# ---- cache_fill_arbiter_flat ----
Fig. 1: cache_fill_arbiter_flat, the metal 2 layer
Bar = 20 um.
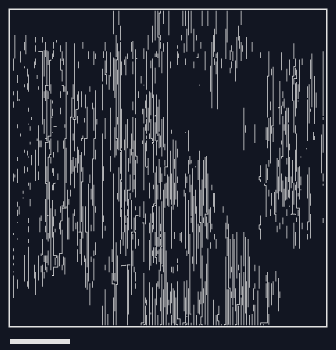

[config.mk]
export PLATFORM = sky130hd
export DESIGN_NAME = cache_fill_arbiter_flat
export DESIGN_NICKNAME = d
export VERILOG_FILES = /design/src/rtl/cache_fill_arbiter_if.sv /design/src/rtl/cache_fill_arbiter.sv /design/src/flat_wrapper.sv
export SDC_FILE = /design/constraint.sdc
export NUM_CORES = 1
export LEC_CHECK = 0
export ABC_AREA = 1
export CORE_MARGIN = 2
export CORE_UTILIZATION = 26
export DETAILED_ROUTE_END_ITERATION = 10
export PLACE_DENSITY_LB_ADDON = 0.3
export SLEW_MARGIN = 20
export SYNTH_ARGS = -nofsm -noshare
export SYNTH_HDL_FRONTEND = slang
export SYNTH_SLANG_ARGS = --single-unit
[constraint.sdc]
create_clock -name clk -period 1.62 [get_ports clk]
set_input_delay 0.243 -clock clk [delete_from_list [all_inputs] [get_ports clk]]
set_output_delay 0.243 -clock clk [all_outputs]
set_load 0.02 [all_outputs]
[src/rtl/cache_fill_arbiter_if.sv]
// Bundle of cache-side request/fill signals and the shared memory port.
// The arbiter uses the slave view; the environment (caches + memory) uses master.
interface cache_fill_arbiter_if #(
  parameter int ADDR_WIDTH      = 16,
  parameter int DATA_WIDTH      = 16,
  parameter int WORDS_PER_BLOCK = 8
);
  localparam int WORD_BITS = $clog2(WORDS_PER_BLOCK);

  // cache requests
  logic                  ic_miss;
  logic [ADDR_WIDTH-1:0] ic_miss_addr;
  logic                  dc_miss;
  logic [ADDR_WIDTH-1:0] dc_miss_addr;
  logic                  dc_wr;
  logic [ADDR_WIDTH-1:0] dc_wr_addr;
  logic [DATA_WIDTH-1:0] dc_wr_data;

  // shared memory port
  logic                  mem_en;
  logic                  mem_wr;
  logic [ADDR_WIDTH-1:0] mem_addr;
  logic [DATA_WIDTH-1:0] mem_wdata;
  logic [DATA_WIDTH-1:0] mem_data_out;
  logic                  mem_data_valid;

  // fill return path and status
  logic [DATA_WIDTH-1:0] fill_data;
  logic [WORD_BITS-1:0]  fill_word;
  logic                  ic_fill_we;
  logic                  dc_fill_we;
  logic                  ic_fill_done;
  logic                  dc_fill_done;
  logic                  dc_wr_done;
  logic                  busy;

  modport slave (
    input  ic_miss, ic_miss_addr, dc_miss, dc_miss_addr,
    input  dc_wr, dc_wr_addr, dc_wr_data,
    input  mem_data_out, mem_data_valid,
    output mem_en, mem_wr, mem_addr, mem_wdata,
    output fill_data, fill_word, ic_fill_we, dc_fill_we,
    output ic_fill_done, dc_fill_done, dc_wr_done, busy
  );

  modport master (
    output ic_miss, ic_miss_addr, dc_miss, dc_miss_addr,
    output dc_wr, dc_wr_addr, dc_wr_data,
    output mem_data_out, mem_data_valid,
    input  mem_en, mem_wr, mem_addr, mem_wdata,
    input  fill_data, fill_word, ic_fill_we, dc_fill_we,
    input  ic_fill_done, dc_fill_done, dc_wr_done, busy
  );
endinterface

[src/rtl/cache_fill_arbiter.sv]
// Arbitrates the single memory port between icache and dcache.
// Block fills are issued as back-to-back word reads; dcache stores are
// single-cycle write-throughs. Round-robin between the two caches.
module cache_fill_arbiter #(
  parameter int ADDR_WIDTH      = 16,
  parameter int DATA_WIDTH      = 16,
  parameter int WORDS_PER_BLOCK = 8
) (
  input  logic                 clk,
  input  logic                 rst,
  cache_fill_arbiter_if.slave  bus
);
  localparam int WORD_BITS   = $clog2(WORDS_PER_BLOCK);
  // byte offset of a block: word index plus the 16-bit word byte select
  localparam int OFFSET_BITS = WORD_BITS + 1;

  localparam logic [WORD_BITS:0]   BLOCK_WORDS = (WORD_BITS+1)'(WORDS_PER_BLOCK);
  localparam logic [WORD_BITS-1:0] LAST_WORD   = WORD_BITS'(WORDS_PER_BLOCK - 1);

  typedef enum logic [1:0] {
    IDLE  = 2'd0,
    FILL  = 2'd1,
    WRITE = 2'd2,
    DONE  = 2'd3
  } state_t;

  state_t                state_reg, state_next;
  logic                  grant_ic_reg, grant_ic_next;   // 1 = icache owns the current op
  logic                  prio_ic_reg, prio_ic_next;     // 1 = icache wins the next tie
  logic [ADDR_WIDTH-1:0] addr_reg, addr_next;
  logic [DATA_WIDTH-1:0] wdata_reg, wdata_next;
  logic [WORD_BITS:0]    issue_cnt_reg, issue_cnt_next; // one extra bit to reach BLOCK_WORDS
  logic [WORD_BITS-1:0]  recv_cnt_reg, recv_cnt_next;

  logic dc_req;
  logic dc_wins;

  assign dc_req  = bus.dc_wr | bus.dc_miss;
  // dcache takes the port when alone or when it holds the round-robin turn
  assign dc_wins = dc_req & (~bus.ic_miss | ~prio_ic_reg);

  // State and datapath registers; reset returns to IDLE with dcache priority
  always_ff @(posedge clk) begin
    if (rst) begin
      state_reg     <= IDLE;
      grant_ic_reg  <= 1'b0;
      prio_ic_reg   <= 1'b0;
      addr_reg      <= '0;
      wdata_reg     <= '0;
      issue_cnt_reg <= '0;
      recv_cnt_reg  <= '0;
    end else begin
      state_reg     <= state_next;
      grant_ic_reg  <= grant_ic_next;
      prio_ic_reg   <= prio_ic_next;
      addr_reg      <= addr_next;
      wdata_reg     <= wdata_next;
      issue_cnt_reg <= issue_cnt_next;
      recv_cnt_reg  <= recv_cnt_next;
    end
  end

  // Next-state logic and all outputs; outputs stay 0 unless a state drives them
  always_comb begin
    state_next     = state_reg;
    grant_ic_next  = grant_ic_reg;
    prio_ic_next   = prio_ic_reg;
    addr_next      = addr_reg;
    wdata_next     = wdata_reg;
    issue_cnt_next = issue_cnt_reg;
    recv_cnt_next  = recv_cnt_reg;

    bus.mem_en       = 1'b0;
    bus.mem_wr       = 1'b0;
    bus.mem_addr     = '0;
    bus.mem_wdata    = '0;
    bus.fill_data    = '0;
    bus.fill_word    = '0;
    bus.ic_fill_we   = 1'b0;
    bus.dc_fill_we   = 1'b0;
    bus.ic_fill_done = 1'b0;
    bus.dc_fill_done = 1'b0;
    bus.dc_wr_done   = 1'b0;
    bus.busy         = (state_reg != IDLE);

    case (state_reg)
      IDLE: begin
        issue_cnt_next = '0;
        recv_cnt_next  = '0;
        if (dc_wins) begin
          grant_ic_next = 1'b0;
          // a pending store goes ahead of a dcache fill
          if (bus.dc_wr) begin
            state_next = WRITE;
            addr_next  = bus.dc_wr_addr;
            wdata_next = bus.dc_wr_data;
          end else begin
            state_next = FILL;
            addr_next  = bus.dc_miss_addr;
          end
        end else if (bus.ic_miss) begin
          grant_ic_next = 1'b1;
          state_next    = FILL;
          addr_next     = bus.ic_miss_addr;
        end
      end

      FILL: begin
        // issue side: one read per cycle, word index replaces the block offset
        // so the address can never carry out of the block
        if (issue_cnt_reg < BLOCK_WORDS) begin
          bus.mem_en     = 1'b1;
          bus.mem_addr   = {addr_reg[ADDR_WIDTH-1:OFFSET_BITS],
                            issue_cnt_reg[WORD_BITS-1:0], 1'b0};
          issue_cnt_next = issue_cnt_reg + (WORD_BITS+1)'(1);
        end
        // receive side: words return in issue order
        if (bus.mem_data_valid) begin
          bus.fill_data  = bus.mem_data_out;
          bus.fill_word  = recv_cnt_reg;
          bus.ic_fill_we = grant_ic_reg;
          bus.dc_fill_we = ~grant_ic_reg;
          recv_cnt_next  = recv_cnt_reg + WORD_BITS'(1);
          if (recv_cnt_reg == LAST_WORD) begin
            bus.ic_fill_done = grant_ic_reg;
            bus.dc_fill_done = ~grant_ic_reg;
            state_next       = DONE;
          end
        end
      end

      WRITE: begin
        bus.mem_en     = 1'b1;
        bus.mem_wr     = 1'b1;
        bus.mem_addr   = addr_reg;
        bus.mem_wdata  = wdata_reg;
        bus.dc_wr_done = 1'b1;
        state_next     = DONE;
      end

      DONE: begin
        // dead cycle lets the finished requester drop its level request;
        // the turn passes to the cache that was not just served
        prio_ic_next = ~grant_ic_reg;
        state_next   = IDLE;
      end

      default: state_next = IDLE;
    endcase
  end
endmodule

[src/flat_wrapper.sv]
// flat-port wrapper written by rule: the top's interface ports become plain ports
module cache_fill_arbiter_flat 
#(
  parameter int ADDR_WIDTH      = 16,
  parameter int DATA_WIDTH      = 16,
  parameter int WORDS_PER_BLOCK = 8
)
  (clk, rst, bus_ic_miss, bus_ic_miss_addr, bus_dc_miss, bus_dc_miss_addr, bus_dc_wr, bus_dc_wr_addr, bus_dc_wr_data, bus_mem_data_out, bus_mem_data_valid, bus_mem_en, bus_mem_wr, bus_mem_addr, bus_mem_wdata, bus_fill_data, bus_fill_word, bus_ic_fill_we, bus_dc_fill_we, bus_ic_fill_done, bus_dc_fill_done, bus_dc_wr_done, bus_busy);
  cache_fill_arbiter_if #(.ADDR_WIDTH(ADDR_WIDTH), .DATA_WIDTH(DATA_WIDTH), .WORDS_PER_BLOCK(WORDS_PER_BLOCK)) bus_i ();
  input  logic clk;
  input  logic rst;
  input wire logic [$bits(bus_i.ic_miss)-1:0] bus_ic_miss;
  input wire logic [$bits(bus_i.ic_miss_addr)-1:0] bus_ic_miss_addr;
  input wire logic [$bits(bus_i.dc_miss)-1:0] bus_dc_miss;
  input wire logic [$bits(bus_i.dc_miss_addr)-1:0] bus_dc_miss_addr;
  input wire logic [$bits(bus_i.dc_wr)-1:0] bus_dc_wr;
  input wire logic [$bits(bus_i.dc_wr_addr)-1:0] bus_dc_wr_addr;
  input wire logic [$bits(bus_i.dc_wr_data)-1:0] bus_dc_wr_data;
  input wire logic [$bits(bus_i.mem_data_out)-1:0] bus_mem_data_out;
  input wire logic [$bits(bus_i.mem_data_valid)-1:0] bus_mem_data_valid;
  output wire logic [$bits(bus_i.mem_en)-1:0] bus_mem_en;
  output wire logic [$bits(bus_i.mem_wr)-1:0] bus_mem_wr;
  output wire logic [$bits(bus_i.mem_addr)-1:0] bus_mem_addr;
  output wire logic [$bits(bus_i.mem_wdata)-1:0] bus_mem_wdata;
  output wire logic [$bits(bus_i.fill_data)-1:0] bus_fill_data;
  output wire logic [$bits(bus_i.fill_word)-1:0] bus_fill_word;
  output wire logic [$bits(bus_i.ic_fill_we)-1:0] bus_ic_fill_we;
  output wire logic [$bits(bus_i.dc_fill_we)-1:0] bus_dc_fill_we;
  output wire logic [$bits(bus_i.ic_fill_done)-1:0] bus_ic_fill_done;
  output wire logic [$bits(bus_i.dc_fill_done)-1:0] bus_dc_fill_done;
  output wire logic [$bits(bus_i.dc_wr_done)-1:0] bus_dc_wr_done;
  output wire logic [$bits(bus_i.busy)-1:0] bus_busy;
  assign bus_i.ic_miss = bus_ic_miss;
  assign bus_i.ic_miss_addr = bus_ic_miss_addr;
  assign bus_i.dc_miss = bus_dc_miss;
  assign bus_i.dc_miss_addr = bus_dc_miss_addr;
  assign bus_i.dc_wr = bus_dc_wr;
  assign bus_i.dc_wr_addr = bus_dc_wr_addr;
  assign bus_i.dc_wr_data = bus_dc_wr_data;
  assign bus_i.mem_data_out = bus_mem_data_out;
  assign bus_i.mem_data_valid = bus_mem_data_valid;
  assign bus_mem_en = bus_i.mem_en;
  assign bus_mem_wr = bus_i.mem_wr;
  assign bus_mem_addr = bus_i.mem_addr;
  assign bus_mem_wdata = bus_i.mem_wdata;
  assign bus_fill_data = bus_i.fill_data;
  assign bus_fill_word = bus_i.fill_word;
  assign bus_ic_fill_we = bus_i.ic_fill_we;
  assign bus_dc_fill_we = bus_i.dc_fill_we;
  assign bus_ic_fill_done = bus_i.ic_fill_done;
  assign bus_dc_fill_done = bus_i.dc_fill_done;
  assign bus_dc_wr_done = bus_i.dc_wr_done;
  assign bus_busy = bus_i.busy;
  cache_fill_arbiter #(.ADDR_WIDTH(ADDR_WIDTH), .DATA_WIDTH(DATA_WIDTH), .WORDS_PER_BLOCK(WORDS_PER_BLOCK)) u_core (.clk(clk), .rst(rst), .bus(bus_i));
endmodule
# ---- fifo_wr_arbiter ----
$ cat config.mk
export PLATFORM = sky130hd
export DESIGN_NAME = fifo_wr_arbiter
export DESIGN_NICKNAME = d
export VERILOG_FILES = /design/src/rtl/fifo_wr_arbiter.sv
export SDC_FILE = /design/constraint.sdc
export NUM_CORES = 1
export LEC_CHECK = 0
export ABC_AREA = 1
export CORE_MARGIN = 2
export CORE_UTILIZATION = 34
export DETAILED_ROUTE_END_ITERATION = 16
export MAX_ROUTING_LAYER = met4
export PLACE_DENSITY = 0.9
export SLEW_MARGIN = 20
export SYNTH_ARGS = -nofsm -noshare
export SYNTH_HDL_FRONTEND = slang
export SYNTH_SLANG_ARGS = --single-unit
$ cat constraint.sdc
create_clock -name clk -period 2.9 [get_ports clk]
set_clock_uncertainty 0.15 [all_clocks]
set_input_delay 0.87 -clock clk [delete_from_list [all_inputs] [get_ports clk]]
set_output_delay 0.87 -clock clk [all_outputs]
set_load 0.05 [all_outputs]
$ cat src/rtl/fifo_wr_arbiter.sv
// Round-robin arbiter sharing one downstream fifo enqueue port among N_REQ
// valid/ready/last producers; grants are held for a burst of up to MAX_BURST beats.
module fifo_wr_arbiter #(
  parameter int N_REQ     = 4,
  parameter int WIDTH     = 32,
  parameter int MAX_BURST = 4
) (
  input  logic                     clk,
  input  logic                     rst,
  input  logic [N_REQ-1:0]         req_valid,
  input  logic [N_REQ-1:0]         req_last,
  input  logic [WIDTH-1:0]         req_data [N_REQ],
  output logic [N_REQ-1:0]         req_ready,
  input  logic                     fifo_full,
  output logic                     fifo_enqueue,
  output logic [WIDTH-1:0]         fifo_wdata,
  output logic                     grant_valid,
  output logic [$clog2(N_REQ)-1:0] grant_id
);

  localparam int IDW   = $clog2(N_REQ);
  localparam int IDW1  = IDW + 1;
  localparam int CNT_W = $clog2(MAX_BURST) + 1;
  localparam logic [CNT_W-1:0] LAST_CNT = CNT_W'(MAX_BURST - 1);

  typedef enum logic {
    IDLE  = 1'b0,
    GRANT = 1'b1
  } state_t;

  state_t           state_q, state_d;
  logic [IDW-1:0]   owner_q, owner_d;
  logic [IDW-1:0]   rr_ptr_q, rr_ptr_d;
  logic [CNT_W-1:0] burst_cnt_q, burst_cnt_d;

  logic             pick_found;
  logic [IDW-1:0]   pick_idx;
  logic [IDW-1:0]   cand;
  logic             owner_valid;
  logic             owner_last;
  logic             beat;
  logic             rel;

  // Modular add that stays correct when N_REQ is not a power of two.
  function automatic logic [IDW-1:0] wrap_add(input logic [IDW-1:0] idx, input int step);
    logic [IDW1-1:0] s;
    s = {1'b0, idx} + IDW1'(step);
    if (s >= IDW1'(N_REQ)) begin
      s = s - IDW1'(N_REQ);
    end
    return s[IDW-1:0];
  endfunction

  always_comb begin
    pick_found = 1'b0;
    pick_idx   = rr_ptr_q;
    cand       = rr_ptr_q;
    for (int i = 0; i < N_REQ; i++) begin
      cand = wrap_add(rr_ptr_q, i);
      if (!pick_found && req_valid[cand]) begin
        pick_found = 1'b1;
        pick_idx   = cand;
      end
    end
  end

  assign owner_valid = req_valid[owner_q];
  assign owner_last  = req_last[owner_q];
  assign beat        = (state_q == GRANT) && owner_valid && !fifo_full;

  always_comb begin
    state_d      = state_q;
    owner_d      = owner_q;
    rr_ptr_d     = rr_ptr_q;
    burst_cnt_d  = burst_cnt_q;
    req_ready    = '0;
    fifo_enqueue = 1'b0;
    fifo_wdata   = '0;
    grant_valid  = 1'b0;
    grant_id     = '0;
    rel          = 1'b0;
    case (state_q)
      IDLE: begin
        if (pick_found) begin
          owner_d     = pick_idx;
          burst_cnt_d = '0;
          state_d     = GRANT;
        end
      end
      GRANT: begin
        grant_valid        = 1'b1;
        grant_id           = owner_q;
        req_ready[owner_q] = !fifo_full;
        if (beat) begin
          fifo_enqueue = 1'b1;
          fifo_wdata   = req_data[owner_q];
          burst_cnt_d  = burst_cnt_q + CNT_W'(1);
        end
        // A withdrawn owner releases even while the fifo is stalling it.
        rel = !owner_valid || (beat && (owner_last || (burst_cnt_q == LAST_CNT)));
        if (rel) begin
          state_d  = IDLE;
          rr_ptr_d = wrap_add(owner_q, 1);
        end
      end
      default: state_d = IDLE;
    endcase
  end

  always_ff @(posedge clk or negedge rst) begin
    if (!rst) begin
      state_q     <= IDLE;
      owner_q     <= '0;
      rr_ptr_q    <= '0;
      burst_cnt_q <= '0;
    end else begin
      state_q     <= state_d;
      owner_q     <= owner_d;
      rr_ptr_q    <= rr_ptr_d;
      burst_cnt_q <= burst_cnt_d;
    end
  end

endmodule

Fig. 2: cache_fill_arbiter_flat, PDN straps and rails
Pins as bars on the die edge. Tap cells in grey.
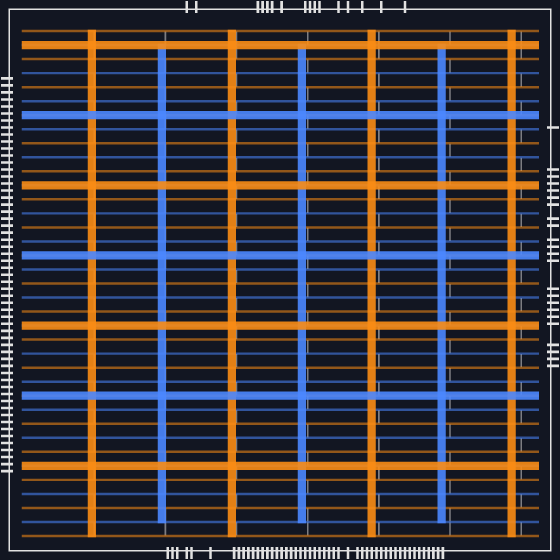
colour	net
blue	VDD
orange	VSS
tap cells	133
met4 straps	7
signal pins	145
core area: 9820 um2
Horiz. Die Dim: 105 um

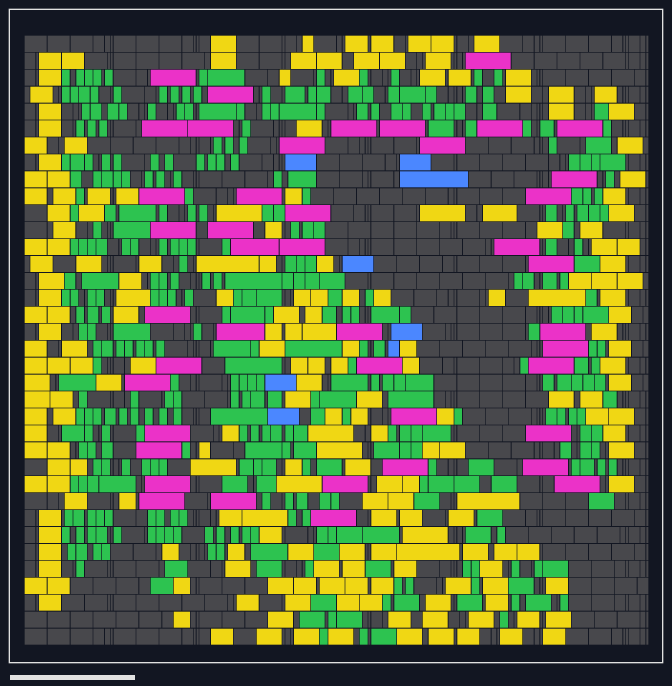
Fig. 3. Cell classes on the final placement (cache_fill_arbiter_flat).
Bar = 20 um. Fill, decap, tap and diode cells in grey.
colour	class	cells	share of their area
yellow	other buffers and delay cells	209	41%
magenta	flops	43	16%
blue	clock drivers and dummy loads	8	2.2%
green	combinational and other logic	385	40%
sequential share of cell area: 15.4%
Rows: 36
Final Util: 56.9%
design area: 5590 um2

Notes on Fig. 1 above:
longest straight run	41.3 um
main direction	vertical
DR vias: 3302
wirelength, routed: 9560 um
met2 GRT Util: 30.6%

==> metrics.yaml, cache_fill_arbiter_flat <==
status: "finished, violations left"
violations: "setup timing"
n_all_buffers: 209
num-multi-input-gates: 303
ctsResizeCount: 374
power_density_nw_per_um2: 1300
top_layer_used: "met4"
rsz0062_at_grt: "yes"
cts-root-buf: "clkbuf_8"
critPathArrivalTime_ps: 1630
placed_area_um2: 4520
grt-busiest-layer: "met2"
area_delta_synth_final_pct: 112
timing.hold.ws_ps: 460
critPathSlowestCell: "dfxtp_2"
wl_met2_um: 4950
grt_util_met1_pct: 19.6
layout-drive-gt1-share_pct: 36.3
p_seq_share_pct: 21.7
finalSetupViolCount: 53
synthesis.nets: 545
overflow: 0
holdCritPathClass: "register to register"
power.total_mw: 7.28
warnings: 34
die_area_um2: 11000
critPathKind: "register to output port"
routabilityCongestion: 0.806
layout.cells.most_common: "nand2_1"
slew-limit-headroom_pct: 81.6
ys_ff: 43
crit_chain: "buf_6 -> ha_4 -> nand2_4 -> inv_4 -> nor2_4 -> buf_12 -> buf_8 -> nor3_4 -> buf_6"
setup_ws_ps: -258
fillers: 917
finalClockPeriodUsage_pct: 116
slowest_delay_ps: 360
-- cache_fill_arbiter_flat: final timing paths --
kind	from	to
max reg2reg	u_core.state_reg[0]$_SDFFE_PP0P_	u_core.issue_cnt_reg[2]$_SDFFE_PP0P_
min reg2reg	u_core.wdata_reg[0]$_SDFFE_PP0P_	u_core.wdata_reg[0]$_SDFFE_PP0P_
max	u_core.state_reg[0]$_SDFFE_PP0P_	bus_mem_addr[15]
min	u_core.wdata_reg[0]$_SDFFE_PP0P_	u_core.wdata_reg[0]$_SDFFE_PP0P_
-- cache_fill_arbiter_flat: cells by family after synthesis --
group,after synthesis,synth area share (%)
flip-flops,43,32.6
buffers and inverters,104,16.0
AND/OR/NAND/NOR,229,34.2
AND-OR/OR-AND,65,13.0
adder cells (fa/ha/maj),9,4.27
-- cache_fill_arbiter_flat: power groups by stage --
stage	logic (mW)	registers (mW)	clock network (mW)
floorplan	1.78	1.53	0
global placement	3.11	1.53	0
detailed placement	3.15	1.54	0
CTS	4.07	1.53	0.901
global route	5.19	1.62	0.937
finish	4.81	1.58	0.887
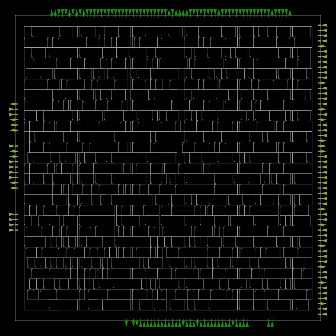
Fig. 4. Placed standard cells (fifo_wr_arbiter).
Rows: 27
Fillers: 235

==> metrics.yaml, fifo_wr_arbiter <==
status: "finished, violations left"
violations: "setup timing"
power_density_nw_per_um2: 940
die_area_um2: 6250
yosysTopAreaCell: "nor2_1"
inverters: 20
adder_share_pct: 3.92
hold_viol: 0
top_layer_used: "met4"
crit_chain: "clkdlybuf4s50_1 -> nor2_1 -> nor2_1 -> o21ai_1 -> a21oi_4 -> buf_12"
aoi_share_pct: 29.2
final_util_pct: 90.7
drv_cap: 0
ff_count: 8
synthDistinctLibCells: 25
holdCritPathClass: "register to register"
cts-root-buf: "clkbuf_8"
finalClockPeriodUsage_pct: 103
warnings: 32
routed_wl_um: 12400
final_cell_mix: "nor2_1 (125), clkdlybuf4s50_1 (78), o21ai_2 (56)"
critPathKind: "input pin to output port"
numCtsBuffers: 3
ys_top_logic_family: "simple AND/OR/NAND/NOR gates"
crit_path_start: "req_data[113]"
placedCellCount: 615
setup_ws_ps: -98.6
die_x_um: 79.1
finalSetupViolCount: 12
fifo_wr_arbiter: where the power goes:
| group | internal, mW | leakage (nW) | switching [mW] |
|---|---|---|---|
| registers | 0.164 | 0.0995 | 0.119 |
| logic | 1.65 | 2.10 | 2.60 |
| clock network | 0.0952 | 0.0228 | 0.0431 |
| total | 1.90 | 2.22 | 2.76 |
fifo_wr_arbiter: Yosys cell counts, drive strengths merged:
cell and count:
nand3 10, dfrtp 8, inv 19, nand2 54, ha 6, nand4 1, nor2 138, clkbuf 9
or2 2, buf 17, nand3b 1, a21o 1, o21ai 71, a21oi 37
fifo_wr_arbiter: path summary, 6_finish.rpt:
path,endpoint,slack (ps),cells after the start
setup reg to reg,rr_ptr_q[1]$_DFFE_PN0P_,860,9
hold reg to reg,burst_cnt_q[2]$_DFFE_PN0P_,320,2
hold / removal,burst_cnt_q[2]$_DFFE_PN0P_,320,2
min in group asynchronous,owner_q[0]$_DFFE_PN0P_,780,1
max in group asynchronous,owner_q[0]$_DFFE_PN0P_,1520,1
setup / recovery,fifo_wdata[17],-100,6

# ---- spi_master_ctrl_flat ----
[src/rtl/spi_master_ctrl_if.sv]
// Command/response handshake bundle for spi_master_ctrl.
// master: host issuing commands; slave: the SPI initiator serving them.
interface spi_master_ctrl_if;
  logic       cmd_valid;
  logic       cmd_ready;
  logic       cmd_rw;
  logic [9:0] cmd_addr;
  logic [7:0] cmd_wdata;
  logic       rsp_valid;
  logic [7:0] rsp_rdata;
  logic       rsp_err;

  modport master (
    output cmd_valid, cmd_rw, cmd_addr, cmd_wdata,
    input  cmd_ready, rsp_valid, rsp_rdata, rsp_err
  );

  modport slave (
    input  cmd_valid, cmd_rw, cmd_addr, cmd_wdata,
    output cmd_ready, rsp_valid, rsp_rdata, rsp_err
  );
endinterface

[src/rtl/spi_master_ctrl.sv]
// SPI initiator for the modulator's 34-bit register-access frame.
// Ports: clk, rst_n, bus (cmd/rsp), SCLK/MOSI/CSN out, MISO/MISO_enable in.
module spi_master_ctrl #(
  parameter int CLK_DIV = 4
) (
  input  logic             clk,
  input  logic             rst_n,
  spi_master_ctrl_if.slave bus,
  output logic             SCLK,
  output logic             MOSI,
  output logic             CSN,
  input  logic             MISO,
  input  logic             MISO_enable
);
  localparam int HW = $clog2(CLK_DIV + 1);
  localparam logic [HW-1:0] HLAST = HW'(CLK_DIV - 1);

  typedef enum logic [1:0] {IDLE, FRAME, GAP} state_t;
  state_t state, state_n;

  logic [HW-1:0] hcnt;
  logic [5:0]    bcnt;
  logic [33:0]   sh;
  logic          rw_q;
  logic [7:0]    racc;
  logic          eacc;
  logic          rv_q;
  logic [7:0]    rd_q;
  logic          err_q;

  logic ph_end;
  logic accept;
  logic start;
  logic rise;
  logic fall;
  logic fend;
  logic gstep;

  assign ph_end = (hcnt == HLAST);
  assign bus.cmd_ready = (state == IDLE);
  assign bus.rsp_valid = rv_q;
  assign bus.rsp_rdata = rd_q;
  assign bus.rsp_err = err_q;

  always_ff @(posedge clk or negedge rst_n) begin
    if (!rst_n) state <= IDLE;
    else        state <= state_n;
  end

  // CSN still high in FRAME marks the first cycle after accept.
  always_comb begin
    state_n = state;
    accept  = 1'b0;
    start   = 1'b0;
    rise    = 1'b0;
    fall    = 1'b0;
    fend    = 1'b0;
    gstep   = 1'b0;
    unique case (state)
      IDLE: begin
        if (bus.cmd_valid) begin
          accept  = 1'b1;
          state_n = FRAME;
        end
      end
      FRAME: begin
        if (CSN) begin
          start = 1'b1;
        end else if (ph_end) begin
          if (!SCLK) begin
            rise = 1'b1;
          end else if (bcnt == 6'd33) begin
            fend    = 1'b1;
            state_n = GAP;
          end else begin
            fall = 1'b1;
          end
        end
      end
      GAP: begin
        if (ph_end) begin
          gstep = 1'b1;
          if (bcnt == 6'd1) state_n = IDLE;
        end
      end
      default: state_n = IDLE;
    endcase
  end

  always_ff @(posedge clk or negedge rst_n) begin
    if (!rst_n) begin
      hcnt  <= '0;
      bcnt  <= '0;
      sh    <= '0;
      rw_q  <= 1'b0;
      racc  <= '0;
      eacc  <= 1'b0;
      SCLK  <= 1'b0;
      MOSI  <= 1'b0;
      CSN   <= 1'b1;
      rv_q  <= 1'b0;
      rd_q  <= '0;
      err_q <= 1'b0;
    end else begin
      rv_q <= 1'b0;
      if (accept) begin
        sh <= {bus.cmd_rw, bus.cmd_addr, 9'b0,
               bus.cmd_rw ? bus.cmd_wdata : 8'h00, 6'b0};
        rw_q <= bus.cmd_rw;
        racc <= '0;
        eacc <= 1'b0;
      end
      if (start) begin
        hcnt <= '0;
        bcnt <= '0;
        CSN  <= 1'b0;
        MOSI <= sh[33];
      end else if (state != IDLE) begin
        hcnt <= ph_end ? '0 : hcnt + 1'b1;
      end
      // Data bits 21..28 are sampled as SCLK rises.
      if (rise) begin
        SCLK <= 1'b1;
        if (!rw_q && bcnt >= 6'd21 && bcnt <= 6'd28) begin
          racc <= {racc[6:0], MISO & MISO_enable};
          eacc <= eacc | ~MISO_enable;
        end
      end
      if (fall) begin
        SCLK <= 1'b0;
        MOSI <= sh[32];
        sh   <= {sh[32:0], 1'b0};
        bcnt <= bcnt + 6'd1;
      end
      // bcnt is reused to count the two half-periods of GAP.
      if (fend) begin
        SCLK  <= 1'b0;
        CSN   <= 1'b1;
        MOSI  <= 1'b0;
        bcnt  <= '0;
        rv_q  <= 1'b1;
        rd_q  <= racc;
        err_q <= eacc;
      end
      if (gstep) bcnt <= bcnt + 6'd1;
    end
  end
endmodule

[src/flat_wrapper.sv]
// flat-port wrapper written by rule: the top's interface ports become plain ports
module spi_master_ctrl_flat 
#(
  parameter int CLK_DIV = 4
)
  (clk, rst_n, SCLK, MOSI, CSN, MISO, MISO_enable, bus_cmd_valid, bus_cmd_rw, bus_cmd_addr, bus_cmd_wdata, bus_cmd_ready, bus_rsp_valid, bus_rsp_rdata, bus_rsp_err);
  spi_master_ctrl_if bus_i ();
  input  logic clk;
  input  logic rst_n;
  output logic SCLK;
  output logic MOSI;
  output logic CSN;
  input  logic MISO;
  input  logic MISO_enable;
  input wire logic [$bits(bus_i.cmd_valid)-1:0] bus_cmd_valid;
  input wire logic [$bits(bus_i.cmd_rw)-1:0] bus_cmd_rw;
  input wire logic [$bits(bus_i.cmd_addr)-1:0] bus_cmd_addr;
  input wire logic [$bits(bus_i.cmd_wdata)-1:0] bus_cmd_wdata;
  output wire logic [$bits(bus_i.cmd_ready)-1:0] bus_cmd_ready;
  output wire logic [$bits(bus_i.rsp_valid)-1:0] bus_rsp_valid;
  output wire logic [$bits(bus_i.rsp_rdata)-1:0] bus_rsp_rdata;
  output wire logic [$bits(bus_i.rsp_err)-1:0] bus_rsp_err;
  assign bus_i.cmd_valid = bus_cmd_valid;
  assign bus_i.cmd_rw = bus_cmd_rw;
  assign bus_i.cmd_addr = bus_cmd_addr;
  assign bus_i.cmd_wdata = bus_cmd_wdata;
  assign bus_cmd_ready = bus_i.cmd_ready;
  assign bus_rsp_valid = bus_i.rsp_valid;
  assign bus_rsp_rdata = bus_i.rsp_rdata;
  assign bus_rsp_err = bus_i.rsp_err;
  spi_master_ctrl #(.CLK_DIV(CLK_DIV)) u_core (.clk(clk), .rst_n(rst_n), .bus(bus_i), .SCLK(SCLK), .MOSI(MOSI), .CSN(CSN), .MISO(MISO), .MISO_enable(MISO_enable));
endmodule
[config.mk]
export PLATFORM = sky130hd
export DESIGN_NAME = spi_master_ctrl_flat
export DESIGN_NICKNAME = d
export VERILOG_FILES = /design/src/rtl/spi_master_ctrl_if.sv /design/src/rtl/spi_master_ctrl.sv /design/src/flat_wrapper.sv
export SDC_FILE = /design/constraint.sdc
export NUM_CORES = 1
export LEC_CHECK = 0
export CAP_MARGIN = 20
export CORE_UTILIZATION = 42
export DETAILED_ROUTE_END_ITERATION = 8
export PLACE_DENSITY = 0.7
export RECOVER_POWER = 50
export SYNTH_ARGS = -nofsm -noshare
export SYNTH_HDL_FRONTEND = slang
export SYNTH_SLANG_ARGS = --single-unit
[constraint.sdc]
create_clock -name clk -period 3.29 [get_ports clk]
set_input_delay 0.8225 -clock clk [delete_from_list [all_inputs] [get_ports clk]]
set_output_delay 0.8225 -clock clk [all_outputs]
set_load 0.05 [all_outputs]
# ---- approx_add_err_monitor ----
==> src/rtl/approx_mon_pkg.sv <==
// Shared types and helpers for the approximate-arithmetic error monitors.
package approx_mon_pkg;

    typedef enum logic [1:0] {
        IDLE  = 2'd0,
        RUN   = 2'd1,
        DRAIN = 2'd2,
        DONE  = 2'd3
    } mon_state_t;

    localparam int W_DEF     = 12;
    localparam int CNT_W_DEF = 24;

    // Add two values and clamp to the all-ones value of a width-bit register (width <= 64).
    function automatic logic [63:0] sat_add(input logic [63:0] acc,
                                            input logic [63:0] inc,
                                            input int          width);
        logic [64:0] sum;
        logic [64:0] lim;
        sum = {1'b0, acc} + {1'b0, inc};
        lim = (65'd1 << width) - 65'd1;
        return (sum > lim) ? lim[63:0] : sum[63:0];
    endfunction

endpackage

==> src/rtl/approx_err_calc.sv <==
// Combinational error slice: exact sum, signed error, magnitude and square.
module approx_err_calc #(
    parameter int W = 12
) (
    input  logic [W-1:0]   a,
    input  logic [W-1:0]   b,
    input  logic [W:0]     o_approx,
    output logic [W:0]     abs_err,
    output logic           nonzero,
    output logic [2*W+1:0] sq_err
);

    logic [W:0]          exact;
    logic signed [W+1:0] err;

    assign exact   = {1'b0, a} + {1'b0, b};
    assign err     = $signed({1'b0, exact}) - $signed({1'b0, o_approx});
    // The magnitude never exceeds 2^(W+1)-1, so the sign bit can be dropped after negation.
    assign abs_err = err[W+1] ? (~err[W:0] + (W+1)'(1)) : err[W:0];
    assign nonzero = |err;
    assign sq_err  = {{(W+1){1'b0}}, abs_err} * {{(W+1){1'b0}}, abs_err};

endmodule

==> src/rtl/approx_add_err_monitor.sv <==
// Error-statistics monitor for an approximate unsigned adder: FSM, two-stage
// pipeline and saturating accumulators for sample count, EP, MAE, MSE and WCE.
module approx_add_err_monitor
    import approx_mon_pkg::*;
#(
    parameter int W     = W_DEF,
    parameter int CNT_W = CNT_W_DEF,
    parameter int SUM_W = CNT_W + W + 1,
    parameter int SQ_W  = CNT_W + 2 * (W + 1)
) (
    input  logic             clk,
    input  logic             rst_n,
    input  logic             start,
    input  logic [CNT_W-1:0] n_samples,
    input  logic             in_valid,
    output logic             in_ready,
    input  logic [W-1:0]     a,
    input  logic [W-1:0]     b,
    input  logic [W:0]       o_approx,
    output logic             busy,
    output logic             done,
    output logic [CNT_W-1:0] sample_cnt,
    output logic [CNT_W-1:0] err_cnt,
    output logic [SUM_W-1:0] sum_abs_err,
    output logic [SQ_W-1:0]  sum_sq_err,
    output logic [W:0]       max_err,
    output logic [W-1:0]     wce_a,
    output logic [W-1:0]     wce_b
);

    mon_state_t       state;
    logic [CNT_W-1:0] n_lat;
    logic [CNT_W-1:0] acc_cnt;
    logic             start_ok;
    logic             accept;
    logic             last_accept;

    logic [W:0]       abs_err;
    logic             nonzero;
    logic [2*W+1:0]   sq_err;

    logic             vld_p1;
    logic [W:0]       abs_p1;
    logic             nz_p1;
    logic [2*W+1:0]   sq_p1;
    logic [W-1:0]     a_p1;
    logic [W-1:0]     b_p1;

    assign start_ok    = start && (state == IDLE || state == DONE);
    assign accept      = in_valid && in_ready;
    assign last_accept = accept && ((acc_cnt + CNT_W'(1)) == n_lat);

    approx_err_calc #(.W(W)) u_calc (
        .a        (a),
        .b        (b),
        .o_approx (o_approx),
        .abs_err  (abs_err),
        .nonzero  (nonzero),
        .sq_err   (sq_err)
    );

    // in_ready, busy and done are registered so they depend only on state and the accept count.
    always_ff @(posedge clk or negedge rst_n) begin
        if (!rst_n) begin
            state    <= IDLE;
            n_lat    <= '0;
            acc_cnt  <= '0;
            in_ready <= 1'b0;
            busy     <= 1'b0;
            done     <= 1'b0;
        end else begin
            case (state)
                IDLE, DONE: begin
                    if (start) begin
                        acc_cnt <= '0;
                        if (n_samples != '0) begin
                            state    <= RUN;
                            n_lat    <= n_samples;
                            in_ready <= 1'b1;
                            busy     <= 1'b1;
                            done     <= 1'b0;
                        end else begin
                            state <= DONE;
                            done  <= 1'b1;
                        end
                    end
                end
                RUN: begin
                    if (accept) begin
                        acc_cnt <= acc_cnt + CNT_W'(1);
                        if (last_accept) begin
                            state    <= DRAIN;
                            in_ready <= 1'b0;
                        end
                    end
                end
                DRAIN: begin
                    if (!vld_p1) begin
                        state <= DONE;
                        busy  <= 1'b0;
                        done  <= 1'b1;
                    end
                end
                default: state <= IDLE;
            endcase
        end
    end

    // S1: capture the error terms and operands of each accepted triple
    always_ff @(posedge clk or negedge rst_n) begin
        if (!rst_n) begin
            vld_p1 <= 1'b0;
            abs_p1 <= '0;
            nz_p1  <= 1'b0;
            sq_p1  <= '0;
            a_p1   <= '0;
            b_p1   <= '0;
        end else begin
            vld_p1 <= accept && !start_ok;
            if (accept) begin
                abs_p1 <= abs_err;
                nz_p1  <= nonzero;
                sq_p1  <= sq_err;
                a_p1   <= a;
                b_p1   <= b;
            end
        end
    end

    // S2: saturating accumulation; strict compare keeps the earliest worst-case sample
    always_ff @(posedge clk or negedge rst_n) begin
        if (!rst_n) begin
            sample_cnt  <= '0;
            err_cnt     <= '0;
            sum_abs_err <= '0;
            sum_sq_err  <= '0;
            max_err     <= '0;
            wce_a       <= '0;
            wce_b       <= '0;
        end else if (start_ok) begin
            sample_cnt  <= '0;
            err_cnt     <= '0;
            sum_abs_err <= '0;
            sum_sq_err  <= '0;
            max_err     <= '0;
            wce_a       <= '0;
            wce_b       <= '0;
        end else if (vld_p1) begin
            sample_cnt  <= CNT_W'(sat_add(64'(sample_cnt), 64'd1, CNT_W));
            err_cnt     <= CNT_W'(sat_add(64'(err_cnt), 64'(nz_p1), CNT_W));
            sum_abs_err <= SUM_W'(sat_add(64'(sum_abs_err), 64'(abs_p1), SUM_W));
            sum_sq_err  <= SQ_W'(sat_add(64'(sum_sq_err), 64'(sq_p1), SQ_W));
            if (abs_p1 > max_err) begin
                max_err <= abs_p1;
                wce_a   <= a_p1;
                wce_b   <= b_p1;
            end
        end
    end

endmodule

==> config.mk <==
export PLATFORM = sky130hd
export DESIGN_NAME = approx_add_err_monitor
export DESIGN_NICKNAME = d
export VERILOG_FILES = /design/src/rtl/approx_mon_pkg.sv /design/src/rtl/approx_err_calc.sv /design/src/rtl/approx_add_err_monitor.sv
export SDC_FILE = /design/constraint.sdc
export NUM_CORES = 1
export LEC_CHECK = 0
export CORE_MARGIN = 5
export CORE_UTILIZATION = 58
export DETAILED_ROUTE_END_ITERATION = 8
export MAX_ROUTING_LAYER = met4
export PLACE_DENSITY_LB_ADDON = 0.1
export SLEW_MARGIN = 20
export SYNTH_ARGS = -nofsm -noshare
export SYNTH_HDL_FRONTEND = slang
export SYNTH_SLANG_ARGS = --single-unit
export TNS_END_PERCENT = 50
==> constraint.sdc <==
create_clock -name clk -period 4.7 [get_ports clk]
set_clock_uncertainty 0.15 [all_clocks]
set_input_delay 0.705 -clock clk [delete_from_list [all_inputs] [get_ports clk]]
set_output_delay 0.705 -clock clk [all_outputs]
set_load 0.02 [all_outputs]
Fig. 5: approx_add_err_monitor, PDN straps and rails
Pins as bars on the die edge. Tap cells in grey.
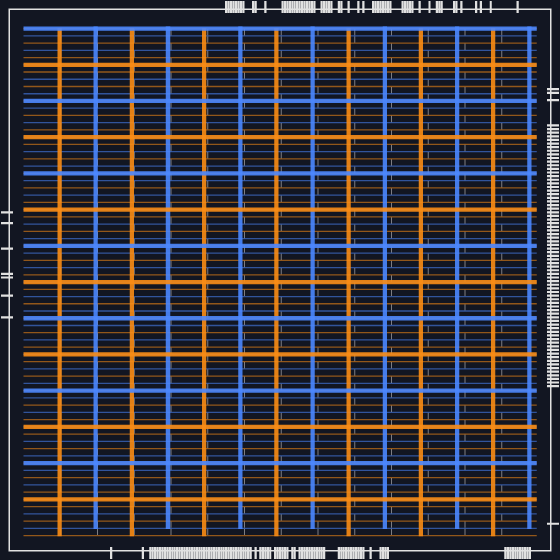
colour	net
orange	VSS
blue	VDD
tap cells	468
met4 straps	14
rows	70
met1 rails	71

==> metrics.yaml, approx_add_err_monitor <==
rrSetupSlack_ps: 510
setup_ws_ps: -3690
critical_path_depth: 33
seq_area_um2: 7210
ff_type: "dfrtp_1"
antenna_left: 0
rsz0062_at_grt: "yes"
ys_seq_share_pct: 33.4
finalSetupViolCount: 22
largest_reg_flops: 50
die.size.y_um: 203
die_x_um: 203
avgSynthCellArea_um2: 8.99
warnings: 33
grt_pass1_wl_um: 105000
via_per_inst: 5.88
core_um2: 36700
status: "finished, violations left"
cts_setup_buffers: 42
vias: 19677
initCoreUtil_pct: 58.8
grt_pass1_vias: 20001
fillers: 2486
wl_met1_um: 26900
violations: "setup timing"
routabilityCongestion: 0.957
path_max_fanout: 6
most_common_cell: "dfrtp_1"
ys_warn_count: 0
finalClockPeriodUsage_pct: 178
==> approx_add_err_monitor: cell usage in the layout (no fill, tap or decap), drive strengths merged, types with 17 or more instances in the layout <==
cell type	netlist	final
buf	17	292
mux2	35	35
a311oi	34	34
nand3	64	64
a21oi	142	142
clkbuf	87	50
xnor2	69	69
a31oi	47	47
o21bai	17	17
a211oi	28	28
fa	111	111
ha	143	143
dfrtp	288	288
nand2	275	275
xor2	48	48
nor2	148	148
nor3	59	59
mux2i	52	52
nand2b	21	21
a21o	46	46
and3	28	28
clkdlybuf4s50	0	220
nand4	31	31
inv	265	265
o21ai	165	165
==> approx_add_err_monitor: cell type report <==
cell class,instances,share of cell area (%)
well taps,468,2.06
inverters,266,3.52
repair buffers,527,16.4
flip-flops and latches,288,25.3
multi-input cells,1740,48.7
clock buffers,50,3.52
clock inverters,10,0.527
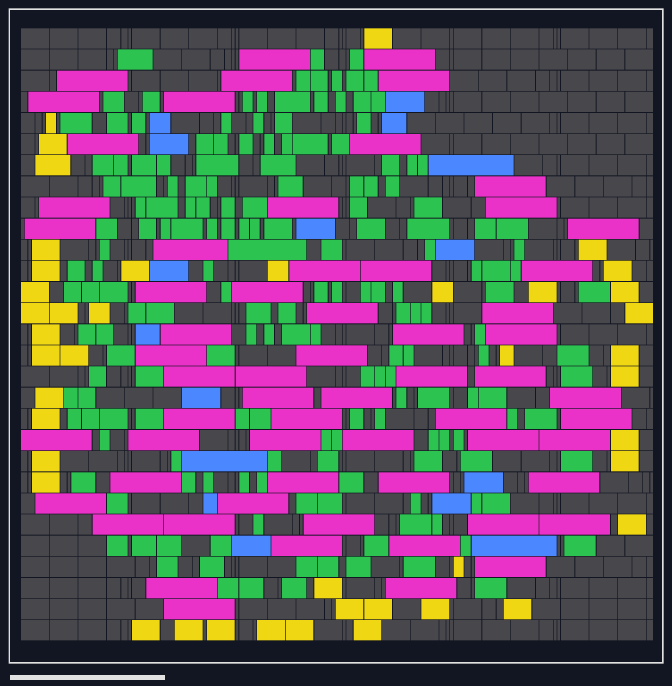
Fig. 6. Cell classes on the final placement (spi_master_ctrl_flat).
Bar = 20 um. Fill, decap, tap and diode cells in grey.
colour	class	cells	share of their area
blue	clock drivers and dummy loads	16	7.2%
green	combinational and other logic	178	35%
yellow	other buffers and delay cells	43	12%
magenta	flops	62	46%

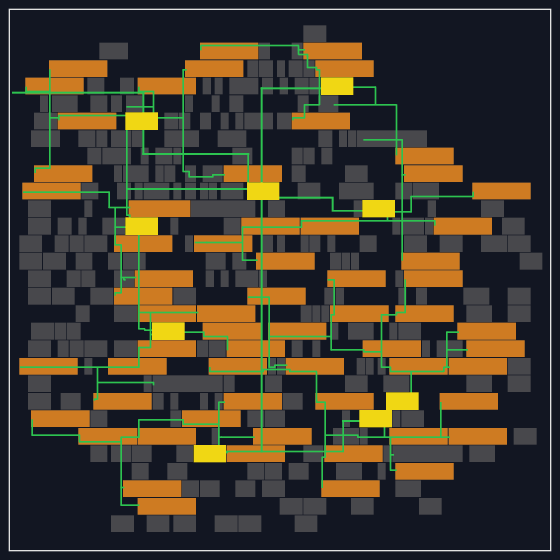
Fig. 7. Clock distribution (spi_master_ctrl_flat).
[green] clock wires | length: 806 um
[yellow] clock drivers | count: 9
[orange] flip-flops | count: 62
routed clock nets	10

==> metrics.yaml, spi_master_ctrl_flat <==
status: "finished, violations left"
violations: "DRC, capacitance limit, slew limit"
via_per_inst: 5.40
grt_max_degree: 49
final-clk-cell-share_pct: 6.98
slew_violations: 42
skew_ps: 8.24
top_layer_used: "met4"
critical_path_depth: 1
num-multi-input-gates: 166
initCoreUtil_pct: 43.9
vias: 2029
cts_buffer_depth: 2
critPathKind: "register to output port"
num_antenna_cells: 0
clk_pin_slew_ps: 70
ys_ff: 62
ys_chip_area_um2: 2820
numCtsBuffers: 9
drv_cap: 1
layout-drive-gt1-share_pct: 13.7
bufAreaShareNonClock_pct: 11.7
rrSetupSlack_ps: 610
drc: 3
io_pins: 38
ys_warn_count: 0
start_kind: "register"
cts.sinks: 62
ctsResizeCount: 0
warnings: 28
n_all_buffers: 43
ys_top_logic_family: "AND-OR/OR-AND gates"
finalClockPeriodUsage_pct: 84.5
wl_met1_um: 2720
synthesis.nets: 280
inverters: 12
rows: 29
rsz0062_at_grt: "no"
spi_master_ctrl_flat: how the worst max path moves through the flow:
stage                                      to  slack (ps)
detailed placement   u_core.sh[8]$_DFFE_PN0P_         740
CTS                             bus_cmd_ready         500
floorplan            u_core.racc[1]$_DFF_PN0_        1220
finish                                    CSN         510
global route         u_core.racc[4]$_DFF_PN0_         260
global placement    u_core.sh[11]$_DFFE_PN0P_         800
spi_master_ctrl_flat: cell usage after synthesis (all sizes together) (3+ instances only):
cell     n  area (um2)
a22o    10        87.6
a21oi    9        45.0
mux2    14         158
nand2   34         128
buf      7        37.5
dfrtp   61        1530
nand3    3        20.0
or3      4        25.0
inv     12        45.0
nor3     3        15.0
o21ai   15        75.1
a21o    12        90.1
ha       4        50.1
nor2    14        57.6
clkbuf   5        18.8
a221o    8        80.1
mux2i    5        50.1
and2     9        56.3
spi_master_ctrl_flat: cell families after synthesis:
logic type               count (synthesis)
multiplexers                            19
AND/OR/NAND/NOR                         81
XOR/XNOR                                 1
AND-OR/OR-AND                           61
adder cells (fa/ha/maj)                  4
flip-flops                              62
buffers and inverters                   24

# ---- ula_seq ----
Fig. 8: ula_seq, clock distribution
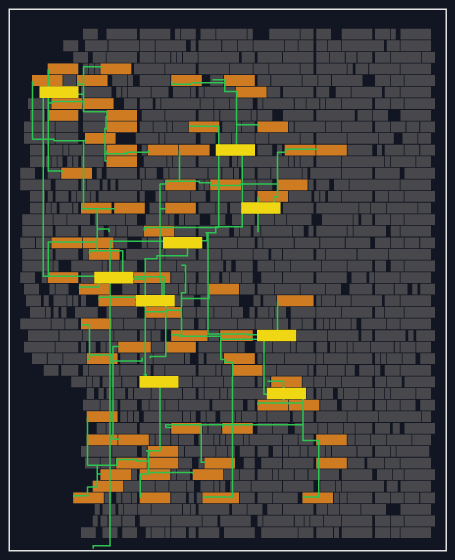

### config.mk
export PLATFORM = sky130hd
export DESIGN_NAME = ula_seq
export DESIGN_NICKNAME = d
export VERILOG_FILES = /design/src/rtl/ula_pkg.sv /design/src/rtl/ula_dec.sv /design/src/rtl/ula_seq.sv
export SDC_FILE = /design/constraint.sdc
export NUM_CORES = 1
export LEC_CHECK = 0
export CORE_ASPECT_RATIO = 1.25
export CORE_MARGIN = 2
export CORE_UTILIZATION = 33
export CTS_CLUSTER_DIAMETER = 50
export DETAILED_ROUTE_END_ITERATION = 12
export PLACE_DENSITY = 0.83
export SLEW_MARGIN = 30
export SYNTH_ARGS = -nofsm -noshare
export SYNTH_HDL_FRONTEND = slang
export SYNTH_SLANG_ARGS = --single-unit
### constraint.sdc
create_clock -name clk -period 1.8 [get_ports clk]
set_clock_uncertainty 0.15 [all_clocks]
set_input_delay 0.18 -clock clk [delete_from_list [all_inputs] [get_ports clk]]
set_output_delay 0.18 -clock clk [all_outputs]
set_load 0.05 [all_outputs]
### src/rtl/ula_pkg.sv
// Shared definitions for the ULA sequencer: opcodes, FSM states and
// instruction-word field positions.
package ula_pkg;

  // ULA operation select codes; the sequencer passes these straight to sel.
  localparam logic [3:0] OP_ADD  = 4'h0;
  localparam logic [3:0] OP_SUB  = 4'h1;
  localparam logic [3:0] OP_AND  = 4'h2;
  localparam logic [3:0] OP_OR   = 4'h3;
  localparam logic [3:0] OP_SLL  = 4'h4;
  localparam logic [3:0] OP_SRL  = 4'h5;
  localparam logic [3:0] OP_XOR  = 4'h6;
  localparam logic [3:0] OP_NOT  = 4'h7;
  localparam logic [3:0] OP_XNOR = 4'h8;
  localparam logic [3:0] OP_MUL  = 4'h9;
  localparam logic [3:0] OP_DIV  = 4'hA;

  typedef enum logic [1:0] {
    S_IDLE,
    S_READ,
    S_EXEC,
    S_WB
  } state_t;

  // Instruction word layout: [31:28] op, [27:23] rd, [22:18] rs1,
  // [17:13] rs2, [12] i, [11:0] imm.
  localparam int OP_W        = 4;
  localparam int OP_LSB      = 28;
  localparam int REG_FIELD_W = 5;
  localparam int RD_LSB      = 23;
  localparam int RS1_LSB     = 18;
  localparam int RS2_LSB     = 13;
  localparam int I_BIT       = 12;
  localparam int IMM_LSB     = 0;
  localparam int IMM_W       = 12;
  localparam int SHAMT_W     = 5;

  // Codes above OP_DIV have no ULA operation behind them.
  function automatic logic is_legal(input logic [OP_W-1:0] op);
    return op <= OP_DIV;
  endfunction

endpackage

### src/rtl/ula_dec.sv
// Combinational decode of the latched instruction word: field extraction,
// legality, immediate sign extension and shift-amount masking of operand Y.
module ula_dec
  import ula_pkg::*;
#(
  parameter int DATA_W = 32,
  parameter int REG_AW = 5
) (
  input  logic [31:0]       instr,
  input  logic [DATA_W-1:0] rd2,
  output logic [3:0]        op,
  output logic [REG_AW-1:0] rd,
  output logic [REG_AW-1:0] rs1,
  output logic [REG_AW-1:0] rs2,
  output logic              legal,
  output logic [DATA_W-1:0] y
);

  logic [IMM_W-1:0]  imm;
  logic [DATA_W-1:0] imm_ext;
  logic [DATA_W-1:0] y_raw;
  logic              shift_op;

  assign op    = instr[OP_LSB +: OP_W];
  assign rd    = REG_AW'(instr[RD_LSB  +: REG_FIELD_W]);
  assign rs1   = REG_AW'(instr[RS1_LSB +: REG_FIELD_W]);
  assign rs2   = REG_AW'(instr[RS2_LSB +: REG_FIELD_W]);
  assign legal = is_legal(op);

  assign imm     = instr[IMM_LSB +: IMM_W];
  assign imm_ext = {{(DATA_W-IMM_W){imm[IMM_W-1]}}, imm};
  assign y_raw   = instr[I_BIT] ? imm_ext : rd2;

  // Shifts only use the low five bits; clearing the rest keeps the ULA from
  // seeing out-of-range shift amounts.
  assign shift_op = (op == OP_SLL) || (op == OP_SRL);
  assign y        = shift_op ? DATA_W'(y_raw[SHAMT_W-1:0]) : y_raw;

endmodule

### src/rtl/ula_seq.sv
// Four-cycle sequencer in front of an external ULA: accept, read operands,
// execute, write back. One instruction per 4 cycles.
module ula_seq
  import ula_pkg::*;
#(
  parameter int DATA_W = 32,
  parameter int REG_AW = 5
) (
  input  logic              clk,
  input  logic              rst,
  input  logic              instr_valid,
  output logic              instr_ready,
  input  logic [31:0]       instr,
  output logic [REG_AW-1:0] rf_ra1,
  output logic [REG_AW-1:0] rf_ra2,
  input  logic [DATA_W-1:0] rf_rd1,
  input  logic [DATA_W-1:0] rf_rd2,
  output logic              rf_we,
  output logic [REG_AW-1:0] rf_wa,
  output logic [DATA_W-1:0] rf_wd,
  output logic [3:0]        ula_sel,
  output logic [DATA_W-1:0] ula_x,
  output logic [DATA_W-1:0] ula_y,
  input  logic [DATA_W-1:0] ula_res,
  input  logic              ula_neg,
  input  logic              ula_zero,
  output logic              flag_neg,
  output logic              flag_zero,
  output logic              done,
  output logic              illegal
);

  state_t            state, next_state;
  logic [31:0]       instr_q;
  logic [DATA_W-1:0] res_q;
  logic              neg_q, zero_q;

  logic [3:0]        op;
  logic [REG_AW-1:0] rd, rs1, rs2;
  logic              legal;
  logic [DATA_W-1:0] y;
  logic              accept, div0, wb_write;

  ula_dec #(
    .DATA_W (DATA_W),
    .REG_AW (REG_AW)
  ) u_dec (
    .instr (instr_q),
    .rd2   (rf_rd2),
    .op    (op),
    .rd    (rd),
    .rs1   (rs1),
    .rs2   (rs2),
    .legal (legal),
    .y     (y)
  );

  assign accept   = instr_valid && instr_ready;
  assign div0     = (op == OP_DIV) && (y == '0);
  assign wb_write = legal && (rd != '0);

  // State register; reset abandons any in-flight instruction.
  always_ff @(posedge clk) begin
    // NOTE: sequential state uses non-blocking assignments so every flop
    // samples pre-edge values regardless of block evaluation order.
    if (rst) state <= S_IDLE;
    else     state <= next_state;
  end

  // Instruction latch, EXEC result capture and architectural flags.
  always_ff @(posedge clk) begin
    if (rst) begin
      instr_q   <= '0;
      res_q     <= '0;
      neg_q     <= 1'b0;
      zero_q    <= 1'b0;
      flag_neg  <= 1'b0;
      flag_zero <= 1'b0;
    end else begin
      if (accept) instr_q <= instr;
      if (state == S_EXEC) begin
        // Divide by zero: force all-ones, negative, non-zero.
        res_q  <= div0 ? '1 : ula_res;
        neg_q  <= div0 | ula_neg;
        zero_q <= !div0 && ula_zero;
      end
      if ((state == S_WB) && legal) begin
        flag_neg  <= neg_q;
        flag_zero <= zero_q;
      end
    end
  end

  // Next-state logic and per-state output decode.
  always_comb begin
    // NOTE: every output is defaulted first so no path through the case
    // leaves a variable unassigned and infers a latch.
    next_state  = state;
    instr_ready = 1'b0;
    rf_ra1      = '0;
    rf_ra2      = '0;
    ula_sel     = '0;
    ula_x       = '0;
    ula_y       = '0;
    rf_we       = 1'b0;
    rf_wa       = '0;
    rf_wd       = '0;
    done        = 1'b0;
    illegal     = 1'b0;
    case (state)
      S_IDLE: begin
        instr_ready = !rst;
        if (instr_valid && !rst) next_state = S_READ;
      end
      S_READ: begin
        rf_ra1     = rs1;
        rf_ra2     = rs2;
        next_state = S_EXEC;
      end
      S_EXEC: begin
        ula_sel    = legal ? op : 4'h0;
        ula_x      = rf_rd1;
        ula_y      = y;
        next_state = S_WB;
      end
      S_WB: begin
        done    = 1'b1;
        illegal = !legal;
        rf_we   = wb_write;
        if (wb_write) begin
          rf_wa = rd;
          rf_wd = res_q;
        end
        next_state = S_IDLE;
      end
      default: next_state = S_IDLE;
    endcase
  end

endmodule

# ---- child_rr_arbiter ----
## config.mk

```make
export PLATFORM = sky130hd
export DESIGN_NAME = child_rr_arbiter
export DESIGN_NICKNAME = d
export VERILOG_FILES = /design/src/rtl/child_arb_pkg.sv /design/src/rtl/child_rr_pick.sv /design/src/rtl/child_rr_arbiter.sv
export SDC_FILE = /design/constraint.sdc
export NUM_CORES = 1
export LEC_CHECK = 0
export CORE_MARGIN = 1.5
export CORE_UTILIZATION = 45
export CTS_BUF_LIST = sky130_fd_sc_hd__clkbuf_4 sky130_fd_sc_hd__clkbuf_8
export CTS_CLUSTER_DIAMETER = 60
export DETAILED_ROUTE_END_ITERATION = 6
export GPL_TIMING_DRIVEN = 0
export PLACE_DENSITY_LB_ADDON = 0.08
export SKIP_LAST_GASP = 1
export SLEW_MARGIN = 20
export SYNTH_ARGS = -nofsm -noshare
export SYNTH_HDL_FRONTEND = slang
export SYNTH_HIERARCHICAL = 1
export SYNTH_SLANG_ARGS = --single-unit
```

## constraint.sdc

```tcl
create_clock -name clk -period 3.4 [get_ports clk]
set_input_delay 0.85 -clock clk [delete_from_list [all_inputs] [get_ports clk]]
set_output_delay 0.85 -clock clk [all_outputs]
set_load 0.03 [all_outputs]
```

## src/rtl/child_arb_pkg.sv

```systemverilog
// Shared types and helpers for the CHILD round-robin arbiter.
package child_arb_pkg;

  typedef enum logic [1:0] {
    IDLE   = 2'd0,
    GRANT  = 2'd1,
    SWITCH = 2'd2
  } arb_state_t;

  // Widest requester index the arbiter supports (NUM_REQ up to 16).
  localparam int MAX_ID_W = 4;

  // Width of a requester index for a given requester count.
  function automatic int id_w(input int n);
    return (n > 1) ? $clog2(n) : 1;
  endfunction

  // Token carried through the response latency pipeline.
  typedef struct packed {
    logic [MAX_ID_W-1:0] id;
    logic                valid;
  } rsp_tok_t;

endpackage

```

## src/rtl/child_rr_pick.sv

```systemverilog
// Cyclic priority encoder: first set request at or after ptr, wrapping.
module child_rr_pick
  import child_arb_pkg::*;
#(
  parameter  int NUM_REQ = 4,
  localparam int ID_W    = id_w(NUM_REQ)
) (
  input  logic [NUM_REQ-1:0] req,
  input  logic [ID_W-1:0]    ptr,
  output logic [NUM_REQ-1:0] win,
  output logic               any
);

  logic [NUM_REQ-1:0] upper;
  logic [NUM_REQ-1:0] pick_src;

  // Prefer requests at or above ptr; otherwise wrap to the lowest request.
  always_comb begin
    upper    = '0;
    pick_src = '0;
    win      = '0;
    for (int i = 0; i < NUM_REQ; i++) begin
      upper[i] = req[i] && (i >= int'(ptr));
    end
    pick_src = (|upper) ? upper : req;
    for (int i = NUM_REQ - 1; i >= 0; i--) begin
      if (pick_src[i]) begin
        win    = '0;
        win[i] = 1'b1;
      end
    end
  end

  assign any = |req;

endmodule

```

## src/rtl/child_rr_arbiter.sv

```systemverilog
// Round-robin arbiter sharing one single-bit CHILD primitive among
// NUM_REQ requesters, with a fixed-latency response return path.
module child_rr_arbiter
  import child_arb_pkg::*;
#(
  parameter  int NUM_REQ   = 4,
  parameter  int MAX_BURST = 8,
  parameter  int RSP_LAT   = 1,
  localparam int ID_W      = id_w(NUM_REQ)
) (
  input  logic               clk,
  input  logic               rst_n,
  input  logic [NUM_REQ-1:0] req,
  input  logic [NUM_REQ-1:0] din,
  output logic [NUM_REQ-1:0] gnt,
  output logic               child_i,
  input  logic               child_o,
  output logic               rsp_valid,
  output logic [ID_W-1:0]    rsp_id,
  output logic               rsp_data,
  output logic               busy
);

  localparam int CNT_W = $clog2(MAX_BURST + 1);

  arb_state_t         state, state_d;
  logic [NUM_REQ-1:0] gnt_d;
  logic [ID_W-1:0]    ptr, ptr_d;
  logic [ID_W-1:0]    gidx;
  logic [CNT_W-1:0]   cnt, cnt_d;
  logic [NUM_REQ-1:0] win;
  logic               any;
  logic               gnt_req;
  rsp_tok_t           push_tok;
  rsp_tok_t           tail_tok;

  // Burst counter step that holds at MAX_BURST instead of wrapping.
  function automatic logic [CNT_W-1:0] sat_inc(input logic [CNT_W-1:0] v);
    return (v < CNT_W'(MAX_BURST)) ? v + 1'b1 : v;
  endfunction

  child_rr_pick #(
    .NUM_REQ(NUM_REQ)
  ) u_pick (
    .req(req),
    .ptr(ptr),
    .win(win),
    .any(any)
  );

  // Index of the current grant holder, decoded from the one-hot grant.
  always_comb begin
    gidx = '0;
    for (int i = 0; i < NUM_REQ; i++) begin
      if (gnt[i]) gidx = ID_W'(i);
    end
  end

  // gnt is zero outside GRANT, so both terms are zero in IDLE/SWITCH and
  // the async reset of gnt forces child_i low immediately.
  assign gnt_req = |(gnt & req);
  assign child_i = |(gnt & din);
  assign busy    = (state != IDLE);

  // Next-state, next-grant, pointer and burst-count decisions.
  always_comb begin
    state_d = state;
    gnt_d   = gnt;
    ptr_d   = ptr;
    cnt_d   = cnt;
    unique case (state)
      IDLE: begin
        if (any) begin
          state_d = GRANT;
          gnt_d   = win;
          cnt_d   = CNT_W'(1);
        end else begin
          gnt_d = '0;
        end
      end
      GRANT: begin
        if (gnt_req && (cnt < CNT_W'(MAX_BURST))) begin
          cnt_d = sat_inc(cnt);
        end else begin
          // Single exit path: a drop coinciding with the cap still
          // advances the pointer exactly once.
          state_d = SWITCH;
          gnt_d   = '0;
          cnt_d   = '0;
          ptr_d   = (gidx == ID_W'(NUM_REQ - 1)) ? '0 : gidx + 1'b1;
        end
      end
      SWITCH: begin
        state_d = IDLE;
      end
      default: begin
        state_d = IDLE;
        gnt_d   = '0;
      end
    endcase
  end

  // Arbiter state register.
  always_ff @(posedge clk or negedge rst_n) begin
    if (!rst_n) begin
      state <= IDLE;
      gnt   <= '0;
      ptr   <= '0;
      cnt   <= '0;
    end else begin
      state <= state_d;
      gnt   <= gnt_d;
      ptr   <= ptr_d;
      cnt   <= cnt_d;
    end
  end

  // Token entering the latency pipeline this cycle.
  always_comb begin
    push_tok       = '0;
    push_tok.valid = gnt_req;
    push_tok.id    = MAX_ID_W'(gidx);
  end

  // Stage p0..p(RSP_LAT-1): tokens wait while CHILD produces its output.
  generate
    if (RSP_LAT == 0) begin : g_lat0
      assign tail_tok = push_tok;
    end else begin : g_pipe
      rsp_tok_t tok_p [RSP_LAT];

      // Shift register delaying tokens by RSP_LAT cycles; reset flushes it.
      always_ff @(posedge clk or negedge rst_n) begin
        if (!rst_n) begin
          for (int i = 0; i < RSP_LAT; i++) tok_p[i] <= '0;
        end else begin
          tok_p[0] <= push_tok;
          for (int i = 1; i < RSP_LAT; i++) tok_p[i] <= tok_p[i-1];
        end
      end

      assign tail_tok = tok_p[RSP_LAT-1];
    end
  endgenerate

  // Response stage: capture CHILD O alongside the matured token.
  always_ff @(posedge clk or negedge rst_n) begin
    if (!rst_n) begin
      rsp_valid <= 1'b0;
      rsp_id    <= '0;
      rsp_data  <= 1'b0;
    end else begin
      rsp_valid <= tail_tok.valid;
      rsp_id    <= ID_W'(tail_tok.id);
      rsp_data  <= child_o;
    end
  end

endmodule

```

# ---- sw_tile_scheduler_flat ----
**src/rtl/sw_pkg.sv**
```systemverilog
// Shared types and constants for the Smith-Waterman tile scheduler.
package sw_pkg;

    localparam int TILE   = 16;
    localparam int CELL_W = 8;
    localparam int BASE_W = 2;
    localparam int ROW_W  = TILE * CELL_W;
    localparam int SEG_W  = TILE * BASE_W;
    localparam int IDX_W  = $clog2(TILE);

    typedef enum logic [2:0] {
        S_IDLE,
        S_LOAD,
        S_ISSUE,
        S_WAIT,
        S_DONE
    } state_t;

    function automatic int unsigned tile_idx(
        input int unsigned r,
        input int unsigned c,
        input int unsigned grid
    );
        return r * grid + c;
    endfunction

endpackage

```
**src/rtl/sw_tile_scheduler_if.sv**
```systemverilog
// Solver-facing bundle: tile issue from the scheduler, results back from the solver.
interface sw_tile_scheduler_if
    import sw_pkg::*;
#(
    parameter int GRID = 4,
    localparam int TN_W = $clog2(GRID * GRID)
);

    logic [TN_W-1:0]   tileNum;
    logic [SEG_W-1:0]  S1;
    logic [SEG_W-1:0]  S2;
    logic [ROW_W-1:0]  firstRow;
    logic [ROW_W-1:0]  firstCol;
    logic [CELL_W-1:0] diagonalCell;

    logic [ROW_W-1:0]  solLastRow;
    logic [ROW_W-1:0]  solLastCol;
    logic [CELL_W-1:0] solMaxValue;
    logic [IDX_W-1:0]  solMaxIdx;
    logic [TN_W-1:0]   solTileNumOut;
    logic              solValid;

    modport master (
        output tileNum, S1, S2, firstRow, firstCol, diagonalCell,
        input  solLastRow, solLastCol, solMaxValue, solMaxIdx,
        input  solTileNumOut, solValid
    );

    modport slave (
        input  tileNum, S1, S2, firstRow, firstCol, diagonalCell,
        output solLastRow, solLastCol, solMaxValue, solMaxIdx,
        output solTileNumOut, solValid
    );

endinterface

```
**src/rtl/sw_max_tracker.sv**
```systemverilog
// Running global maximum over tile results; ties keep the earlier tile.
module sw_max_tracker
    import sw_pkg::*;
#(
    parameter int TN_W = 4
) (
    input  logic              clk,
    input  logic              reset,
    input  logic              clear,
    input  logic              update,
    input  logic [CELL_W-1:0] value,
    input  logic [TN_W-1:0]   tile,
    input  logic [IDX_W-1:0]  idx,
    output logic [CELL_W-1:0] best_score,
    output logic [TN_W-1:0]   best_tile,
    output logic [IDX_W-1:0]  best_idx
);

    always_ff @(posedge clk or negedge reset) begin
        if (!reset) begin
            best_score <= '0;
            best_tile  <= '0;
            best_idx   <= '0;
        end else if (clear) begin
            best_score <= '0;
            best_tile  <= '0;
            best_idx   <= '0;
        end else if (update && (value > best_score)) begin
            best_score <= value;
            best_tile  <= tile;
            best_idx   <= idx;
        end
    end

endmodule

```
**src/rtl/sw_tile_scheduler.sv**
```systemverilog
// Walks a GRID x GRID tile grid row-major, feeding each tile its
// boundaries from previously captured solver results.
module sw_tile_scheduler
    import sw_pkg::*;
#(
    parameter int GRID = 4,
    localparam int TN_W  = $clog2(GRID * GRID),
    localparam int RC_W  = $clog2(GRID),
    localparam int SEQ_W = BASE_W * TILE * GRID
) (
    input  logic               clk,
    input  logic               reset,
    input  logic               start,
    input  logic [SEQ_W-1:0]   seqA,
    input  logic [SEQ_W-1:0]   seqB,
    sw_tile_scheduler_if.master sol,
    output logic               busy,
    output logic               done,
    output logic [CELL_W-1:0]  bestScore,
    output logic [TN_W-1:0]    bestTile,
    output logic [IDX_W-1:0]   bestIdx
);

    state_t state, nxt;

    logic [RC_W-1:0]   r, c;
    logic [SEQ_W-1:0]  seq_a, seq_b;
    logic [ROW_W-1:0]  row_buf [GRID];
    logic [ROW_W-1:0]  col_reg;
    logic [CELL_W-1:0] corner;
    logic              capture, last, load;

    assign load    = (state == S_LOAD);
    assign last    = (r == RC_W'(GRID - 1)) && (c == RC_W'(GRID - 1));
    assign capture = (state == S_WAIT) && sol.solValid
                   && (sol.solTileNumOut == sol.tileNum);

    always_ff @(posedge clk or negedge reset) begin
        if (!reset) state <= S_IDLE;
        else        state <= nxt;
    end

    always_comb begin
        nxt  = state;
        busy = 1'b0;
        done = 1'b0;
        unique case (state)
            S_IDLE:  if (start) nxt = S_LOAD;
            S_LOAD: begin
                busy = 1'b1;
                nxt  = S_ISSUE;
            end
            S_ISSUE: begin
                busy = 1'b1;
                nxt  = S_WAIT;
            end
            S_WAIT: begin
                busy = 1'b1;
                if (capture) nxt = last ? S_DONE : S_ISSUE;
            end
            S_DONE: begin
                done = 1'b1;
                nxt  = S_IDLE;
            end
            default: nxt = S_IDLE;
        endcase
    end

    // The corner for the next tile is the last cell of the row being replaced.
    always_ff @(posedge clk or negedge reset) begin
        if (!reset) begin
            seq_a   <= '0;
            seq_b   <= '0;
            r       <= '0;
            c       <= '0;
            col_reg <= '0;
            corner  <= '0;
            for (int i = 0; i < GRID; i++) row_buf[i] <= '0;
        end else if (load) begin
            seq_a   <= seqA;
            seq_b   <= seqB;
            r       <= '0;
            c       <= '0;
            col_reg <= '0;
            corner  <= '0;
            for (int i = 0; i < GRID; i++) row_buf[i] <= '0;
        end else if (capture) begin
            corner     <= row_buf[c][ROW_W-1 -: CELL_W];
            row_buf[c] <= sol.solLastRow;
            col_reg    <= sol.solLastCol;
            if (!last) begin
                if (c == RC_W'(GRID - 1)) begin
                    c <= '0;
                    r <= r + 1'b1;
                end else begin
                    c <= c + 1'b1;
                end
            end
        end
    end

    assign sol.tileNum      = TN_W'(tile_idx(r, c, GRID));
    assign sol.S1           = seq_a[SEG_W * c +: SEG_W];
    assign sol.S2           = seq_b[SEG_W * r +: SEG_W];
    assign sol.firstRow     = (r == '0) ? '0 : row_buf[c];
    assign sol.firstCol     = (c == '0) ? '0 : col_reg;
    assign sol.diagonalCell = ((r == '0) || (c == '0)) ? '0 : corner;

    sw_max_tracker #(
        .TN_W(TN_W)
    ) u_max (
        .clk        (clk),
        .reset      (reset),
        .clear      (load),
        .update     (capture),
        .value      (sol.solMaxValue),
        .tile       (sol.tileNum),
        .idx        (sol.solMaxIdx),
        .best_score (bestScore),
        .best_tile  (bestTile),
        .best_idx   (bestIdx)
    );

endmodule
```
**src/flat_wrapper.sv**
```systemverilog
// flat-port wrapper written by rule: the top's interface ports become plain ports
module sw_tile_scheduler_flat import sw_pkg::*;
#(
    parameter int GRID = 4,
    localparam int TN_W  = $clog2(GRID * GRID),
    localparam int RC_W  = $clog2(GRID),
    localparam int SEQ_W = BASE_W * TILE * GRID
)
  (clk, reset, start, seqA, seqB, busy, done, bestScore, bestTile, bestIdx, sol_tileNum, sol_S1, sol_S2, sol_firstRow, sol_firstCol, sol_diagonalCell, sol_solLastRow, sol_solLastCol, sol_solMaxValue, sol_solMaxIdx, sol_solTileNumOut, sol_solValid);
  sw_tile_scheduler_if #(.GRID(GRID)) sol_i ();
  input  logic clk;
  input  logic reset;
  input  logic start;
  input  logic [SEQ_W-1:0] seqA;
  input  logic [SEQ_W-1:0] seqB;
  output logic busy;
  output logic done;
  output logic [CELL_W-1:0] bestScore;
  output logic [TN_W-1:0] bestTile;
  output logic [IDX_W-1:0] bestIdx;
  output wire logic [$bits(sol_i.tileNum)-1:0] sol_tileNum;
  output wire logic [$bits(sol_i.S1)-1:0] sol_S1;
  output wire logic [$bits(sol_i.S2)-1:0] sol_S2;
  output wire logic [$bits(sol_i.firstRow)-1:0] sol_firstRow;
  output wire logic [$bits(sol_i.firstCol)-1:0] sol_firstCol;
  output wire logic [$bits(sol_i.diagonalCell)-1:0] sol_diagonalCell;
  input wire logic [$bits(sol_i.solLastRow)-1:0] sol_solLastRow;
  input wire logic [$bits(sol_i.solLastCol)-1:0] sol_solLastCol;
  input wire logic [$bits(sol_i.solMaxValue)-1:0] sol_solMaxValue;
  input wire logic [$bits(sol_i.solMaxIdx)-1:0] sol_solMaxIdx;
  input wire logic [$bits(sol_i.solTileNumOut)-1:0] sol_solTileNumOut;
  input wire logic [$bits(sol_i.solValid)-1:0] sol_solValid;
  assign sol_tileNum = sol_i.tileNum;
  assign sol_S1 = sol_i.S1;
  assign sol_S2 = sol_i.S2;
  assign sol_firstRow = sol_i.firstRow;
  assign sol_firstCol = sol_i.firstCol;
  assign sol_diagonalCell = sol_i.diagonalCell;
  assign sol_i.solLastRow = sol_solLastRow;
  assign sol_i.solLastCol = sol_solLastCol;
  assign sol_i.solMaxValue = sol_solMaxValue;
  assign sol_i.solMaxIdx = sol_solMaxIdx;
  assign sol_i.solTileNumOut = sol_solTileNumOut;
  assign sol_i.solValid = sol_solValid;
  sw_tile_scheduler #(.GRID(GRID)) u_core (.clk(clk), .reset(reset), .start(start), .seqA(seqA), .seqB(seqB), .sol(sol_i), .busy(busy), .done(done), .bestScore(bestScore), .bestTile(bestTile), .bestIdx(bestIdx));
endmodule
```
**config.mk**
```make
export PLATFORM = sky130hd
export DESIGN_NAME = sw_tile_scheduler_flat
export DESIGN_NICKNAME = d
export VERILOG_FILES = /design/src/rtl/sw_pkg.sv /design/src/rtl/sw_tile_scheduler_if.sv /design/src/rtl/sw_max_tracker.sv /design/src/rtl/sw_tile_scheduler.sv /design/src/flat_wrapper.sv
export SDC_FILE = /design/constraint.sdc
export NUM_CORES = 2
export LEC_CHECK = 0
export ABC_AREA = 1
export ABC_CLOCK_PERIOD_IN_PS = 3700
export CORE_AREA = 2 2 343 345
export CTS_BUF_LIST = sky130_fd_sc_hd__clkbuf_8
export CTS_CLUSTER_DIAMETER = 80
export DETAILED_ROUTE_END_ITERATION = 16
export DIE_AREA = 0 0 345 347
export PLACE_DENSITY = 0.58
export SYNTH_ARGS = -nofsm -noshare
export SYNTH_HDL_FRONTEND = slang
export SYNTH_SLANG_ARGS = --single-unit
```
**constraint.sdc**
```tcl
create_clock -name clk -period 3.7 [get_ports clk]
set_input_delay 0.74 -clock clk [delete_from_list [all_inputs] [get_ports clk]]
set_output_delay 0.74 -clock clk [all_outputs]
set_load 0.005 [all_outputs]
```
# ---- shift_rows_pipe ----
[src/rtl/aes_pkg.sv]
// Shared Rijndael datapath constants and helpers used by the ShiftRows stage
// and by the key-schedule test model.
package aes_pkg;

    localparam int BYTE_W = 8;
    localparam int WORD_W = 4 * BYTE_W;

    function automatic int state_w(input int nb);
        return WORD_W * nb;
    endfunction

    // Row rotation amount; the 8-column block skips offset 2 in the lower rows.
    function automatic int row_offset(input int nb, input int row);
        int off;
        if (nb == 8 && row >= 2) begin
            off = row + 1;
        end else begin
            off = row;
        end
        return off;
    endfunction

endpackage

[src/rtl/shift_rows_perm.sv]
// Purely combinational (Inv)ShiftRows byte permutation for an NB-column state.
// Column 0 / row 0 is the most significant byte.
module shift_rows_perm
    import aes_pkg::*;
#(
    parameter int NB = 4
) (
    input  logic                   i_inv,
    input  logic [state_w(NB)-1:0] i_state,
    output logic [state_w(NB)-1:0] o_state
);

    for (genvar i = 0; i < 4; i++) begin : g_row
        for (genvar j = 0; j < NB; j++) begin : g_col
            localparam int C     = row_offset(NB, i);
            localparam int J_FWD = (j + C) % NB;
            localparam int J_INV = (j - C + NB) % NB;
            localparam int DST   = WORD_W * (NB - 1 - j)     + BYTE_W * (3 - i);
            localparam int S_FWD = WORD_W * (NB - 1 - J_FWD) + BYTE_W * (3 - i);
            localparam int S_INV = WORD_W * (NB - 1 - J_INV) + BYTE_W * (3 - i);

            assign o_state[DST +: BYTE_W] = i_inv ? i_state[S_INV +: BYTE_W]
                                                  : i_state[S_FWD +: BYTE_W];
        end
    end

endmodule

[src/rtl/shift_rows_pipe.sv]
// Pipelined (Inv)ShiftRows stage with valid/ready handshakes on both sides;
// the permutation sits in front of the first register, the mode tag rides along.
module shift_rows_pipe
    import aes_pkg::*;
#(
    parameter int NB     = 4,
    parameter int STAGES = 1
) (
    input  logic                   CLK,
    input  logic                   RST,
    input  logic                   IN_valid,
    output logic                   IN_ready,
    input  logic                   IN_inv,
    input  logic [state_w(NB)-1:0] IN_state,
    output logic                   OUT_valid,
    input  logic                   OUT_ready,
    output logic                   OUT_inv,
    output logic [state_w(NB)-1:0] OUT_state
);

    localparam int SW = state_w(NB);

    if (!(NB == 4 || NB == 6 || NB == 8)) begin : g_bad_nb
        $error("shift_rows_pipe: NB must be 4, 6 or 8");
    end
    if (!(STAGES == 1 || STAGES == 2)) begin : g_bad_stages
        $error("shift_rows_pipe: STAGES must be 1 or 2");
    end

    logic [SW-1:0]     w_perm;
    logic [STAGES-1:0] w_ready;
    logic [STAGES-1:0] w_valid;
    logic [STAGES-1:0] w_inv;
    logic [SW-1:0]     w_state [STAGES];

    shift_rows_perm #(
        .NB(NB)
    ) u_perm (
        .i_inv  (IN_inv),
        .i_state(IN_state),
        .o_state(w_perm)
    );

    for (genvar k = 0; k < STAGES; k++) begin : g_stage
        logic          r_valid;
        logic          r_inv;
        logic [SW-1:0] r_state;
        logic          w_up_valid;
        logic          w_up_inv;
        logic [SW-1:0] w_up_state;

        if (k == 0) begin : g_head
            assign w_up_valid = IN_valid;
            assign w_up_inv   = IN_inv;
            assign w_up_state = w_perm;
        end else begin : g_body
            assign w_up_valid = w_valid[k-1];
            assign w_up_inv   = w_inv[k-1];
            assign w_up_state = w_state[k-1];
        end

        // Unrolled ready chain: a stage can move if the output drains or any stage from here on has a hole.
        assign w_ready[k] = OUT_ready || !(&w_valid[STAGES-1:k]);

        // Advance on ready; payload loads only on a real transfer so an idle input never disturbs held data.
        always_ff @(posedge CLK or negedge RST) begin
            if (!RST) begin
                r_valid <= 1'b0;
                r_inv   <= 1'b0;
                r_state <= '0;
            end else if (w_ready[k]) begin
                r_valid <= w_up_valid;
                if (w_up_valid) begin
                    r_inv   <= w_up_inv;
                    r_state <= w_up_state;
                end else begin
                    r_inv   <= r_inv;
                    r_state <= r_state;
                end
            end else begin
                r_valid <= r_valid;
                r_inv   <= r_inv;
                r_state <= r_state;
            end
        end

        assign w_valid[k] = r_valid;
        assign w_inv[k]   = r_inv;
        assign w_state[k] = r_state;
    end

    assign IN_ready  = w_ready[0];
    assign OUT_valid = w_valid[STAGES-1];
    assign OUT_inv   = w_inv[STAGES-1];
    assign OUT_state = w_state[STAGES-1];

endmodule
[config.mk]
export PLATFORM = sky130hd
export DESIGN_NAME = shift_rows_pipe
export DESIGN_NICKNAME = d
export VERILOG_FILES = /design/src/rtl/aes_pkg.sv /design/src/rtl/shift_rows_perm.sv /design/src/rtl/shift_rows_pipe.sv
export SDC_FILE = /design/constraint.sdc
export NUM_CORES = 1
export LEC_CHECK = 0
export CAP_MARGIN = 10
export CORE_MARGIN = 5
export CORE_UTILIZATION = 42
export DETAILED_ROUTE_END_ITERATION = 8
export GPL_ROUTABILITY_DRIVEN = 0
export PLACE_DENSITY = 0.92
export SLEW_MARGIN = 5
export SYNTH_ARGS = -nofsm -noshare
export SYNTH_HDL_FRONTEND = slang
export SYNTH_SLANG_ARGS = --single-unit
[constraint.sdc]
create_clock -name CLK -period 1.5 [get_ports CLK]
set_input_delay 0.375 -clock CLK [delete_from_list [all_inputs] [get_ports CLK]]
set_output_delay 0.375 -clock CLK [all_outputs]
set_load 0.02 [all_outputs]
Fig. 9: sw_tile_scheduler_flat, clock distribution
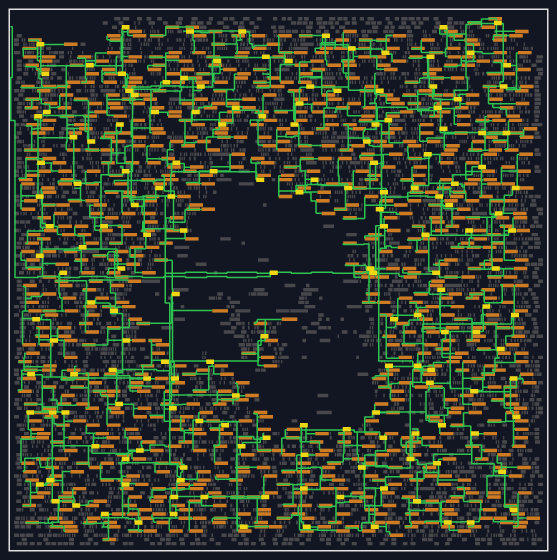
[green] clock wires | length: 13900 um
[orange] flip-flops | count: 927
[yellow] clock drivers | count: 166
routed clock nets	167
flops lie	spread over the die
clock skew: 43.0 ps
clock latency on the worst-skew pair: 860 ps

==> metrics.yaml, sw_tile_scheduler_flat <==
grt_usage_pct: 28.2
drv_cap: 0
tritoncts: "built"
grt_pass1_vias: 40020
clk_pin_slew_ps: 60
top_register: "u_core.row_buf"
rsz0062_at_grt: "yes"
portBuffers: 881
cts.sinks: 927
top_area_share_pct: 54.0
ys_warn_count: 0
critPathArrivalTime_ps: 2880
yosysTopAreaCell: "dfrtp_1"
num-multi-input-gates: 4172
clkbuf_count: 206
power_density_nw_per_um2: 684
hpwl_um: 110000
routed_wl_um: 174000
synthesis.nets: 6299
sh_seq_area_pct: 39.8
crit_family: "buffers and inverters"
critPathKind: "register to output port"
holdCritPathClass: "input pin to register"
layout-drive-gt1-share_pct: 6.94
grt_pass1_wl_um: 258000
slew_violations: 0
timing.hold.ws_ps: 409
rrSetupSlack_ps: 750
crit_top_cell: "buf_12"
power.total_mw: 39.9
vias: 41053
ff_type: "dfrtp_1"
logic_area_um2: 17300
num_antenna_cells: 28
status: "complete, no violations"
worstSetupEndpoint: "sol_firstRow[46]"
rr_startpoint: "u_core.c[1]$_DFFE_PN0P_"
final_util_pct: 50.4
tightest_slew_ps: 1110
## sw_tile_scheduler_flat: repair_timing
action                                 CTS  global route
resized                                153           105
cloned                                  19             8
pin swaps                               25            46
hold buffers                             1             0
endpoints found under the hold margin   37             0
setup buffers                           16            17
setup endpoints to repair              287           101
## sw_tile_scheduler_flat: through the flow
step                setup WS (ps)  cells
floorplan                     680   5753
global placement              540   7887
detailed placement            487   7887
CTS                          -139   8215
global route                -26.6   8255
finish                       80.1   8266
## sw_tile_scheduler_flat: kinds of logic after synthesis
group,count (synthesis),synth area share (%)
compound gates,722,8.71
fa+ha+maj,14,0.408
buf+inv,654,6.35
flops,927,54.0
simple gates,3436,30.5
## sw_tile_scheduler_flat: where the power goes
group	switching (mW)	internal, mW	total, mW
Sequential	1.46	13.2	14.6
Combinational	8.91	6.70	15.6
Clock	4.50	5.15	9.65
Total	14.9	25.0	39.9
## sw_tile_scheduler_flat: routing by layer
layer,up-vias,global-route usage [%],part of all wire [%]
met5,-,0,0.14
met4,38,11.1,3.8
met3,327,8.31,8.5
met2,1489,44.5,46
met1,19710,36.5,42
li1,19489,-,-
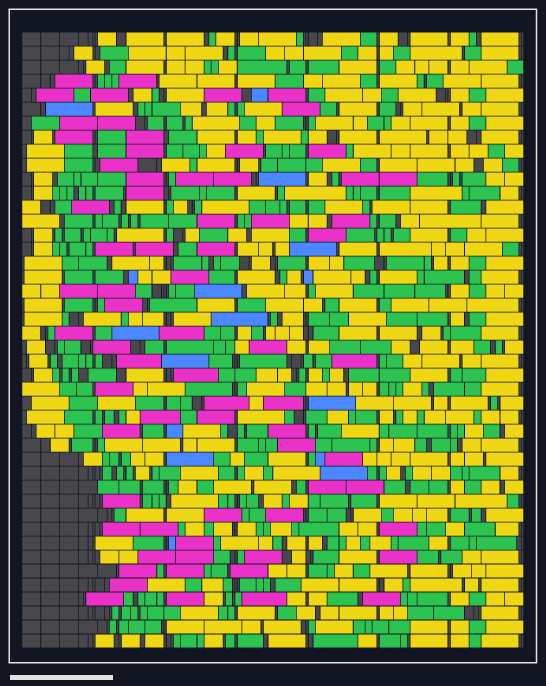
Fig. 10. Cell classes on the final placement (ula_seq).
Bar = 20 um. Fill, decap, tap and diode cells in grey.
colour	class	cells	share of their area
magenta	flops	70	14%
blue	clock drivers and dummy loads	16	2.9%
green	combinational and other logic	397	32%
yellow	other buffers and delay cells	356	51%

## Picture notes: Fig. 8
[green] clock wires | length: 1080 um
[yellow] clock drivers | count: 9
[orange] flip-flops | count: 70
routed clock nets	10
power in the clock group: 1.81 mW
clock latency on the worst-skew pair: 340 ps

==> metrics.yaml, ula_seq <==
violations: "setup timing"
status: "finished, violations left"
grt_pass1_vias: 5737
critPathSlowestCell: "dfxtp_4"
dp_slack_ps: -547
wire_per_inst_um: 28.6
crit_chain: "buf_12 -> buf_6 -> nor4b_2 -> nand2_1 -> a31oi_1 -> buf_4 -> o21ai_4 -> buf_12 -> a311oi_2"
fillers: 409
setup_ws_ps: -757
finalSetupViolCount: 149
async_flop_share_pct: 0
io_pins: 254
die_area_um2: 12900
power_density_nw_per_um2: 1110
yosysTopAreaCell: "dfxtp_1"
synthesis.nets: 645
ys_ff: 70
-- ula_seq: cells in the mapped netlist (4+ instances only) --
cell type / count
nand2_1: 89
and2_1: 76
dfxtp_1: 70
nor2_1: 44
inv_1: 37
o21ai_0: 31
a311oi_2: 30
clkbuf_1: 30
a21oi_1: 21
mux2i_1: 14
and3_1: 8
nor2b_1: 7
nor4_1: 7
buf_1: 5
ha_1: 5
buf_6: 4
-- ula_seq: state kept, by name (all words and copies together), names as in the netlist --
register   flops
instr_q       32
res_q         32
flag_zero      1
flag_neg       1
zero_q         1
neg_q          1
state          2
-- ula_seq: cells in the final DEF, fill, tap and decap left out, drive strengths merged, types with 2 or more instances in the layout --
master / Yosys / layout
nor4b: 2 / 2
a21oi: 21 / 21
nor4: 9 / 9
nor2b: 7 / 7
clkinv: 0 / 5
nor3b: 2 / 2
dfxtp: 70 / 70
dlymetal6s2s: 0 / 3
clkbuf: 30 / 17
diode: 0 / 2
nor3: 2 / 2
a311oi: 33 / 33
inv: 37 / 37
bufbuf: 0 / 2
ha: 5 / 5
mux2i: 14 / 14
clkdlybuf4s50: 0 / 128
and3: 8 / 8
nand2: 89 / 89
and2: 76 / 76
o21ai: 35 / 35
nor2: 44 / 44
buf: 10 / 215
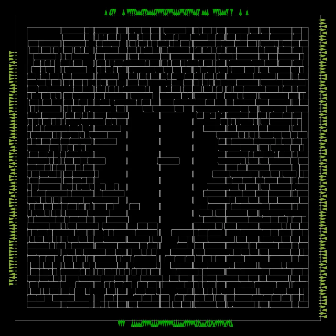
Fig. 11. Placed standard cells (shift_rows_pipe).
num tapcells: 180
sequential share of cell area: 35.5%
Rows: 43
Final Util: 66.8%
core area: 13700 um2

==> metrics.yaml, shift_rows_pipe <==
most_common_cell: "dfrtp_1"
slowest_delay_ps: 390
crit_chain: "clkdlybuf4s15_1"
ys_seq_share_pct: 56.1
worst_r2r_endpoint: "OUT_state[17]$_DFFE_PN0P_"
critPathBufInv: 1
tritoncts: "built"
cts_setup_buffers: 0
layout-drive-gt1-share_pct: 32.7
grt_usage_pct: 22.3
synth.cellmix.simpleShare_pct: 0.280
antenna_found_initial: 0
rrSetupSlack_ps: 50
finalSetupTns_ps: 0
holdCritPathClass: "input pin to register"
crit_path_start: "OUT_state[73]$_DFFE_PN0P_"
status: "complete, no violations"
finalSetupViolCount: 0
worstSetupEndpoint: "OUT_state[73]"
num_antenna_cells: 0
end_kind: "output port"
finalClockPeriodUsage_pct: 98.1
fin_cells: 889
async_flop_share_pct: 100
overflow: 0
setup_ws_ps: 29.1
fmax_mhz: 680
syn_inst: 433
crit_family: "flip-flops"
critical_path_depth: 1
rr_startpoint: "OUT_valid$_DFFE_PN0P_"
grt_pass1_vias: 5028
adder_share_pct: 0
antenna_left: 0
tightest_slew_ps: 527
finalCriticalPeriod_ps: 1470
routed_wl_um: 18500
aoi_share_pct: 12.4
clk_pin_slew_ps: 60
min-delay-start: "IN_valid"
final_cell_mix: "dfrtp_1 (130), clkdlybuf4s50_1 (128), clkbuf_2 (69)"
[shift_rows_pipe: layout make-up]
type                            count  area [um2]
Fill cell                         992        4550
Sequential cell                   130        3250
Timing Repair Buffer              287        2730
Multi-Input combinational cell    260        2320
Clock buffer                       19         453
Tap cell                          180         225
Clock inverter                     13         183
[shift_rows_pipe: report_power, final]
group          switching (mW)  internal (mW)  leakage, nW
combinational            1.59           1.48         2.39
sequential              0.330           4.03         1.48
clock                    1.57           2.87        0.301
total                    3.49           8.37         4.16
[shift_rows_pipe: routing by layer]
| metal | global-route usage [%] | vias to the layer above | wire length (um) | part of all wire (%) |
|---|---|---|---|---|
| met1 | 25.7 | 2322 | 7070 | 38 |
| met4 | 6.44 | 0 | 269 | 1.5 |
| met3 | 8.78 | 26 | 1730 | 9.3 |
| met2 | 38.6 | 220 | 9470 | 51 |
| met5 | 0 | - | 0 | 0 |
| li1 | - | 2156 | - | - |
[shift_rows_pipe: kinds of logic after synthesis]
| family | Yosys count |
|---|---|
| compound gates | 128 |
| buf+inv | 43 |
| flops | 130 |
| mux | 129 |
| simple gates | 3 |
[shift_rows_pipe: flip-flops by register name (all words and copies together) (netlist names)]
register,flops
OUT_state,128
OUT_valid,1
OUT_inv,1
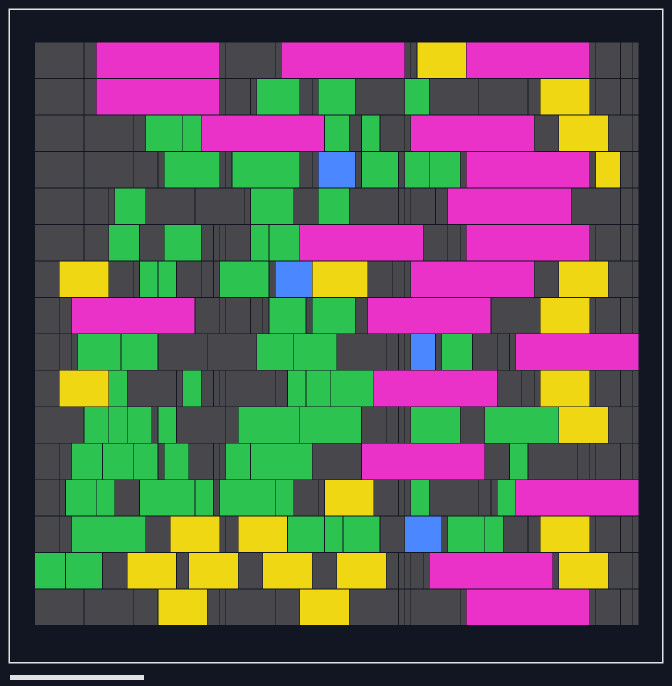
Fig. 12. Cell classes on the final placement (child_rr_arbiter).
Bar = 10 um. Fill, decap, tap and diode cells in grey.
colour	class	cells	share of their area
green	combinational and other logic	65	38%
magenta	flops	19	41%
blue	clock drivers and dummy loads	4	2.4%
yellow	other buffers and delay cells	22	19%
design area: 1200 um2
sequential share of cell area: 39.7%

==> metrics.yaml, child_rr_arbiter <==
clkbuf_count: 3
irDropWorstVdd_v: 0.000452
warnings: 26
die_x_um: 48.6
routed_wl_um: 1960
via_per_inst: 5.43
logic_area_um2: 430
ctsResizeCount: 0
cts-root-buf: "clkbuf_4"
ys_ff: 19
inverters: 4
status: "complete, no violations"
fmax_mhz: 337
grt_pass1_wl_um: 3560
start_kind: "input pin"
slowest_delay_ps: 660
ff_count: 19
adder_share_pct: 1.34
synthDistinctLibCells: 33
tightest_slew_ps: 831
grt_usage_pct: 19.6
numCtsBuffers: 3
taps: 27
-- child_rr_arbiter: logic make-up after synthesis --
logic type / after synthesis
compound gates: 32
simple gates: 26
flops: 19
buf+inv: 6
mux: 2
fa+ha+maj: 1
-- child_rr_arbiter: state kept, by name (all words and copies together), names as in the netlist --
signal and flops:
cnt 4, gnt 4, rsp_valid 1, g_pipe.tok_p 3
rsp_data 1, rsp_id 2, state 2, ptr 2
-- child_rr_arbiter: layer usage --
metal	global-route usage (%)	routed length, um	vias up	share of wire, %
met4	7.14	28	0	1.4
met2	31.1	915	17	47
li1	-	-	362	-
met3	3.40	78	4	4.0
met1	27.1	938	361	48
met5	0	0	-	0
-- child_rr_arbiter: through the flow --
step / total power, mW / cells
global placement: 0.845 / 133
global route: 1.04 / 137
detailed placement: 0.859 / 133
CTS: 0.982 / 137
floorplan: 0.691 / 86
finish: 0.971 / 137
-- child_rr_arbiter: power by group through the flow --
stage               sequential, mW  combinational, mW  clock [mW]
floorplan                    0.425              0.266           0
global placement             0.386              0.459           0
detailed placement           0.390              0.469           0
CTS                          0.388              0.476       0.118
global route                 0.402              0.512       0.126
finish                       0.388              0.471       0.112

# ---- run_monitor ----
Fig. 13: run_monitor, clock distribution
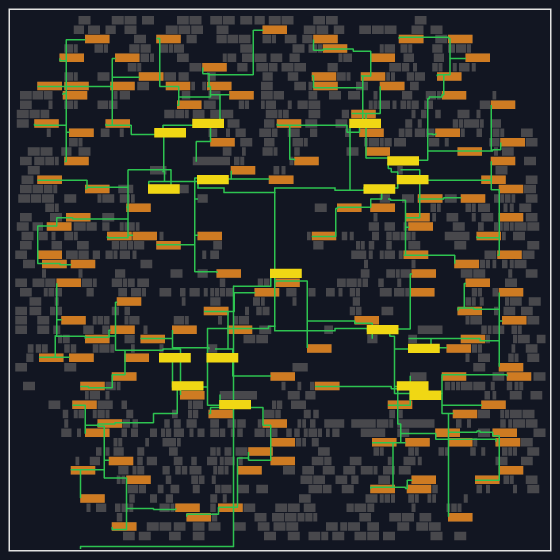

`src/rtl/run_monitor.sv`:
```
// run_monitor: watches a simple in-order core, counts activity and a writeback
// checksum, and stops on a halt instruction (after a drain window) or a timeout.
module run_monitor #(
  parameter int unsigned     XLEN         = 32,
  parameter logic [XLEN-1:0] HALT_INSTR   = XLEN'(32'h0000_006f),
  parameter int unsigned     DRAIN_CYCLES = 6,
  parameter int unsigned     MAX_CYCLES   = 200,
  parameter int unsigned     CNT_W        = 16
) (
  input  logic             clk,
  input  logic             reset,
  input  logic [XLEN-1:0]  if_pc,
  input  logic [XLEN-1:0]  if_instr,
  input  logic             pc_write,
  input  logic             hazard_flush,
  input  logic             wb_regwrite,
  input  logic [4:0]       wb_rd,
  input  logic [XLEN-1:0]  wb_wdata,
  output logic [1:0]       state,
  output logic             done,
  output logic             timeout,
  output logic [XLEN-1:0]  halt_pc,
  output logic [CNT_W-1:0] cycle_count,
  output logic [CNT_W-1:0] wb_count,
  output logic [CNT_W-1:0] stall_count,
  output logic [CNT_W-1:0] flush_count,
  output logic [XLEN-1:0]  signature
);

  localparam int unsigned DRN_W = (DRAIN_CYCLES < 2) ? 1 : $clog2(DRAIN_CYCLES + 1);

  typedef enum logic [1:0] {
    ST_RUN     = 2'd0,
    ST_DRAIN   = 2'd1,
    ST_DONE    = 2'd2,
    ST_TIMEOUT = 2'd3
  } state_t;

  state_t             state_q, state_d;
  logic               done_q, done_d;
  logic               timeout_q, timeout_d;
  logic [XLEN-1:0]    halt_pc_q, halt_pc_d;
  logic [CNT_W-1:0]   cycle_count_q, cycle_count_d;
  logic [CNT_W-1:0]   wb_count_q, wb_count_d;
  logic [CNT_W-1:0]   stall_count_q, stall_count_d;
  logic [CNT_W-1:0]   flush_count_q, flush_count_d;
  logic [XLEN-1:0]    signature_q, signature_d;
  logic [DRN_W-1:0]   drain_q, drain_d;
  logic               active;
  logic               halt_det;
  logic               last_cycle;

  // Next-state, counter and checksum logic; everything holds outside RUN/DRAIN.
  always_comb begin
    state_d       = state_q;
    halt_pc_d     = halt_pc_q;
    cycle_count_d = cycle_count_q;
    wb_count_d    = wb_count_q;
    stall_count_d = stall_count_q;
    flush_count_d = flush_count_q;
    signature_d   = signature_q;
    drain_d       = drain_q;

    active     = (state_q == ST_RUN) || (state_q == ST_DRAIN);
    halt_det   = (if_instr == HALT_INSTR);
    // Compare in a wide domain so a saturated counter can never alias MAX_CYCLES.
    last_cycle = ((64'(cycle_count_q) + 64'd1) == 64'(MAX_CYCLES));

    if (active) begin
      if (cycle_count_q != '1) cycle_count_d = cycle_count_q + CNT_W'(1);
      if (wb_regwrite && (wb_rd != 5'd0)) begin
        if (wb_count_q != '1) wb_count_d = wb_count_q + CNT_W'(1);
        signature_d = {signature_q[XLEN-2:0], signature_q[XLEN-1]} ^ wb_wdata ^ XLEN'(wb_rd);
      end
      if (!pc_write && (stall_count_q != '1)) stall_count_d = stall_count_q + CNT_W'(1);
      if (hazard_flush && (flush_count_q != '1)) flush_count_d = flush_count_q + CNT_W'(1);
    end

    case (state_q)
      ST_RUN: begin
        if (halt_det) begin
          halt_pc_d = if_pc;
          drain_d   = DRN_W'(DRAIN_CYCLES);
          state_d   = (DRAIN_CYCLES == 0) ? ST_DONE : ST_DRAIN;
        end else if (last_cycle) begin
          state_d = ST_TIMEOUT;
        end
      end
      ST_DRAIN: begin
        drain_d = drain_q - DRN_W'(1);
        if (drain_q == DRN_W'(1)) state_d = ST_DONE;
      end
      default: state_d = state_q;
    endcase

    done_d    = (state_d == ST_DONE);
    timeout_d = (state_d == ST_TIMEOUT);
  end

  // State and output registers with synchronous reset.
  always_ff @(posedge clk) begin
    if (reset) begin
      state_q       <= ST_RUN;
      done_q        <= 1'b0;
      timeout_q     <= 1'b0;
      halt_pc_q     <= '0;
      cycle_count_q <= '0;
      wb_count_q    <= '0;
      stall_count_q <= '0;
      flush_count_q <= '0;
      signature_q   <= '0;
      drain_q       <= '0;
    end else begin
      state_q       <= state_d;
      done_q        <= done_d;
      timeout_q     <= timeout_d;
      halt_pc_q     <= halt_pc_d;
      cycle_count_q <= cycle_count_d;
      wb_count_q    <= wb_count_d;
      stall_count_q <= stall_count_d;
      flush_count_q <= flush_count_d;
      signature_q   <= signature_d;
      drain_q       <= drain_d;
    end
  end

  assign state       = state_q;
  assign done        = done_q;
  assign timeout     = timeout_q;
  assign halt_pc     = halt_pc_q;
  assign cycle_count = cycle_count_q;
  assign wb_count    = wb_count_q;
  assign stall_count = stall_count_q;
  assign flush_count = flush_count_q;
  assign signature   = signature_q;

endmodule

```
`config.mk`:
```
export PLATFORM = sky130hd
export DESIGN_NAME = run_monitor
export DESIGN_NICKNAME = d
export VERILOG_FILES = /design/src/rtl/run_monitor.sv
export SDC_FILE = /design/constraint.sdc
export NUM_CORES = 1
export LEC_CHECK = 0
export CAP_MARGIN = 30
export CORE_UTILIZATION = 25
export CTS_CLUSTER_DIAMETER = 50
export DETAILED_ROUTE_END_ITERATION = 8
export PLACE_DENSITY = 0.53
export SLEW_MARGIN = 20
export SYNTH_ARGS = -nofsm -noshare
export SYNTH_HDL_FRONTEND = slang
export SYNTH_SLANG_ARGS = --single-unit
```
`constraint.sdc`:
```
create_clock -name clk -period 2.9 [get_ports clk]
set_clock_uncertainty 0.2 [all_clocks]
set_input_delay 0.29 -clock clk [delete_from_list [all_inputs] [get_ports clk]]
set_output_delay 0.29 -clock clk [all_outputs]
set_load 0.03 [all_outputs]
```
# ---- sw_debounce ----
--- config.mk ---
export PLATFORM = sky130hd
export DESIGN_NAME = sw_debounce
export DESIGN_NICKNAME = d
export VERILOG_FILES = /design/src/rtl/sw_debounce.sv
export SDC_FILE = /design/constraint.sdc
export NUM_CORES = 1
export LEC_CHECK = 0
export CORE_UTILIZATION = 50
export CTS_CLUSTER_DIAMETER = 80
export DETAILED_ROUTE_END_ITERATION = 6
export GPL_TIMING_DRIVEN = 0
export PLACE_DENSITY = 0.7
export SETUP_SLACK_MARGIN = 0.5
export SKIP_CTS_REPAIR_TIMING = 1
export SLEW_MARGIN = 20
export SYNTH_ARGS = -nofsm -noshare
export SYNTH_HDL_FRONTEND = slang
export SYNTH_SLANG_ARGS = --single-unit
--- constraint.sdc ---
create_clock -name clk -period 9.2 [get_ports clk]
set_input_delay 1.84 -clock clk [delete_from_list [all_inputs] [get_ports clk]]
set_output_delay 1.84 -clock clk [all_outputs]
set_load 0.05 [all_outputs]
--- src/rtl/sw_debounce.sv ---
// Purpose : per-bit switch debouncer with 2-flop synchronizer and rise/fall pulse outputs.
// Latency : a clean level change is reflected on sw_out STABLE_CNT+2 clk edges after it reaches sw_in.
// Backpres: none; sw_in is sampled every cycle and the outputs are free-running levels/pulses.
//
// Ports:
//   clk     - single clock, all flops on its rising edge
//   rst     - asynchronous, active-high reset; clears every flop immediately
//   sw_in   - raw, asynchronous, bouncing switch pins (DW bits)
//   sw_out  - debounced switch state (DW bits)
//   sw_rise - one-cycle pulse per bit on a debounced 0->1 change
//   sw_fall - one-cycle pulse per bit on a debounced 1->0 change
module sw_debounce #(
  parameter int DW         = 4,
  parameter int STABLE_CNT = 250000
) (
  input  logic          clk,
  input  logic          rst,
  input  logic [DW-1:0] sw_in,
  output logic [DW-1:0] sw_out,
  output logic [DW-1:0] sw_rise,
  output logic [DW-1:0] sw_fall
);

  localparam int CW = $clog2(STABLE_CNT + 1);
  // Count value on which the STABLE_CNT-th consecutive mismatching sample lands.
  localparam logic [CW-1:0] TERM = CW'(STABLE_CNT - 1);

  if (STABLE_CNT < 1) begin : g_bad_param
    $error("sw_debounce: STABLE_CNT must be >= 1");
  end

  // Two-stage synchronizer; nothing downstream ever looks at sw_in directly.
  logic [DW-1:0] sync1;
  logic [DW-1:0] sync2;

  always_ff @(posedge clk or posedge rst) begin
    if (rst) begin
      sync1 <= '0;
      sync2 <= '0;
    end else begin
      sync1 <= sw_in;
      sync2 <= sync1;
    end
  end

  // One fully independent debounce slice per switch bit. A slice is "stable"
  // while its counter is 0 and "pending" while it is non-zero; the counter
  // saturates at TERM because reaching it always toggles and clears.
  for (genvar i = 0; i < DW; i++) begin : g_bit
    logic [CW-1:0] cnt;
    logic          out_q;
    logic          rise_q;
    logic          fall_q;

    always_ff @(posedge clk or posedge rst) begin
      if (rst) begin
        cnt    <= '0;
        out_q  <= 1'b0;
        rise_q <= 1'b0;
        fall_q <= 1'b0;
      end else begin
        rise_q <= 1'b0;
        fall_q <= 1'b0;
        if (sync2[i] == out_q) begin
          // Input agrees with the output: any partial count was a glitch.
          cnt <= '0;
        end else if (cnt == TERM) begin
          // Mismatch has persisted for STABLE_CNT samples: accept it.
          cnt    <= '0;
          out_q  <= ~out_q;
          rise_q <= ~out_q;
          fall_q <= out_q;
        end else begin
          cnt <= cnt + CW'(1);
        end
      end
    end

    assign sw_out[i]  = out_q;
    assign sw_rise[i] = rise_q;
    assign sw_fall[i] = fall_q;
  end

endmodule

# ---- mem_bus_responder ----
--- config.mk ---
export PLATFORM = sky130hd
export DESIGN_NAME = mem_bus_responder
export DESIGN_NICKNAME = d
export VERILOG_FILES = /design/src/rtl/mem_bus_responder_pkg.sv /design/src/rtl/mem_bus_responder_wait.sv /design/src/rtl/mem_bus_responder.sv
export SDC_FILE = /design/constraint.sdc
export NUM_CORES = 1
export LEC_CHECK = 0
export CAP_MARGIN = 20
export CORE_MARGIN = 5
export CORE_UTILIZATION = 30
export CTS_BUF_LIST = sky130_fd_sc_hd__clkbuf_8
export DETAILED_ROUTE_END_ITERATION = 16
export GPL_TIMING_DRIVEN = 0
export PLACE_DENSITY = 0.65
export SETUP_SLACK_MARGIN = 0.02
export SLEW_MARGIN = 10
export SYNTH_ARGS = -nofsm -noshare
export SYNTH_HDL_FRONTEND = slang
export SYNTH_HIERARCHICAL = 1
export SYNTH_SLANG_ARGS = --single-unit
--- constraint.sdc ---
create_clock -name clk -period 3.35 [get_ports clk]
set_clock_uncertainty 0.1 [all_clocks]
set_input_delay 0.335 -clock clk [delete_from_list [all_inputs] [get_ports clk]]
set_output_delay 0.335 -clock clk [all_outputs]
set_load 0.005 [all_outputs]
--- src/rtl/mem_bus_responder_pkg.sv ---
// Shared types for the memory bus responder: FSM states, request codes and request decode.
package mem_bus_responder_pkg;

    localparam int unsigned DefDataW   = 14;
    localparam int unsigned DefAddrW   = 12;
    localparam int unsigned DefRamDepth = 1024;
    localparam int unsigned WaitCntW   = 4;

    typedef enum logic [2:0] {
        StIdle,
        StWait,
        StAccess,
        StCapture,
        StRespond,
        StRelease
    } state_e;

    typedef enum logic [1:0] {
        ReqRomRd,
        ReqRamRd,
        ReqRamWr,
        ReqIllegal
    } req_e;

    // Multiple strobes, or a RAM access outside the populated range, is rejected.
    function automatic req_e decode_req(input logic rom_rd, input logic ram_rd,
                                        input logic ram_wr, input logic ram_in_range);
        req_e req;
        case ({rom_rd, ram_rd, ram_wr})
            3'b100:  req = ReqRomRd;
            3'b010:  req = ram_in_range ? ReqRamRd : ReqIllegal;
            3'b001:  req = ram_in_range ? ReqRamWr : ReqIllegal;
            default: req = ReqIllegal;
        endcase
        return req;
    endfunction

endpackage

--- src/rtl/mem_bus_responder_wait.sv ---
// Loadable 4-bit down-counter that stops at zero; done is high while the count is zero.
module wait_counter
    import mem_bus_responder_pkg::*;
(
    input  logic                clk,
    input  logic                reset,
    input  logic                load_i,
    input  logic [WaitCntW-1:0] value_i,
    output logic                done_o
);

    logic [WaitCntW-1:0] cnt_q;

    always_ff @(posedge clk) begin
        if (reset) begin
            cnt_q <= '0;
        end else if (load_i) begin
            cnt_q <= value_i;
        end else if (cnt_q != '0) begin
            cnt_q <= cnt_q - 1'b1;
        end
    end

    assign done_o = (cnt_q == '0);

endmodule

--- src/rtl/mem_bus_responder.sv ---
// Memory-side bus responder: serves ROM/RAM requests from the control unit with optional
// wait states, range checking and a one-cycle ready/bus_err completion pulse.
module mem_bus_responder
    import mem_bus_responder_pkg::*;
#(
    parameter int unsigned DATA_W      = DefDataW,
    parameter int unsigned ADDR_W      = DefAddrW,
    parameter int unsigned RAM_DEPTH   = DefRamDepth,
    parameter int unsigned WAIT_CYCLES = 0
) (
    input  logic              clk,
    input  logic              reset,
    input  logic [ADDR_W-1:0] addr_in,
    input  logic [DATA_W-1:0] wdata_in,
    input  logic              rom_rd,
    input  logic              ram_rd,
    input  logic              ram_wr,
    output logic [DATA_W-1:0] rdata_out,
    output logic              ready,
    output logic              bus_err,
    output logic [ADDR_W-1:0] rom_addr,
    output logic              rom_en,
    input  logic [DATA_W-1:0] rom_q,
    output logic [ADDR_W-1:0] ram_addr,
    output logic              ram_en,
    output logic              ram_we,
    output logic [DATA_W-1:0] ram_d,
    input  logic [DATA_W-1:0] ram_q
);

    localparam logic [WaitCntW-1:0] WaitLoad =
        (WAIT_CYCLES > 0) ? WaitCntW'(WAIT_CYCLES - 1) : '0;
    localparam logic [ADDR_W:0] RamLimit = (ADDR_W + 1)'(RAM_DEPTH);

    state_e            state_q;
    req_e              req_q;
    logic [ADDR_W-1:0] addr_q;
    logic [DATA_W-1:0] wdata_q;
    logic [DATA_W-1:0] rdata_q;
    logic              ready_q;
    logic              bus_err_q;
    logic              rom_en_q;
    logic              ram_en_q;
    logic              ram_we_q;
    logic [ADDR_W-1:0] rom_addr_q;
    logic [ADDR_W-1:0] ram_addr_q;
    logic [DATA_W-1:0] ram_d_q;

    logic              any_strobe;
    logic              ram_in_range;
    req_e              req_in;
    logic              cnt_load;
    logic              cnt_done;
    logic              enter_access;
    req_e              acc_req;
    logic [ADDR_W-1:0] acc_addr;
    logic [DATA_W-1:0] acc_wdata;

    // Enables are registered on the edge entering ACCESS; without wait states that edge is
    // also the accept edge, so the just-sampled request stands in for the latched copy.
    always_comb begin
        any_strobe   = rom_rd | ram_rd | ram_wr;
        ram_in_range = ({1'b0, addr_in} < RamLimit);
        req_in       = decode_req(rom_rd, ram_rd, ram_wr, ram_in_range);
        cnt_load     = (state_q == StIdle) && any_strobe && (req_in != ReqIllegal)
                       && (WAIT_CYCLES != 0);
        enter_access = ((state_q == StIdle) && any_strobe && (req_in != ReqIllegal)
                        && (WAIT_CYCLES == 0))
                       || ((state_q == StWait) && cnt_done);
        acc_req      = (state_q == StIdle) ? req_in : req_q;
        acc_addr     = (state_q == StIdle) ? addr_in : addr_q;
        acc_wdata    = (state_q == StIdle) ? wdata_in : wdata_q;
    end

    wait_counter u_wait_counter (
        .clk     (clk),
        .reset   (reset),
        .load_i  (cnt_load),
        .value_i (WaitLoad),
        .done_o  (cnt_done)
    );

    always_ff @(posedge clk) begin
        if (reset) begin
            state_q    <= StIdle;
            req_q      <= ReqRomRd;
            addr_q     <= '0;
            wdata_q    <= '0;
            rdata_q    <= '0;
            ready_q    <= 1'b0;
            bus_err_q  <= 1'b0;
            rom_en_q   <= 1'b0;
            ram_en_q   <= 1'b0;
            ram_we_q   <= 1'b0;
            rom_addr_q <= '0;
            ram_addr_q <= '0;
            ram_d_q    <= '0;
        end else begin
            ready_q   <= 1'b0;
            bus_err_q <= 1'b0;
            rom_en_q  <= 1'b0;
            ram_en_q  <= 1'b0;
            ram_we_q  <= 1'b0;

            if (enter_access) begin
                rom_en_q <= (acc_req == ReqRomRd);
                ram_en_q <= (acc_req == ReqRamRd) || (acc_req == ReqRamWr);
                ram_we_q <= (acc_req == ReqRamWr);
                if (acc_req == ReqRomRd) begin
                    rom_addr_q <= acc_addr;
                end else begin
                    ram_addr_q <= acc_addr;
                end
                if (acc_req == ReqRamWr) begin
                    ram_d_q <= acc_wdata;
                end
            end

            unique case (state_q)
                StIdle: begin
                    if (any_strobe) begin
                        req_q   <= req_in;
                        addr_q  <= addr_in;
                        wdata_q <= wdata_in;
                        if (req_in == ReqIllegal) begin
                            state_q <= StCapture;
                        end else if (WAIT_CYCLES != 0) begin
                            state_q <= StWait;
                        end else begin
                            state_q <= StAccess;
                        end
                    end
                end
                StWait: begin
                    if (cnt_done) begin
                        state_q <= StAccess;
                    end
                end
                StAccess: state_q <= StCapture;
                StCapture: begin
                    if (req_q == ReqRomRd) begin
                        rdata_q <= rom_q;
                    end else if (req_q == ReqRamRd) begin
                        rdata_q <= ram_q;
                    end
                    state_q <= StRespond;
                end
                StRespond: begin
                    ready_q   <= 1'b1;
                    bus_err_q <= (req_q == ReqIllegal);
                    state_q   <= StRelease;
                end
                StRelease: begin
                    // Hold here until the initiator drops its strobe so it is served once.
                    if (!any_strobe) begin
                        state_q <= StIdle;
                    end
                end
                default: state_q <= StIdle;
            endcase
        end
    end

    assign rdata_out = rdata_q;
    assign ready     = ready_q;
    assign bus_err   = bus_err_q;
    assign rom_addr  = rom_addr_q;
    assign rom_en    = rom_en_q;
    assign ram_addr  = ram_addr_q;
    assign ram_en    = ram_en_q;
    assign ram_we    = ram_we_q;
    assign ram_d     = ram_d_q;

endmodule

## Gallery

Placed standard cells.
image #1
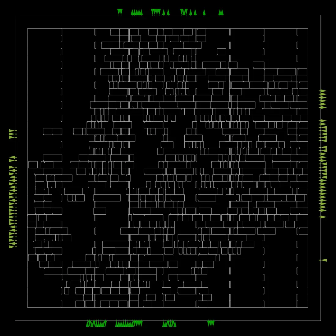
image #2
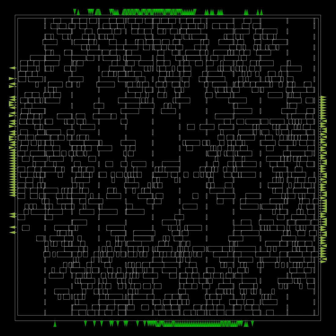
image #3
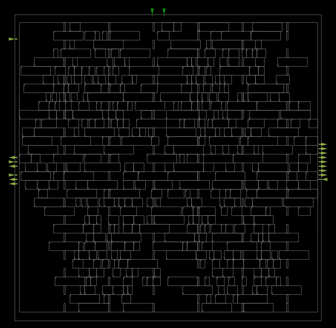
- run_monitor = image #2
- mem_bus_responder = image #1
- sw_debounce = image #3

Fig. 14: mem_bus_responder, clock distribution
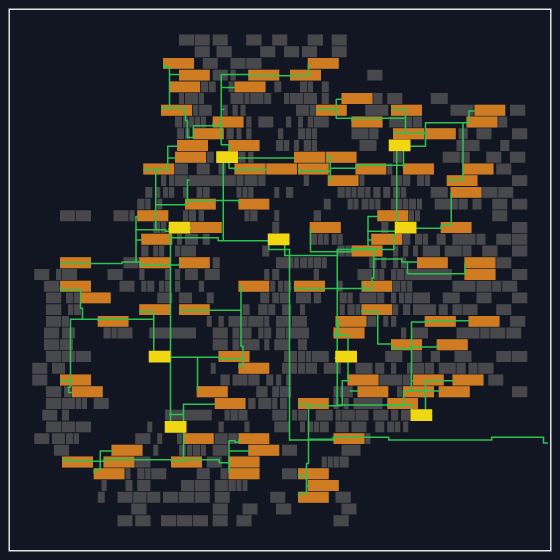
[green] clock wires | length: 1170 um
[orange] flip-flops | count: 92
[yellow] clock drivers | count: 9
flops lie	spread over the die

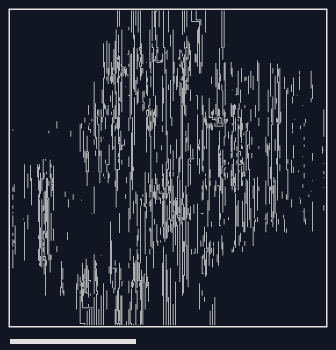
Fig. 15. The metal 2 layer (mem_bus_responder).
Bar = 50 um.
nets with wire on the layer	544
wire length on this layer	5390 um
main direction	vertical

==> metrics.yaml, mem_bus_responder <==
critPathBufInv: 3
ctsHoldBuffers: 0
hold_viol: 0
slowest_delay_ps: 390
overflow: 0
ctsResizeCount: 0
rows: 42
final_util_pct: 43.1
die_x_um: 125
layout-drive-gt1-share_pct: 10.6
placedCellCount: 758
status: "complete, no violations"
wl_met1_um: 5030
crit_chain: "buf_2 -> or3_1 -> buf_2 -> or3_1 -> o21ai_0 -> ha_1 -> o211a_1 -> clkbuf_1 -> a21oi_1 -> a311oi_1"
seq_area_um2: 1840
rrSetupSlack_ps: 370
fillers: 1286
routabilityCongestion: 0.828
top_area_share_pct: 46.2
synthDistinctLibCells: 43
die_area_um2: 15700
clk_pin_slew_ps: 90
drv_cap: 0
routed_wl_um: 11400
final_cell_mix: "nand2_1 (123), clkdlybuf4s50_1 (115), dfxtp_1 (92)"
antenna_left: 0
ys_ff: 92
initCoreUtil_pct: 30.3
portBuffers: 115
num_antenna_cells: 0
cts_buffer_depth: 2
ys_top_logic_family: "simple AND/OR/NAND/NOR gates"
via_per_inst: 4.79
worst_r2r_endpoint: "ram_d[7]$_SDFFE_PP0P_"
clk-insertion-delay-late_ps: 360
slew-limit-headroom_pct: 56.1
top_layer_used: "met4"
wl_met2_um: 5390
firstDrtPassIters: 5
ff_type: "dfxtp_1"
io_pins: 116
timing.hold.ws_ps: 352
grt_util_met1_pct: 17.9
tritoncts: "built"
dp_slack_ps: -94.7
logic_area_um2: 2000
power.total_mw: 3.06
rr_startpoint: "state_q[2]$_SDFFE_PP0P_"
critPathKind: "register to register"
tightest_slew_ps: 653
finalCriticalPeriod_ps: 2980
-- mem_bus_responder: worst max path at each step --
stage	from	to	cells after the start
after floorplan	state_q[2]$_SDFFE_PP0P_	rom_addr[10]$_SDFFE_PP0P_	9
after global placement	rom_rd	ram_d[9]$_SDFFE_PP0P_	10
after detailed placement	rom_rd	ram_d[7]$_SDFFE_PP0P_	10
after CTS	state_q[2]$_SDFFE_PP0P_	ram_d[7]$_SDFFE_PP0P_	10
after global routing	state_q[2]$_SDFFE_PP0P_	ram_d[3]$_SDFFE_PP0P_	10
final	state_q[2]$_SDFFE_PP0P_	ram_d[7]$_SDFFE_PP0P_	10
-- mem_bus_responder: final cells by class --
type	count	share of cell area [%]
buffer	33	2.70
clock buffer	9	2.19
sequential	92	32.6
timing repair buffer	115	20.3
clock inverter	7	2.48
tap	176	3.89
inverter	6	0.398
multi-input combinational	335	35.4
-- mem_bus_responder: power breakdown --
group / internal, mW / total (mW) / switching, mW
Sequential: 1.21 / 1.27 / 0.0629
Clock: 0.569 / 0.967 / 0.397
Combinational: 0.387 / 0.825 / 0.438
Total: 2.16 / 3.06 / 0.898
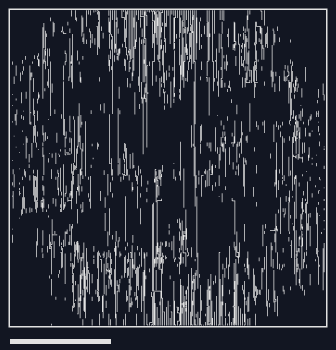
Fig. 16. The metal 2 layer (run_monitor).
Bar = 50 um.
wire length on this layer	7720 um
longest straight run	43.7 um
met2 GRT Util: 21.9%
wirelength, routed: 17300 um

## Picture notes: Fig. 13
[orange] flip-flops | count: 135
[green] clock wires | length: 2120 um
[yellow] clock drivers | count: 17
routed clock nets	18
power in the clock group: 2.23 mW
Clock Power Share: 46.6%
clock latency on the worst-skew pair: 410 ps

==> metrics.yaml, run_monitor <==
yosysTopAreaCell: "dfxtp_1"
power_density_nw_per_um2: 512
ff_type: "dfxtp_1"
seq_area_um2: 2700
ys_sh_xor_pct: 12.6
die_x_um: 157
layout-drive-gt1-share_pct: 4.78
clkbuf_count: 20
via_per_inst: 4.41
ctsResizeCount: 0
tightest_slew_ps: 919
grt_pass1_vias: 5300
aoi_share_pct: 12.2
synthDistinctLibCells: 45
rsz0062_at_grt: "no"
logic_area_um2: 3080
grt_usage_pct: 14.2
wire_per_inst_um: 13.5
inverters: 15
die_area_um2: 24500
dominant_cells: "logic gates"
critPathRequiredTime_ps: 2970
bufAreaShareNonClock_pct: 26.7
grt_pass1_wl_um: 27500
fillers: 2399
timing.hold.ws_ps: 176
power.total_mw: 4.78
async_flop_share_pct: 0
dp_slack_ps: 127
ys_chip_area_um2: 5980
layout.cells.most_common: "clkdlybuf4s50_1"
fin_cells: 1281
setup_ws_ps: 379
rows: 56
wl_met3_um: 1020
vias: 5653
io_pins: 238
hpwl_um: 12600
ctsHoldBuffers: 0
drt_iter0_drc: 216
drc: 0
avgSynthCellArea_um2: 8.36
slew_violations: 0
routabilityCongestion: 0.746
top_layer_used: "met4"
n_all_buffers: 247
cts_setup_buffers: 0
ff_count: 135
drv_cap: 0
critPathKind: "register to register"
fmax_mhz: 397
numCtsBuffers: 17
common_cells: "dfxtp_1 (135), nand2_1 (109), nor2_1 (97), xnor2_1 (60), a21oi_1 (56)"
status: "complete, no violations"
fin_area_um2: 9340
clk_pin_slew_ps: 60
slew-limit-headroom_pct: 37.8
final_util_pct: 39.8
ys_warn_count: 0
grt_util_met1_pct: 19.1
finalSetupViolCount: 0
finalSetupTns_ps: 0
rrSetupSlack_ps: 380
ys_seq_share_pct: 45.2
## run_monitor: worst max-delay path: stages (launching register included)
cell	delay [ps]
dfxtp_1	440
ha_1	250
nand3_1	140
or4_4	580
o211ai_1	460
nor3_1	110
xnor2_1	160
nor2_1	50
## run_monitor: power by group
part	internal, mW	total [mW]	switching (mW)
Sequential	1.91	1.97	0.0579
Combinational	0.312	0.583	0.271
Clock	1.40	2.23	0.832
Total	3.62	4.78	1.16
## run_monitor: final timing paths
check	from	endpoint	cells after the start
max	cycle_count[0]$_SDFFE_PP0P_	cycle_count[13]$_SDFFE_PP0P_	7
min	reset	cycle_count[7]$_SDFFE_PP0P_	2
max reg2reg	cycle_count[0]$_SDFFE_PP0P_	cycle_count[13]$_SDFFE_PP0P_	7
min reg2reg	halt_pc[19]$_SDFFE_PP0P_	halt_pc[19]$_SDFFE_PP0P_	2
## run_monitor: sequential cells by signal (all words and copies together), names as in the netlist, named ones only
register and cells:
signature 32, wb_count 16, stall_count 16, timeout 1, halt_pc 32, drain_q 3, state 1, flush_count 16
cycle_count 16, done 1
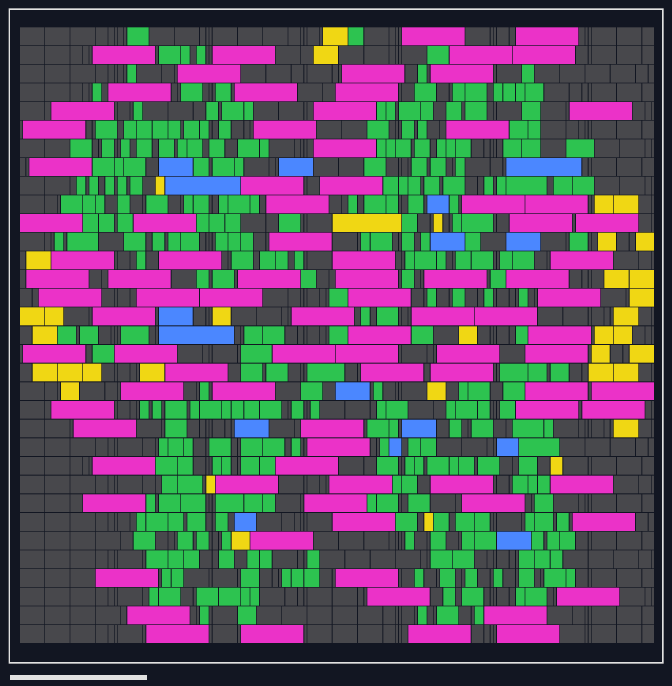
Fig. 17. Cell classes on the final placement (sw_debounce).
Bar = 20 um. Fill, decap, tap and diode cells in grey.
colour	class	cells	share of their area
magenta	flops	92	48%
yellow	other buffers and delay cells	36	6.6%
blue	clock drivers and dummy loads	16	5.1%
green	combinational and other logic	303	40%
core area: 8300 um2
design area: 4900 um2

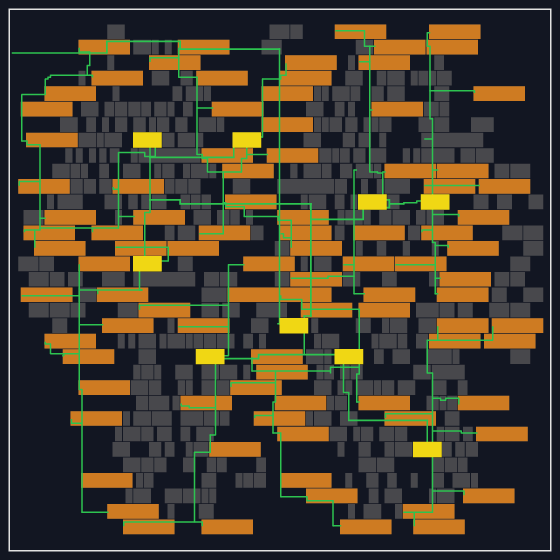
Fig. 18. Clock distribution (sw_debounce).
[orange] flip-flops | count: 92
[green] clock wires | length: 1070 um
[yellow] clock drivers | count: 9
flops lie	spread over the die
routed clock nets	10
clock latency on the worst-skew pair: 360 ps
Clock Power Share: 42.4%
clock skew: 4.76 ps
power in the clock group: 326 uW

==> metrics.yaml, sw_debounce <==
ff_count: 92
status: "complete, no violations"
cell_internal_pwr_uw: 601
min-delay-start: "sync1[1]$_DFF_PP0_"
fillers: 717
hpwl_um: 5240
critPathRequiredTime_ps: 7360
worstSetupEndpoint: "sw_out[1]"
cts.sinks: 92
slew-limit-headroom_pct: 45.8
logic_area_um2: 1880
most_common_cell: "dfrtp_1"
common_cells: "dfrtp_1 (92), nor2_1 (66), xor2_1 (29), xnor2_1 (28), nand3_1 (27)"
ff_type: "dfrtp_1"
critPathBufInv: 2
r2r_cells: 5
portBuffers: 17
n_all_buffers: 36
num-multi-input-gates: 297
sw_debounce: state kept, by name, summed over array words and instances (netlist names):
register,count
g_bit.out_q,4
g_bit.rise_q,4
g_bit.cnt,72
sync1,4
g_bit.fall_q,4
sync2,4
sw_debounce: layer usage:
| layer | global-route usage [%] | up-vias |
|---|---|---|
| li1 | - | 1509 |
| met1 | 26.4 | 1491 |
| met2 | 30.6 | 63 |
| met3 | 5.56 | 11 |
| met4 | 7.58 | 0 |
| met5 | 0 | - |
sw_debounce: cells by family after synthesis:
logic type               after synthesis  share of synthesized area [%]
flip-flops                            92                           53.3
XOR/XNOR                              57                           11.6
AND/OR/NAND/NOR                      206                           25.5
AND-OR/OR-AND                         26                           4.08
buffers and inverters                 24                           3.24
multiplexers                           4                           1.13
adder cells (fa/ha/maj)                4                           1.16
sw_debounce: worst min path at each step:
| stage | to | cells after the start |
|---|---|---|
| after floorplan | sync2[0]$_DFF_PP0_ | 0 |
| after global placement | sync2[3]$_DFF_PP0_ | 0 |
| after detailed placement | sync2[1]$_DFF_PP0_ | 0 |
| after CTS | sync2[1]$_DFF_PP0_ | 0 |
| after global routing | sync2[3]$_DFF_PP0_ | 0 |
| final | sync2[1]$_DFF_PP0_ | 0 |


==> gallery <==
Placed standard cells.
Plate I
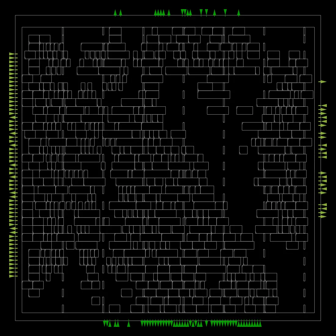
Plate II
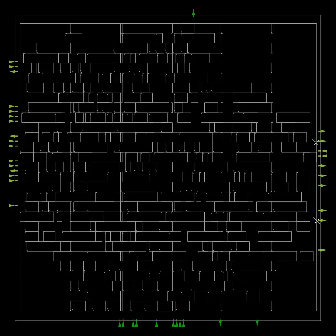
Plate III
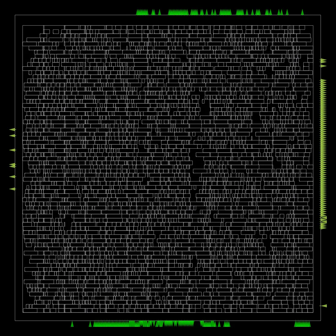
Plate IV
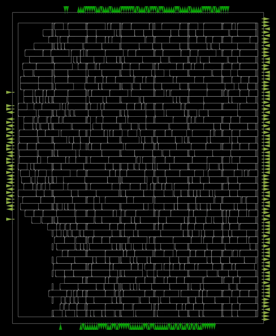
Plate V
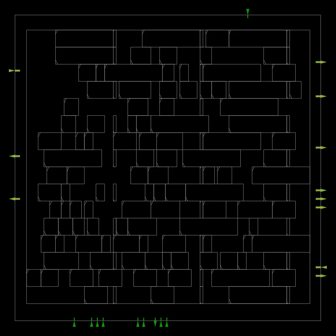
Plate VI
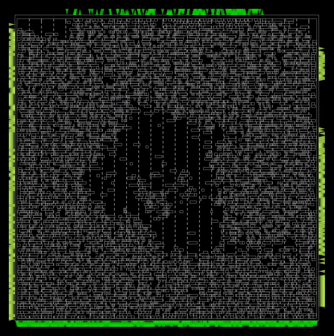
The one with the most cells is Plate VI.
The one with the most sequential cells is Plate VI.
| from | picture |
|---|---|
| ula_seq | Plate IV |
| sw_tile_scheduler_flat | Plate VI |
| cache_fill_arbiter_flat | Plate I |
| approx_add_err_monitor | Plate III |
| child_rr_arbiter | Plate V |
| spi_master_ctrl_flat | Plate II |


==> notes/layouts.md <==
Pictures saved along the way, in no particular order.

Cell classes on the final placement.
panel A
Bar = 50 um. Fill, decap, tap and diode cells in grey.
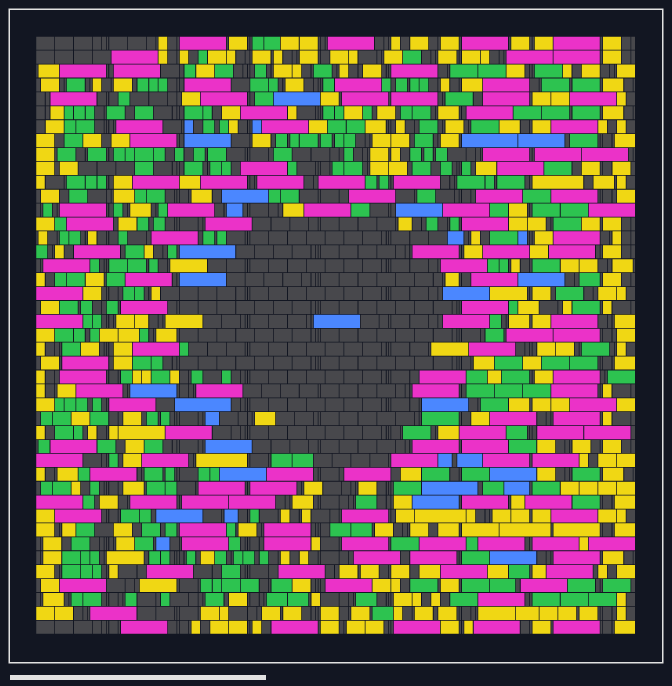
panel B
Bar = 50 um. Fill, decap, tap and diode cells in grey.
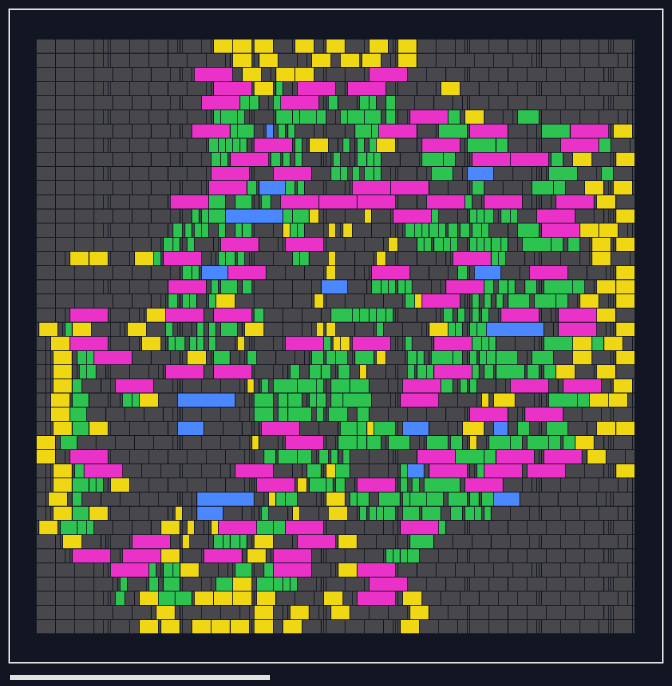
panel C
Bar = 50 um. Fill, decap, tap and diode cells in grey.
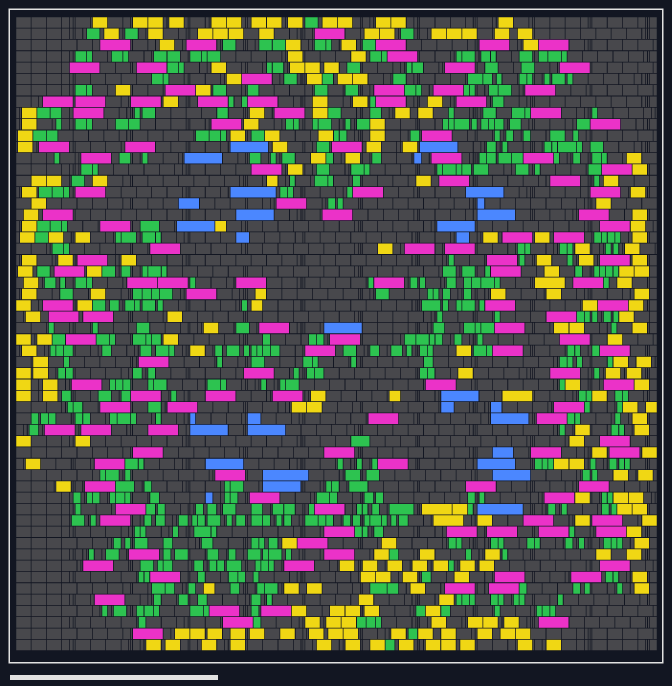
panel D
Bar = 50 um. Fill, decap, tap and diode cells in grey.
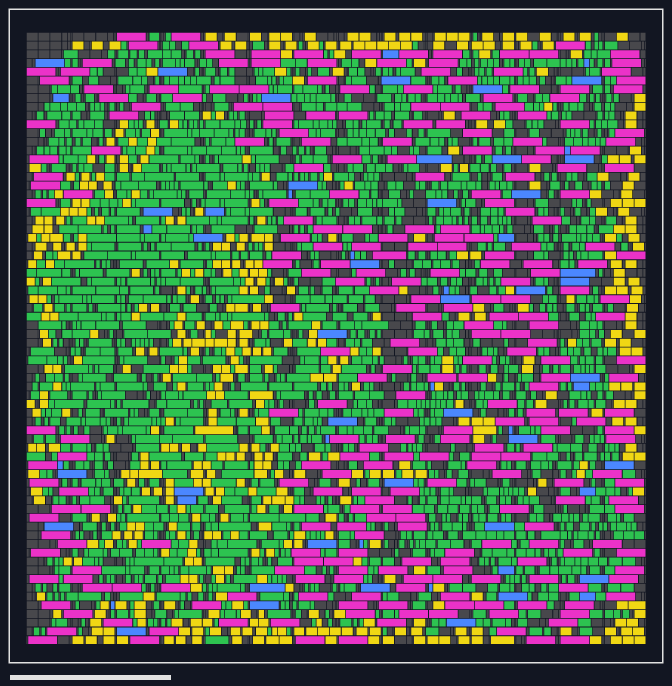
panel E
Bar = 100 um. Fill, decap, tap and diode cells in grey.
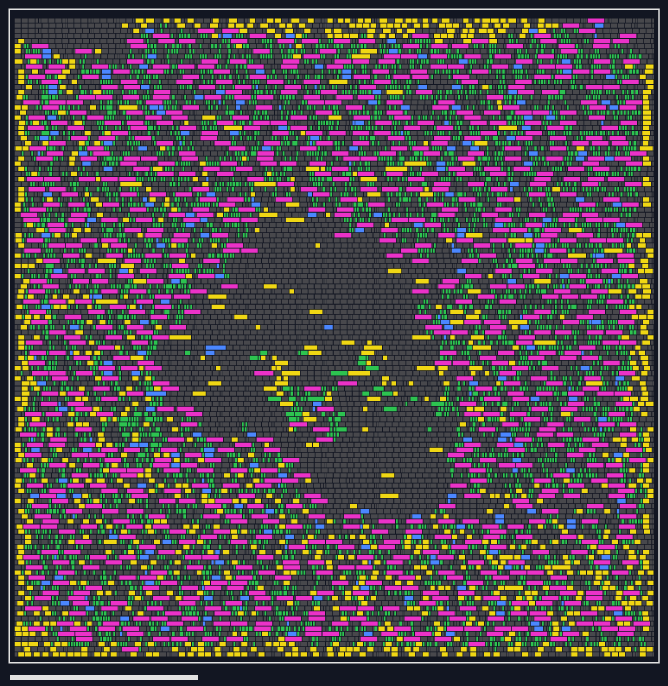
shift_rows_pipe -> panel A
sw_tile_scheduler_flat -> panel E
run_monitor -> panel C
approx_add_err_monitor -> panel D
mem_bus_responder -> panel B
Of these, highest utilization: panel D

Key to panel A:
colour	class	cells	share of their area
yellow	other buffers and delay cells	287	31%
magenta	flops	130	36%
blue	clock drivers and dummy loads	32	7.1%
green	combinational and other logic	260	26%

Power figures rest on the tool's default switching activity, not on a simulated workload.
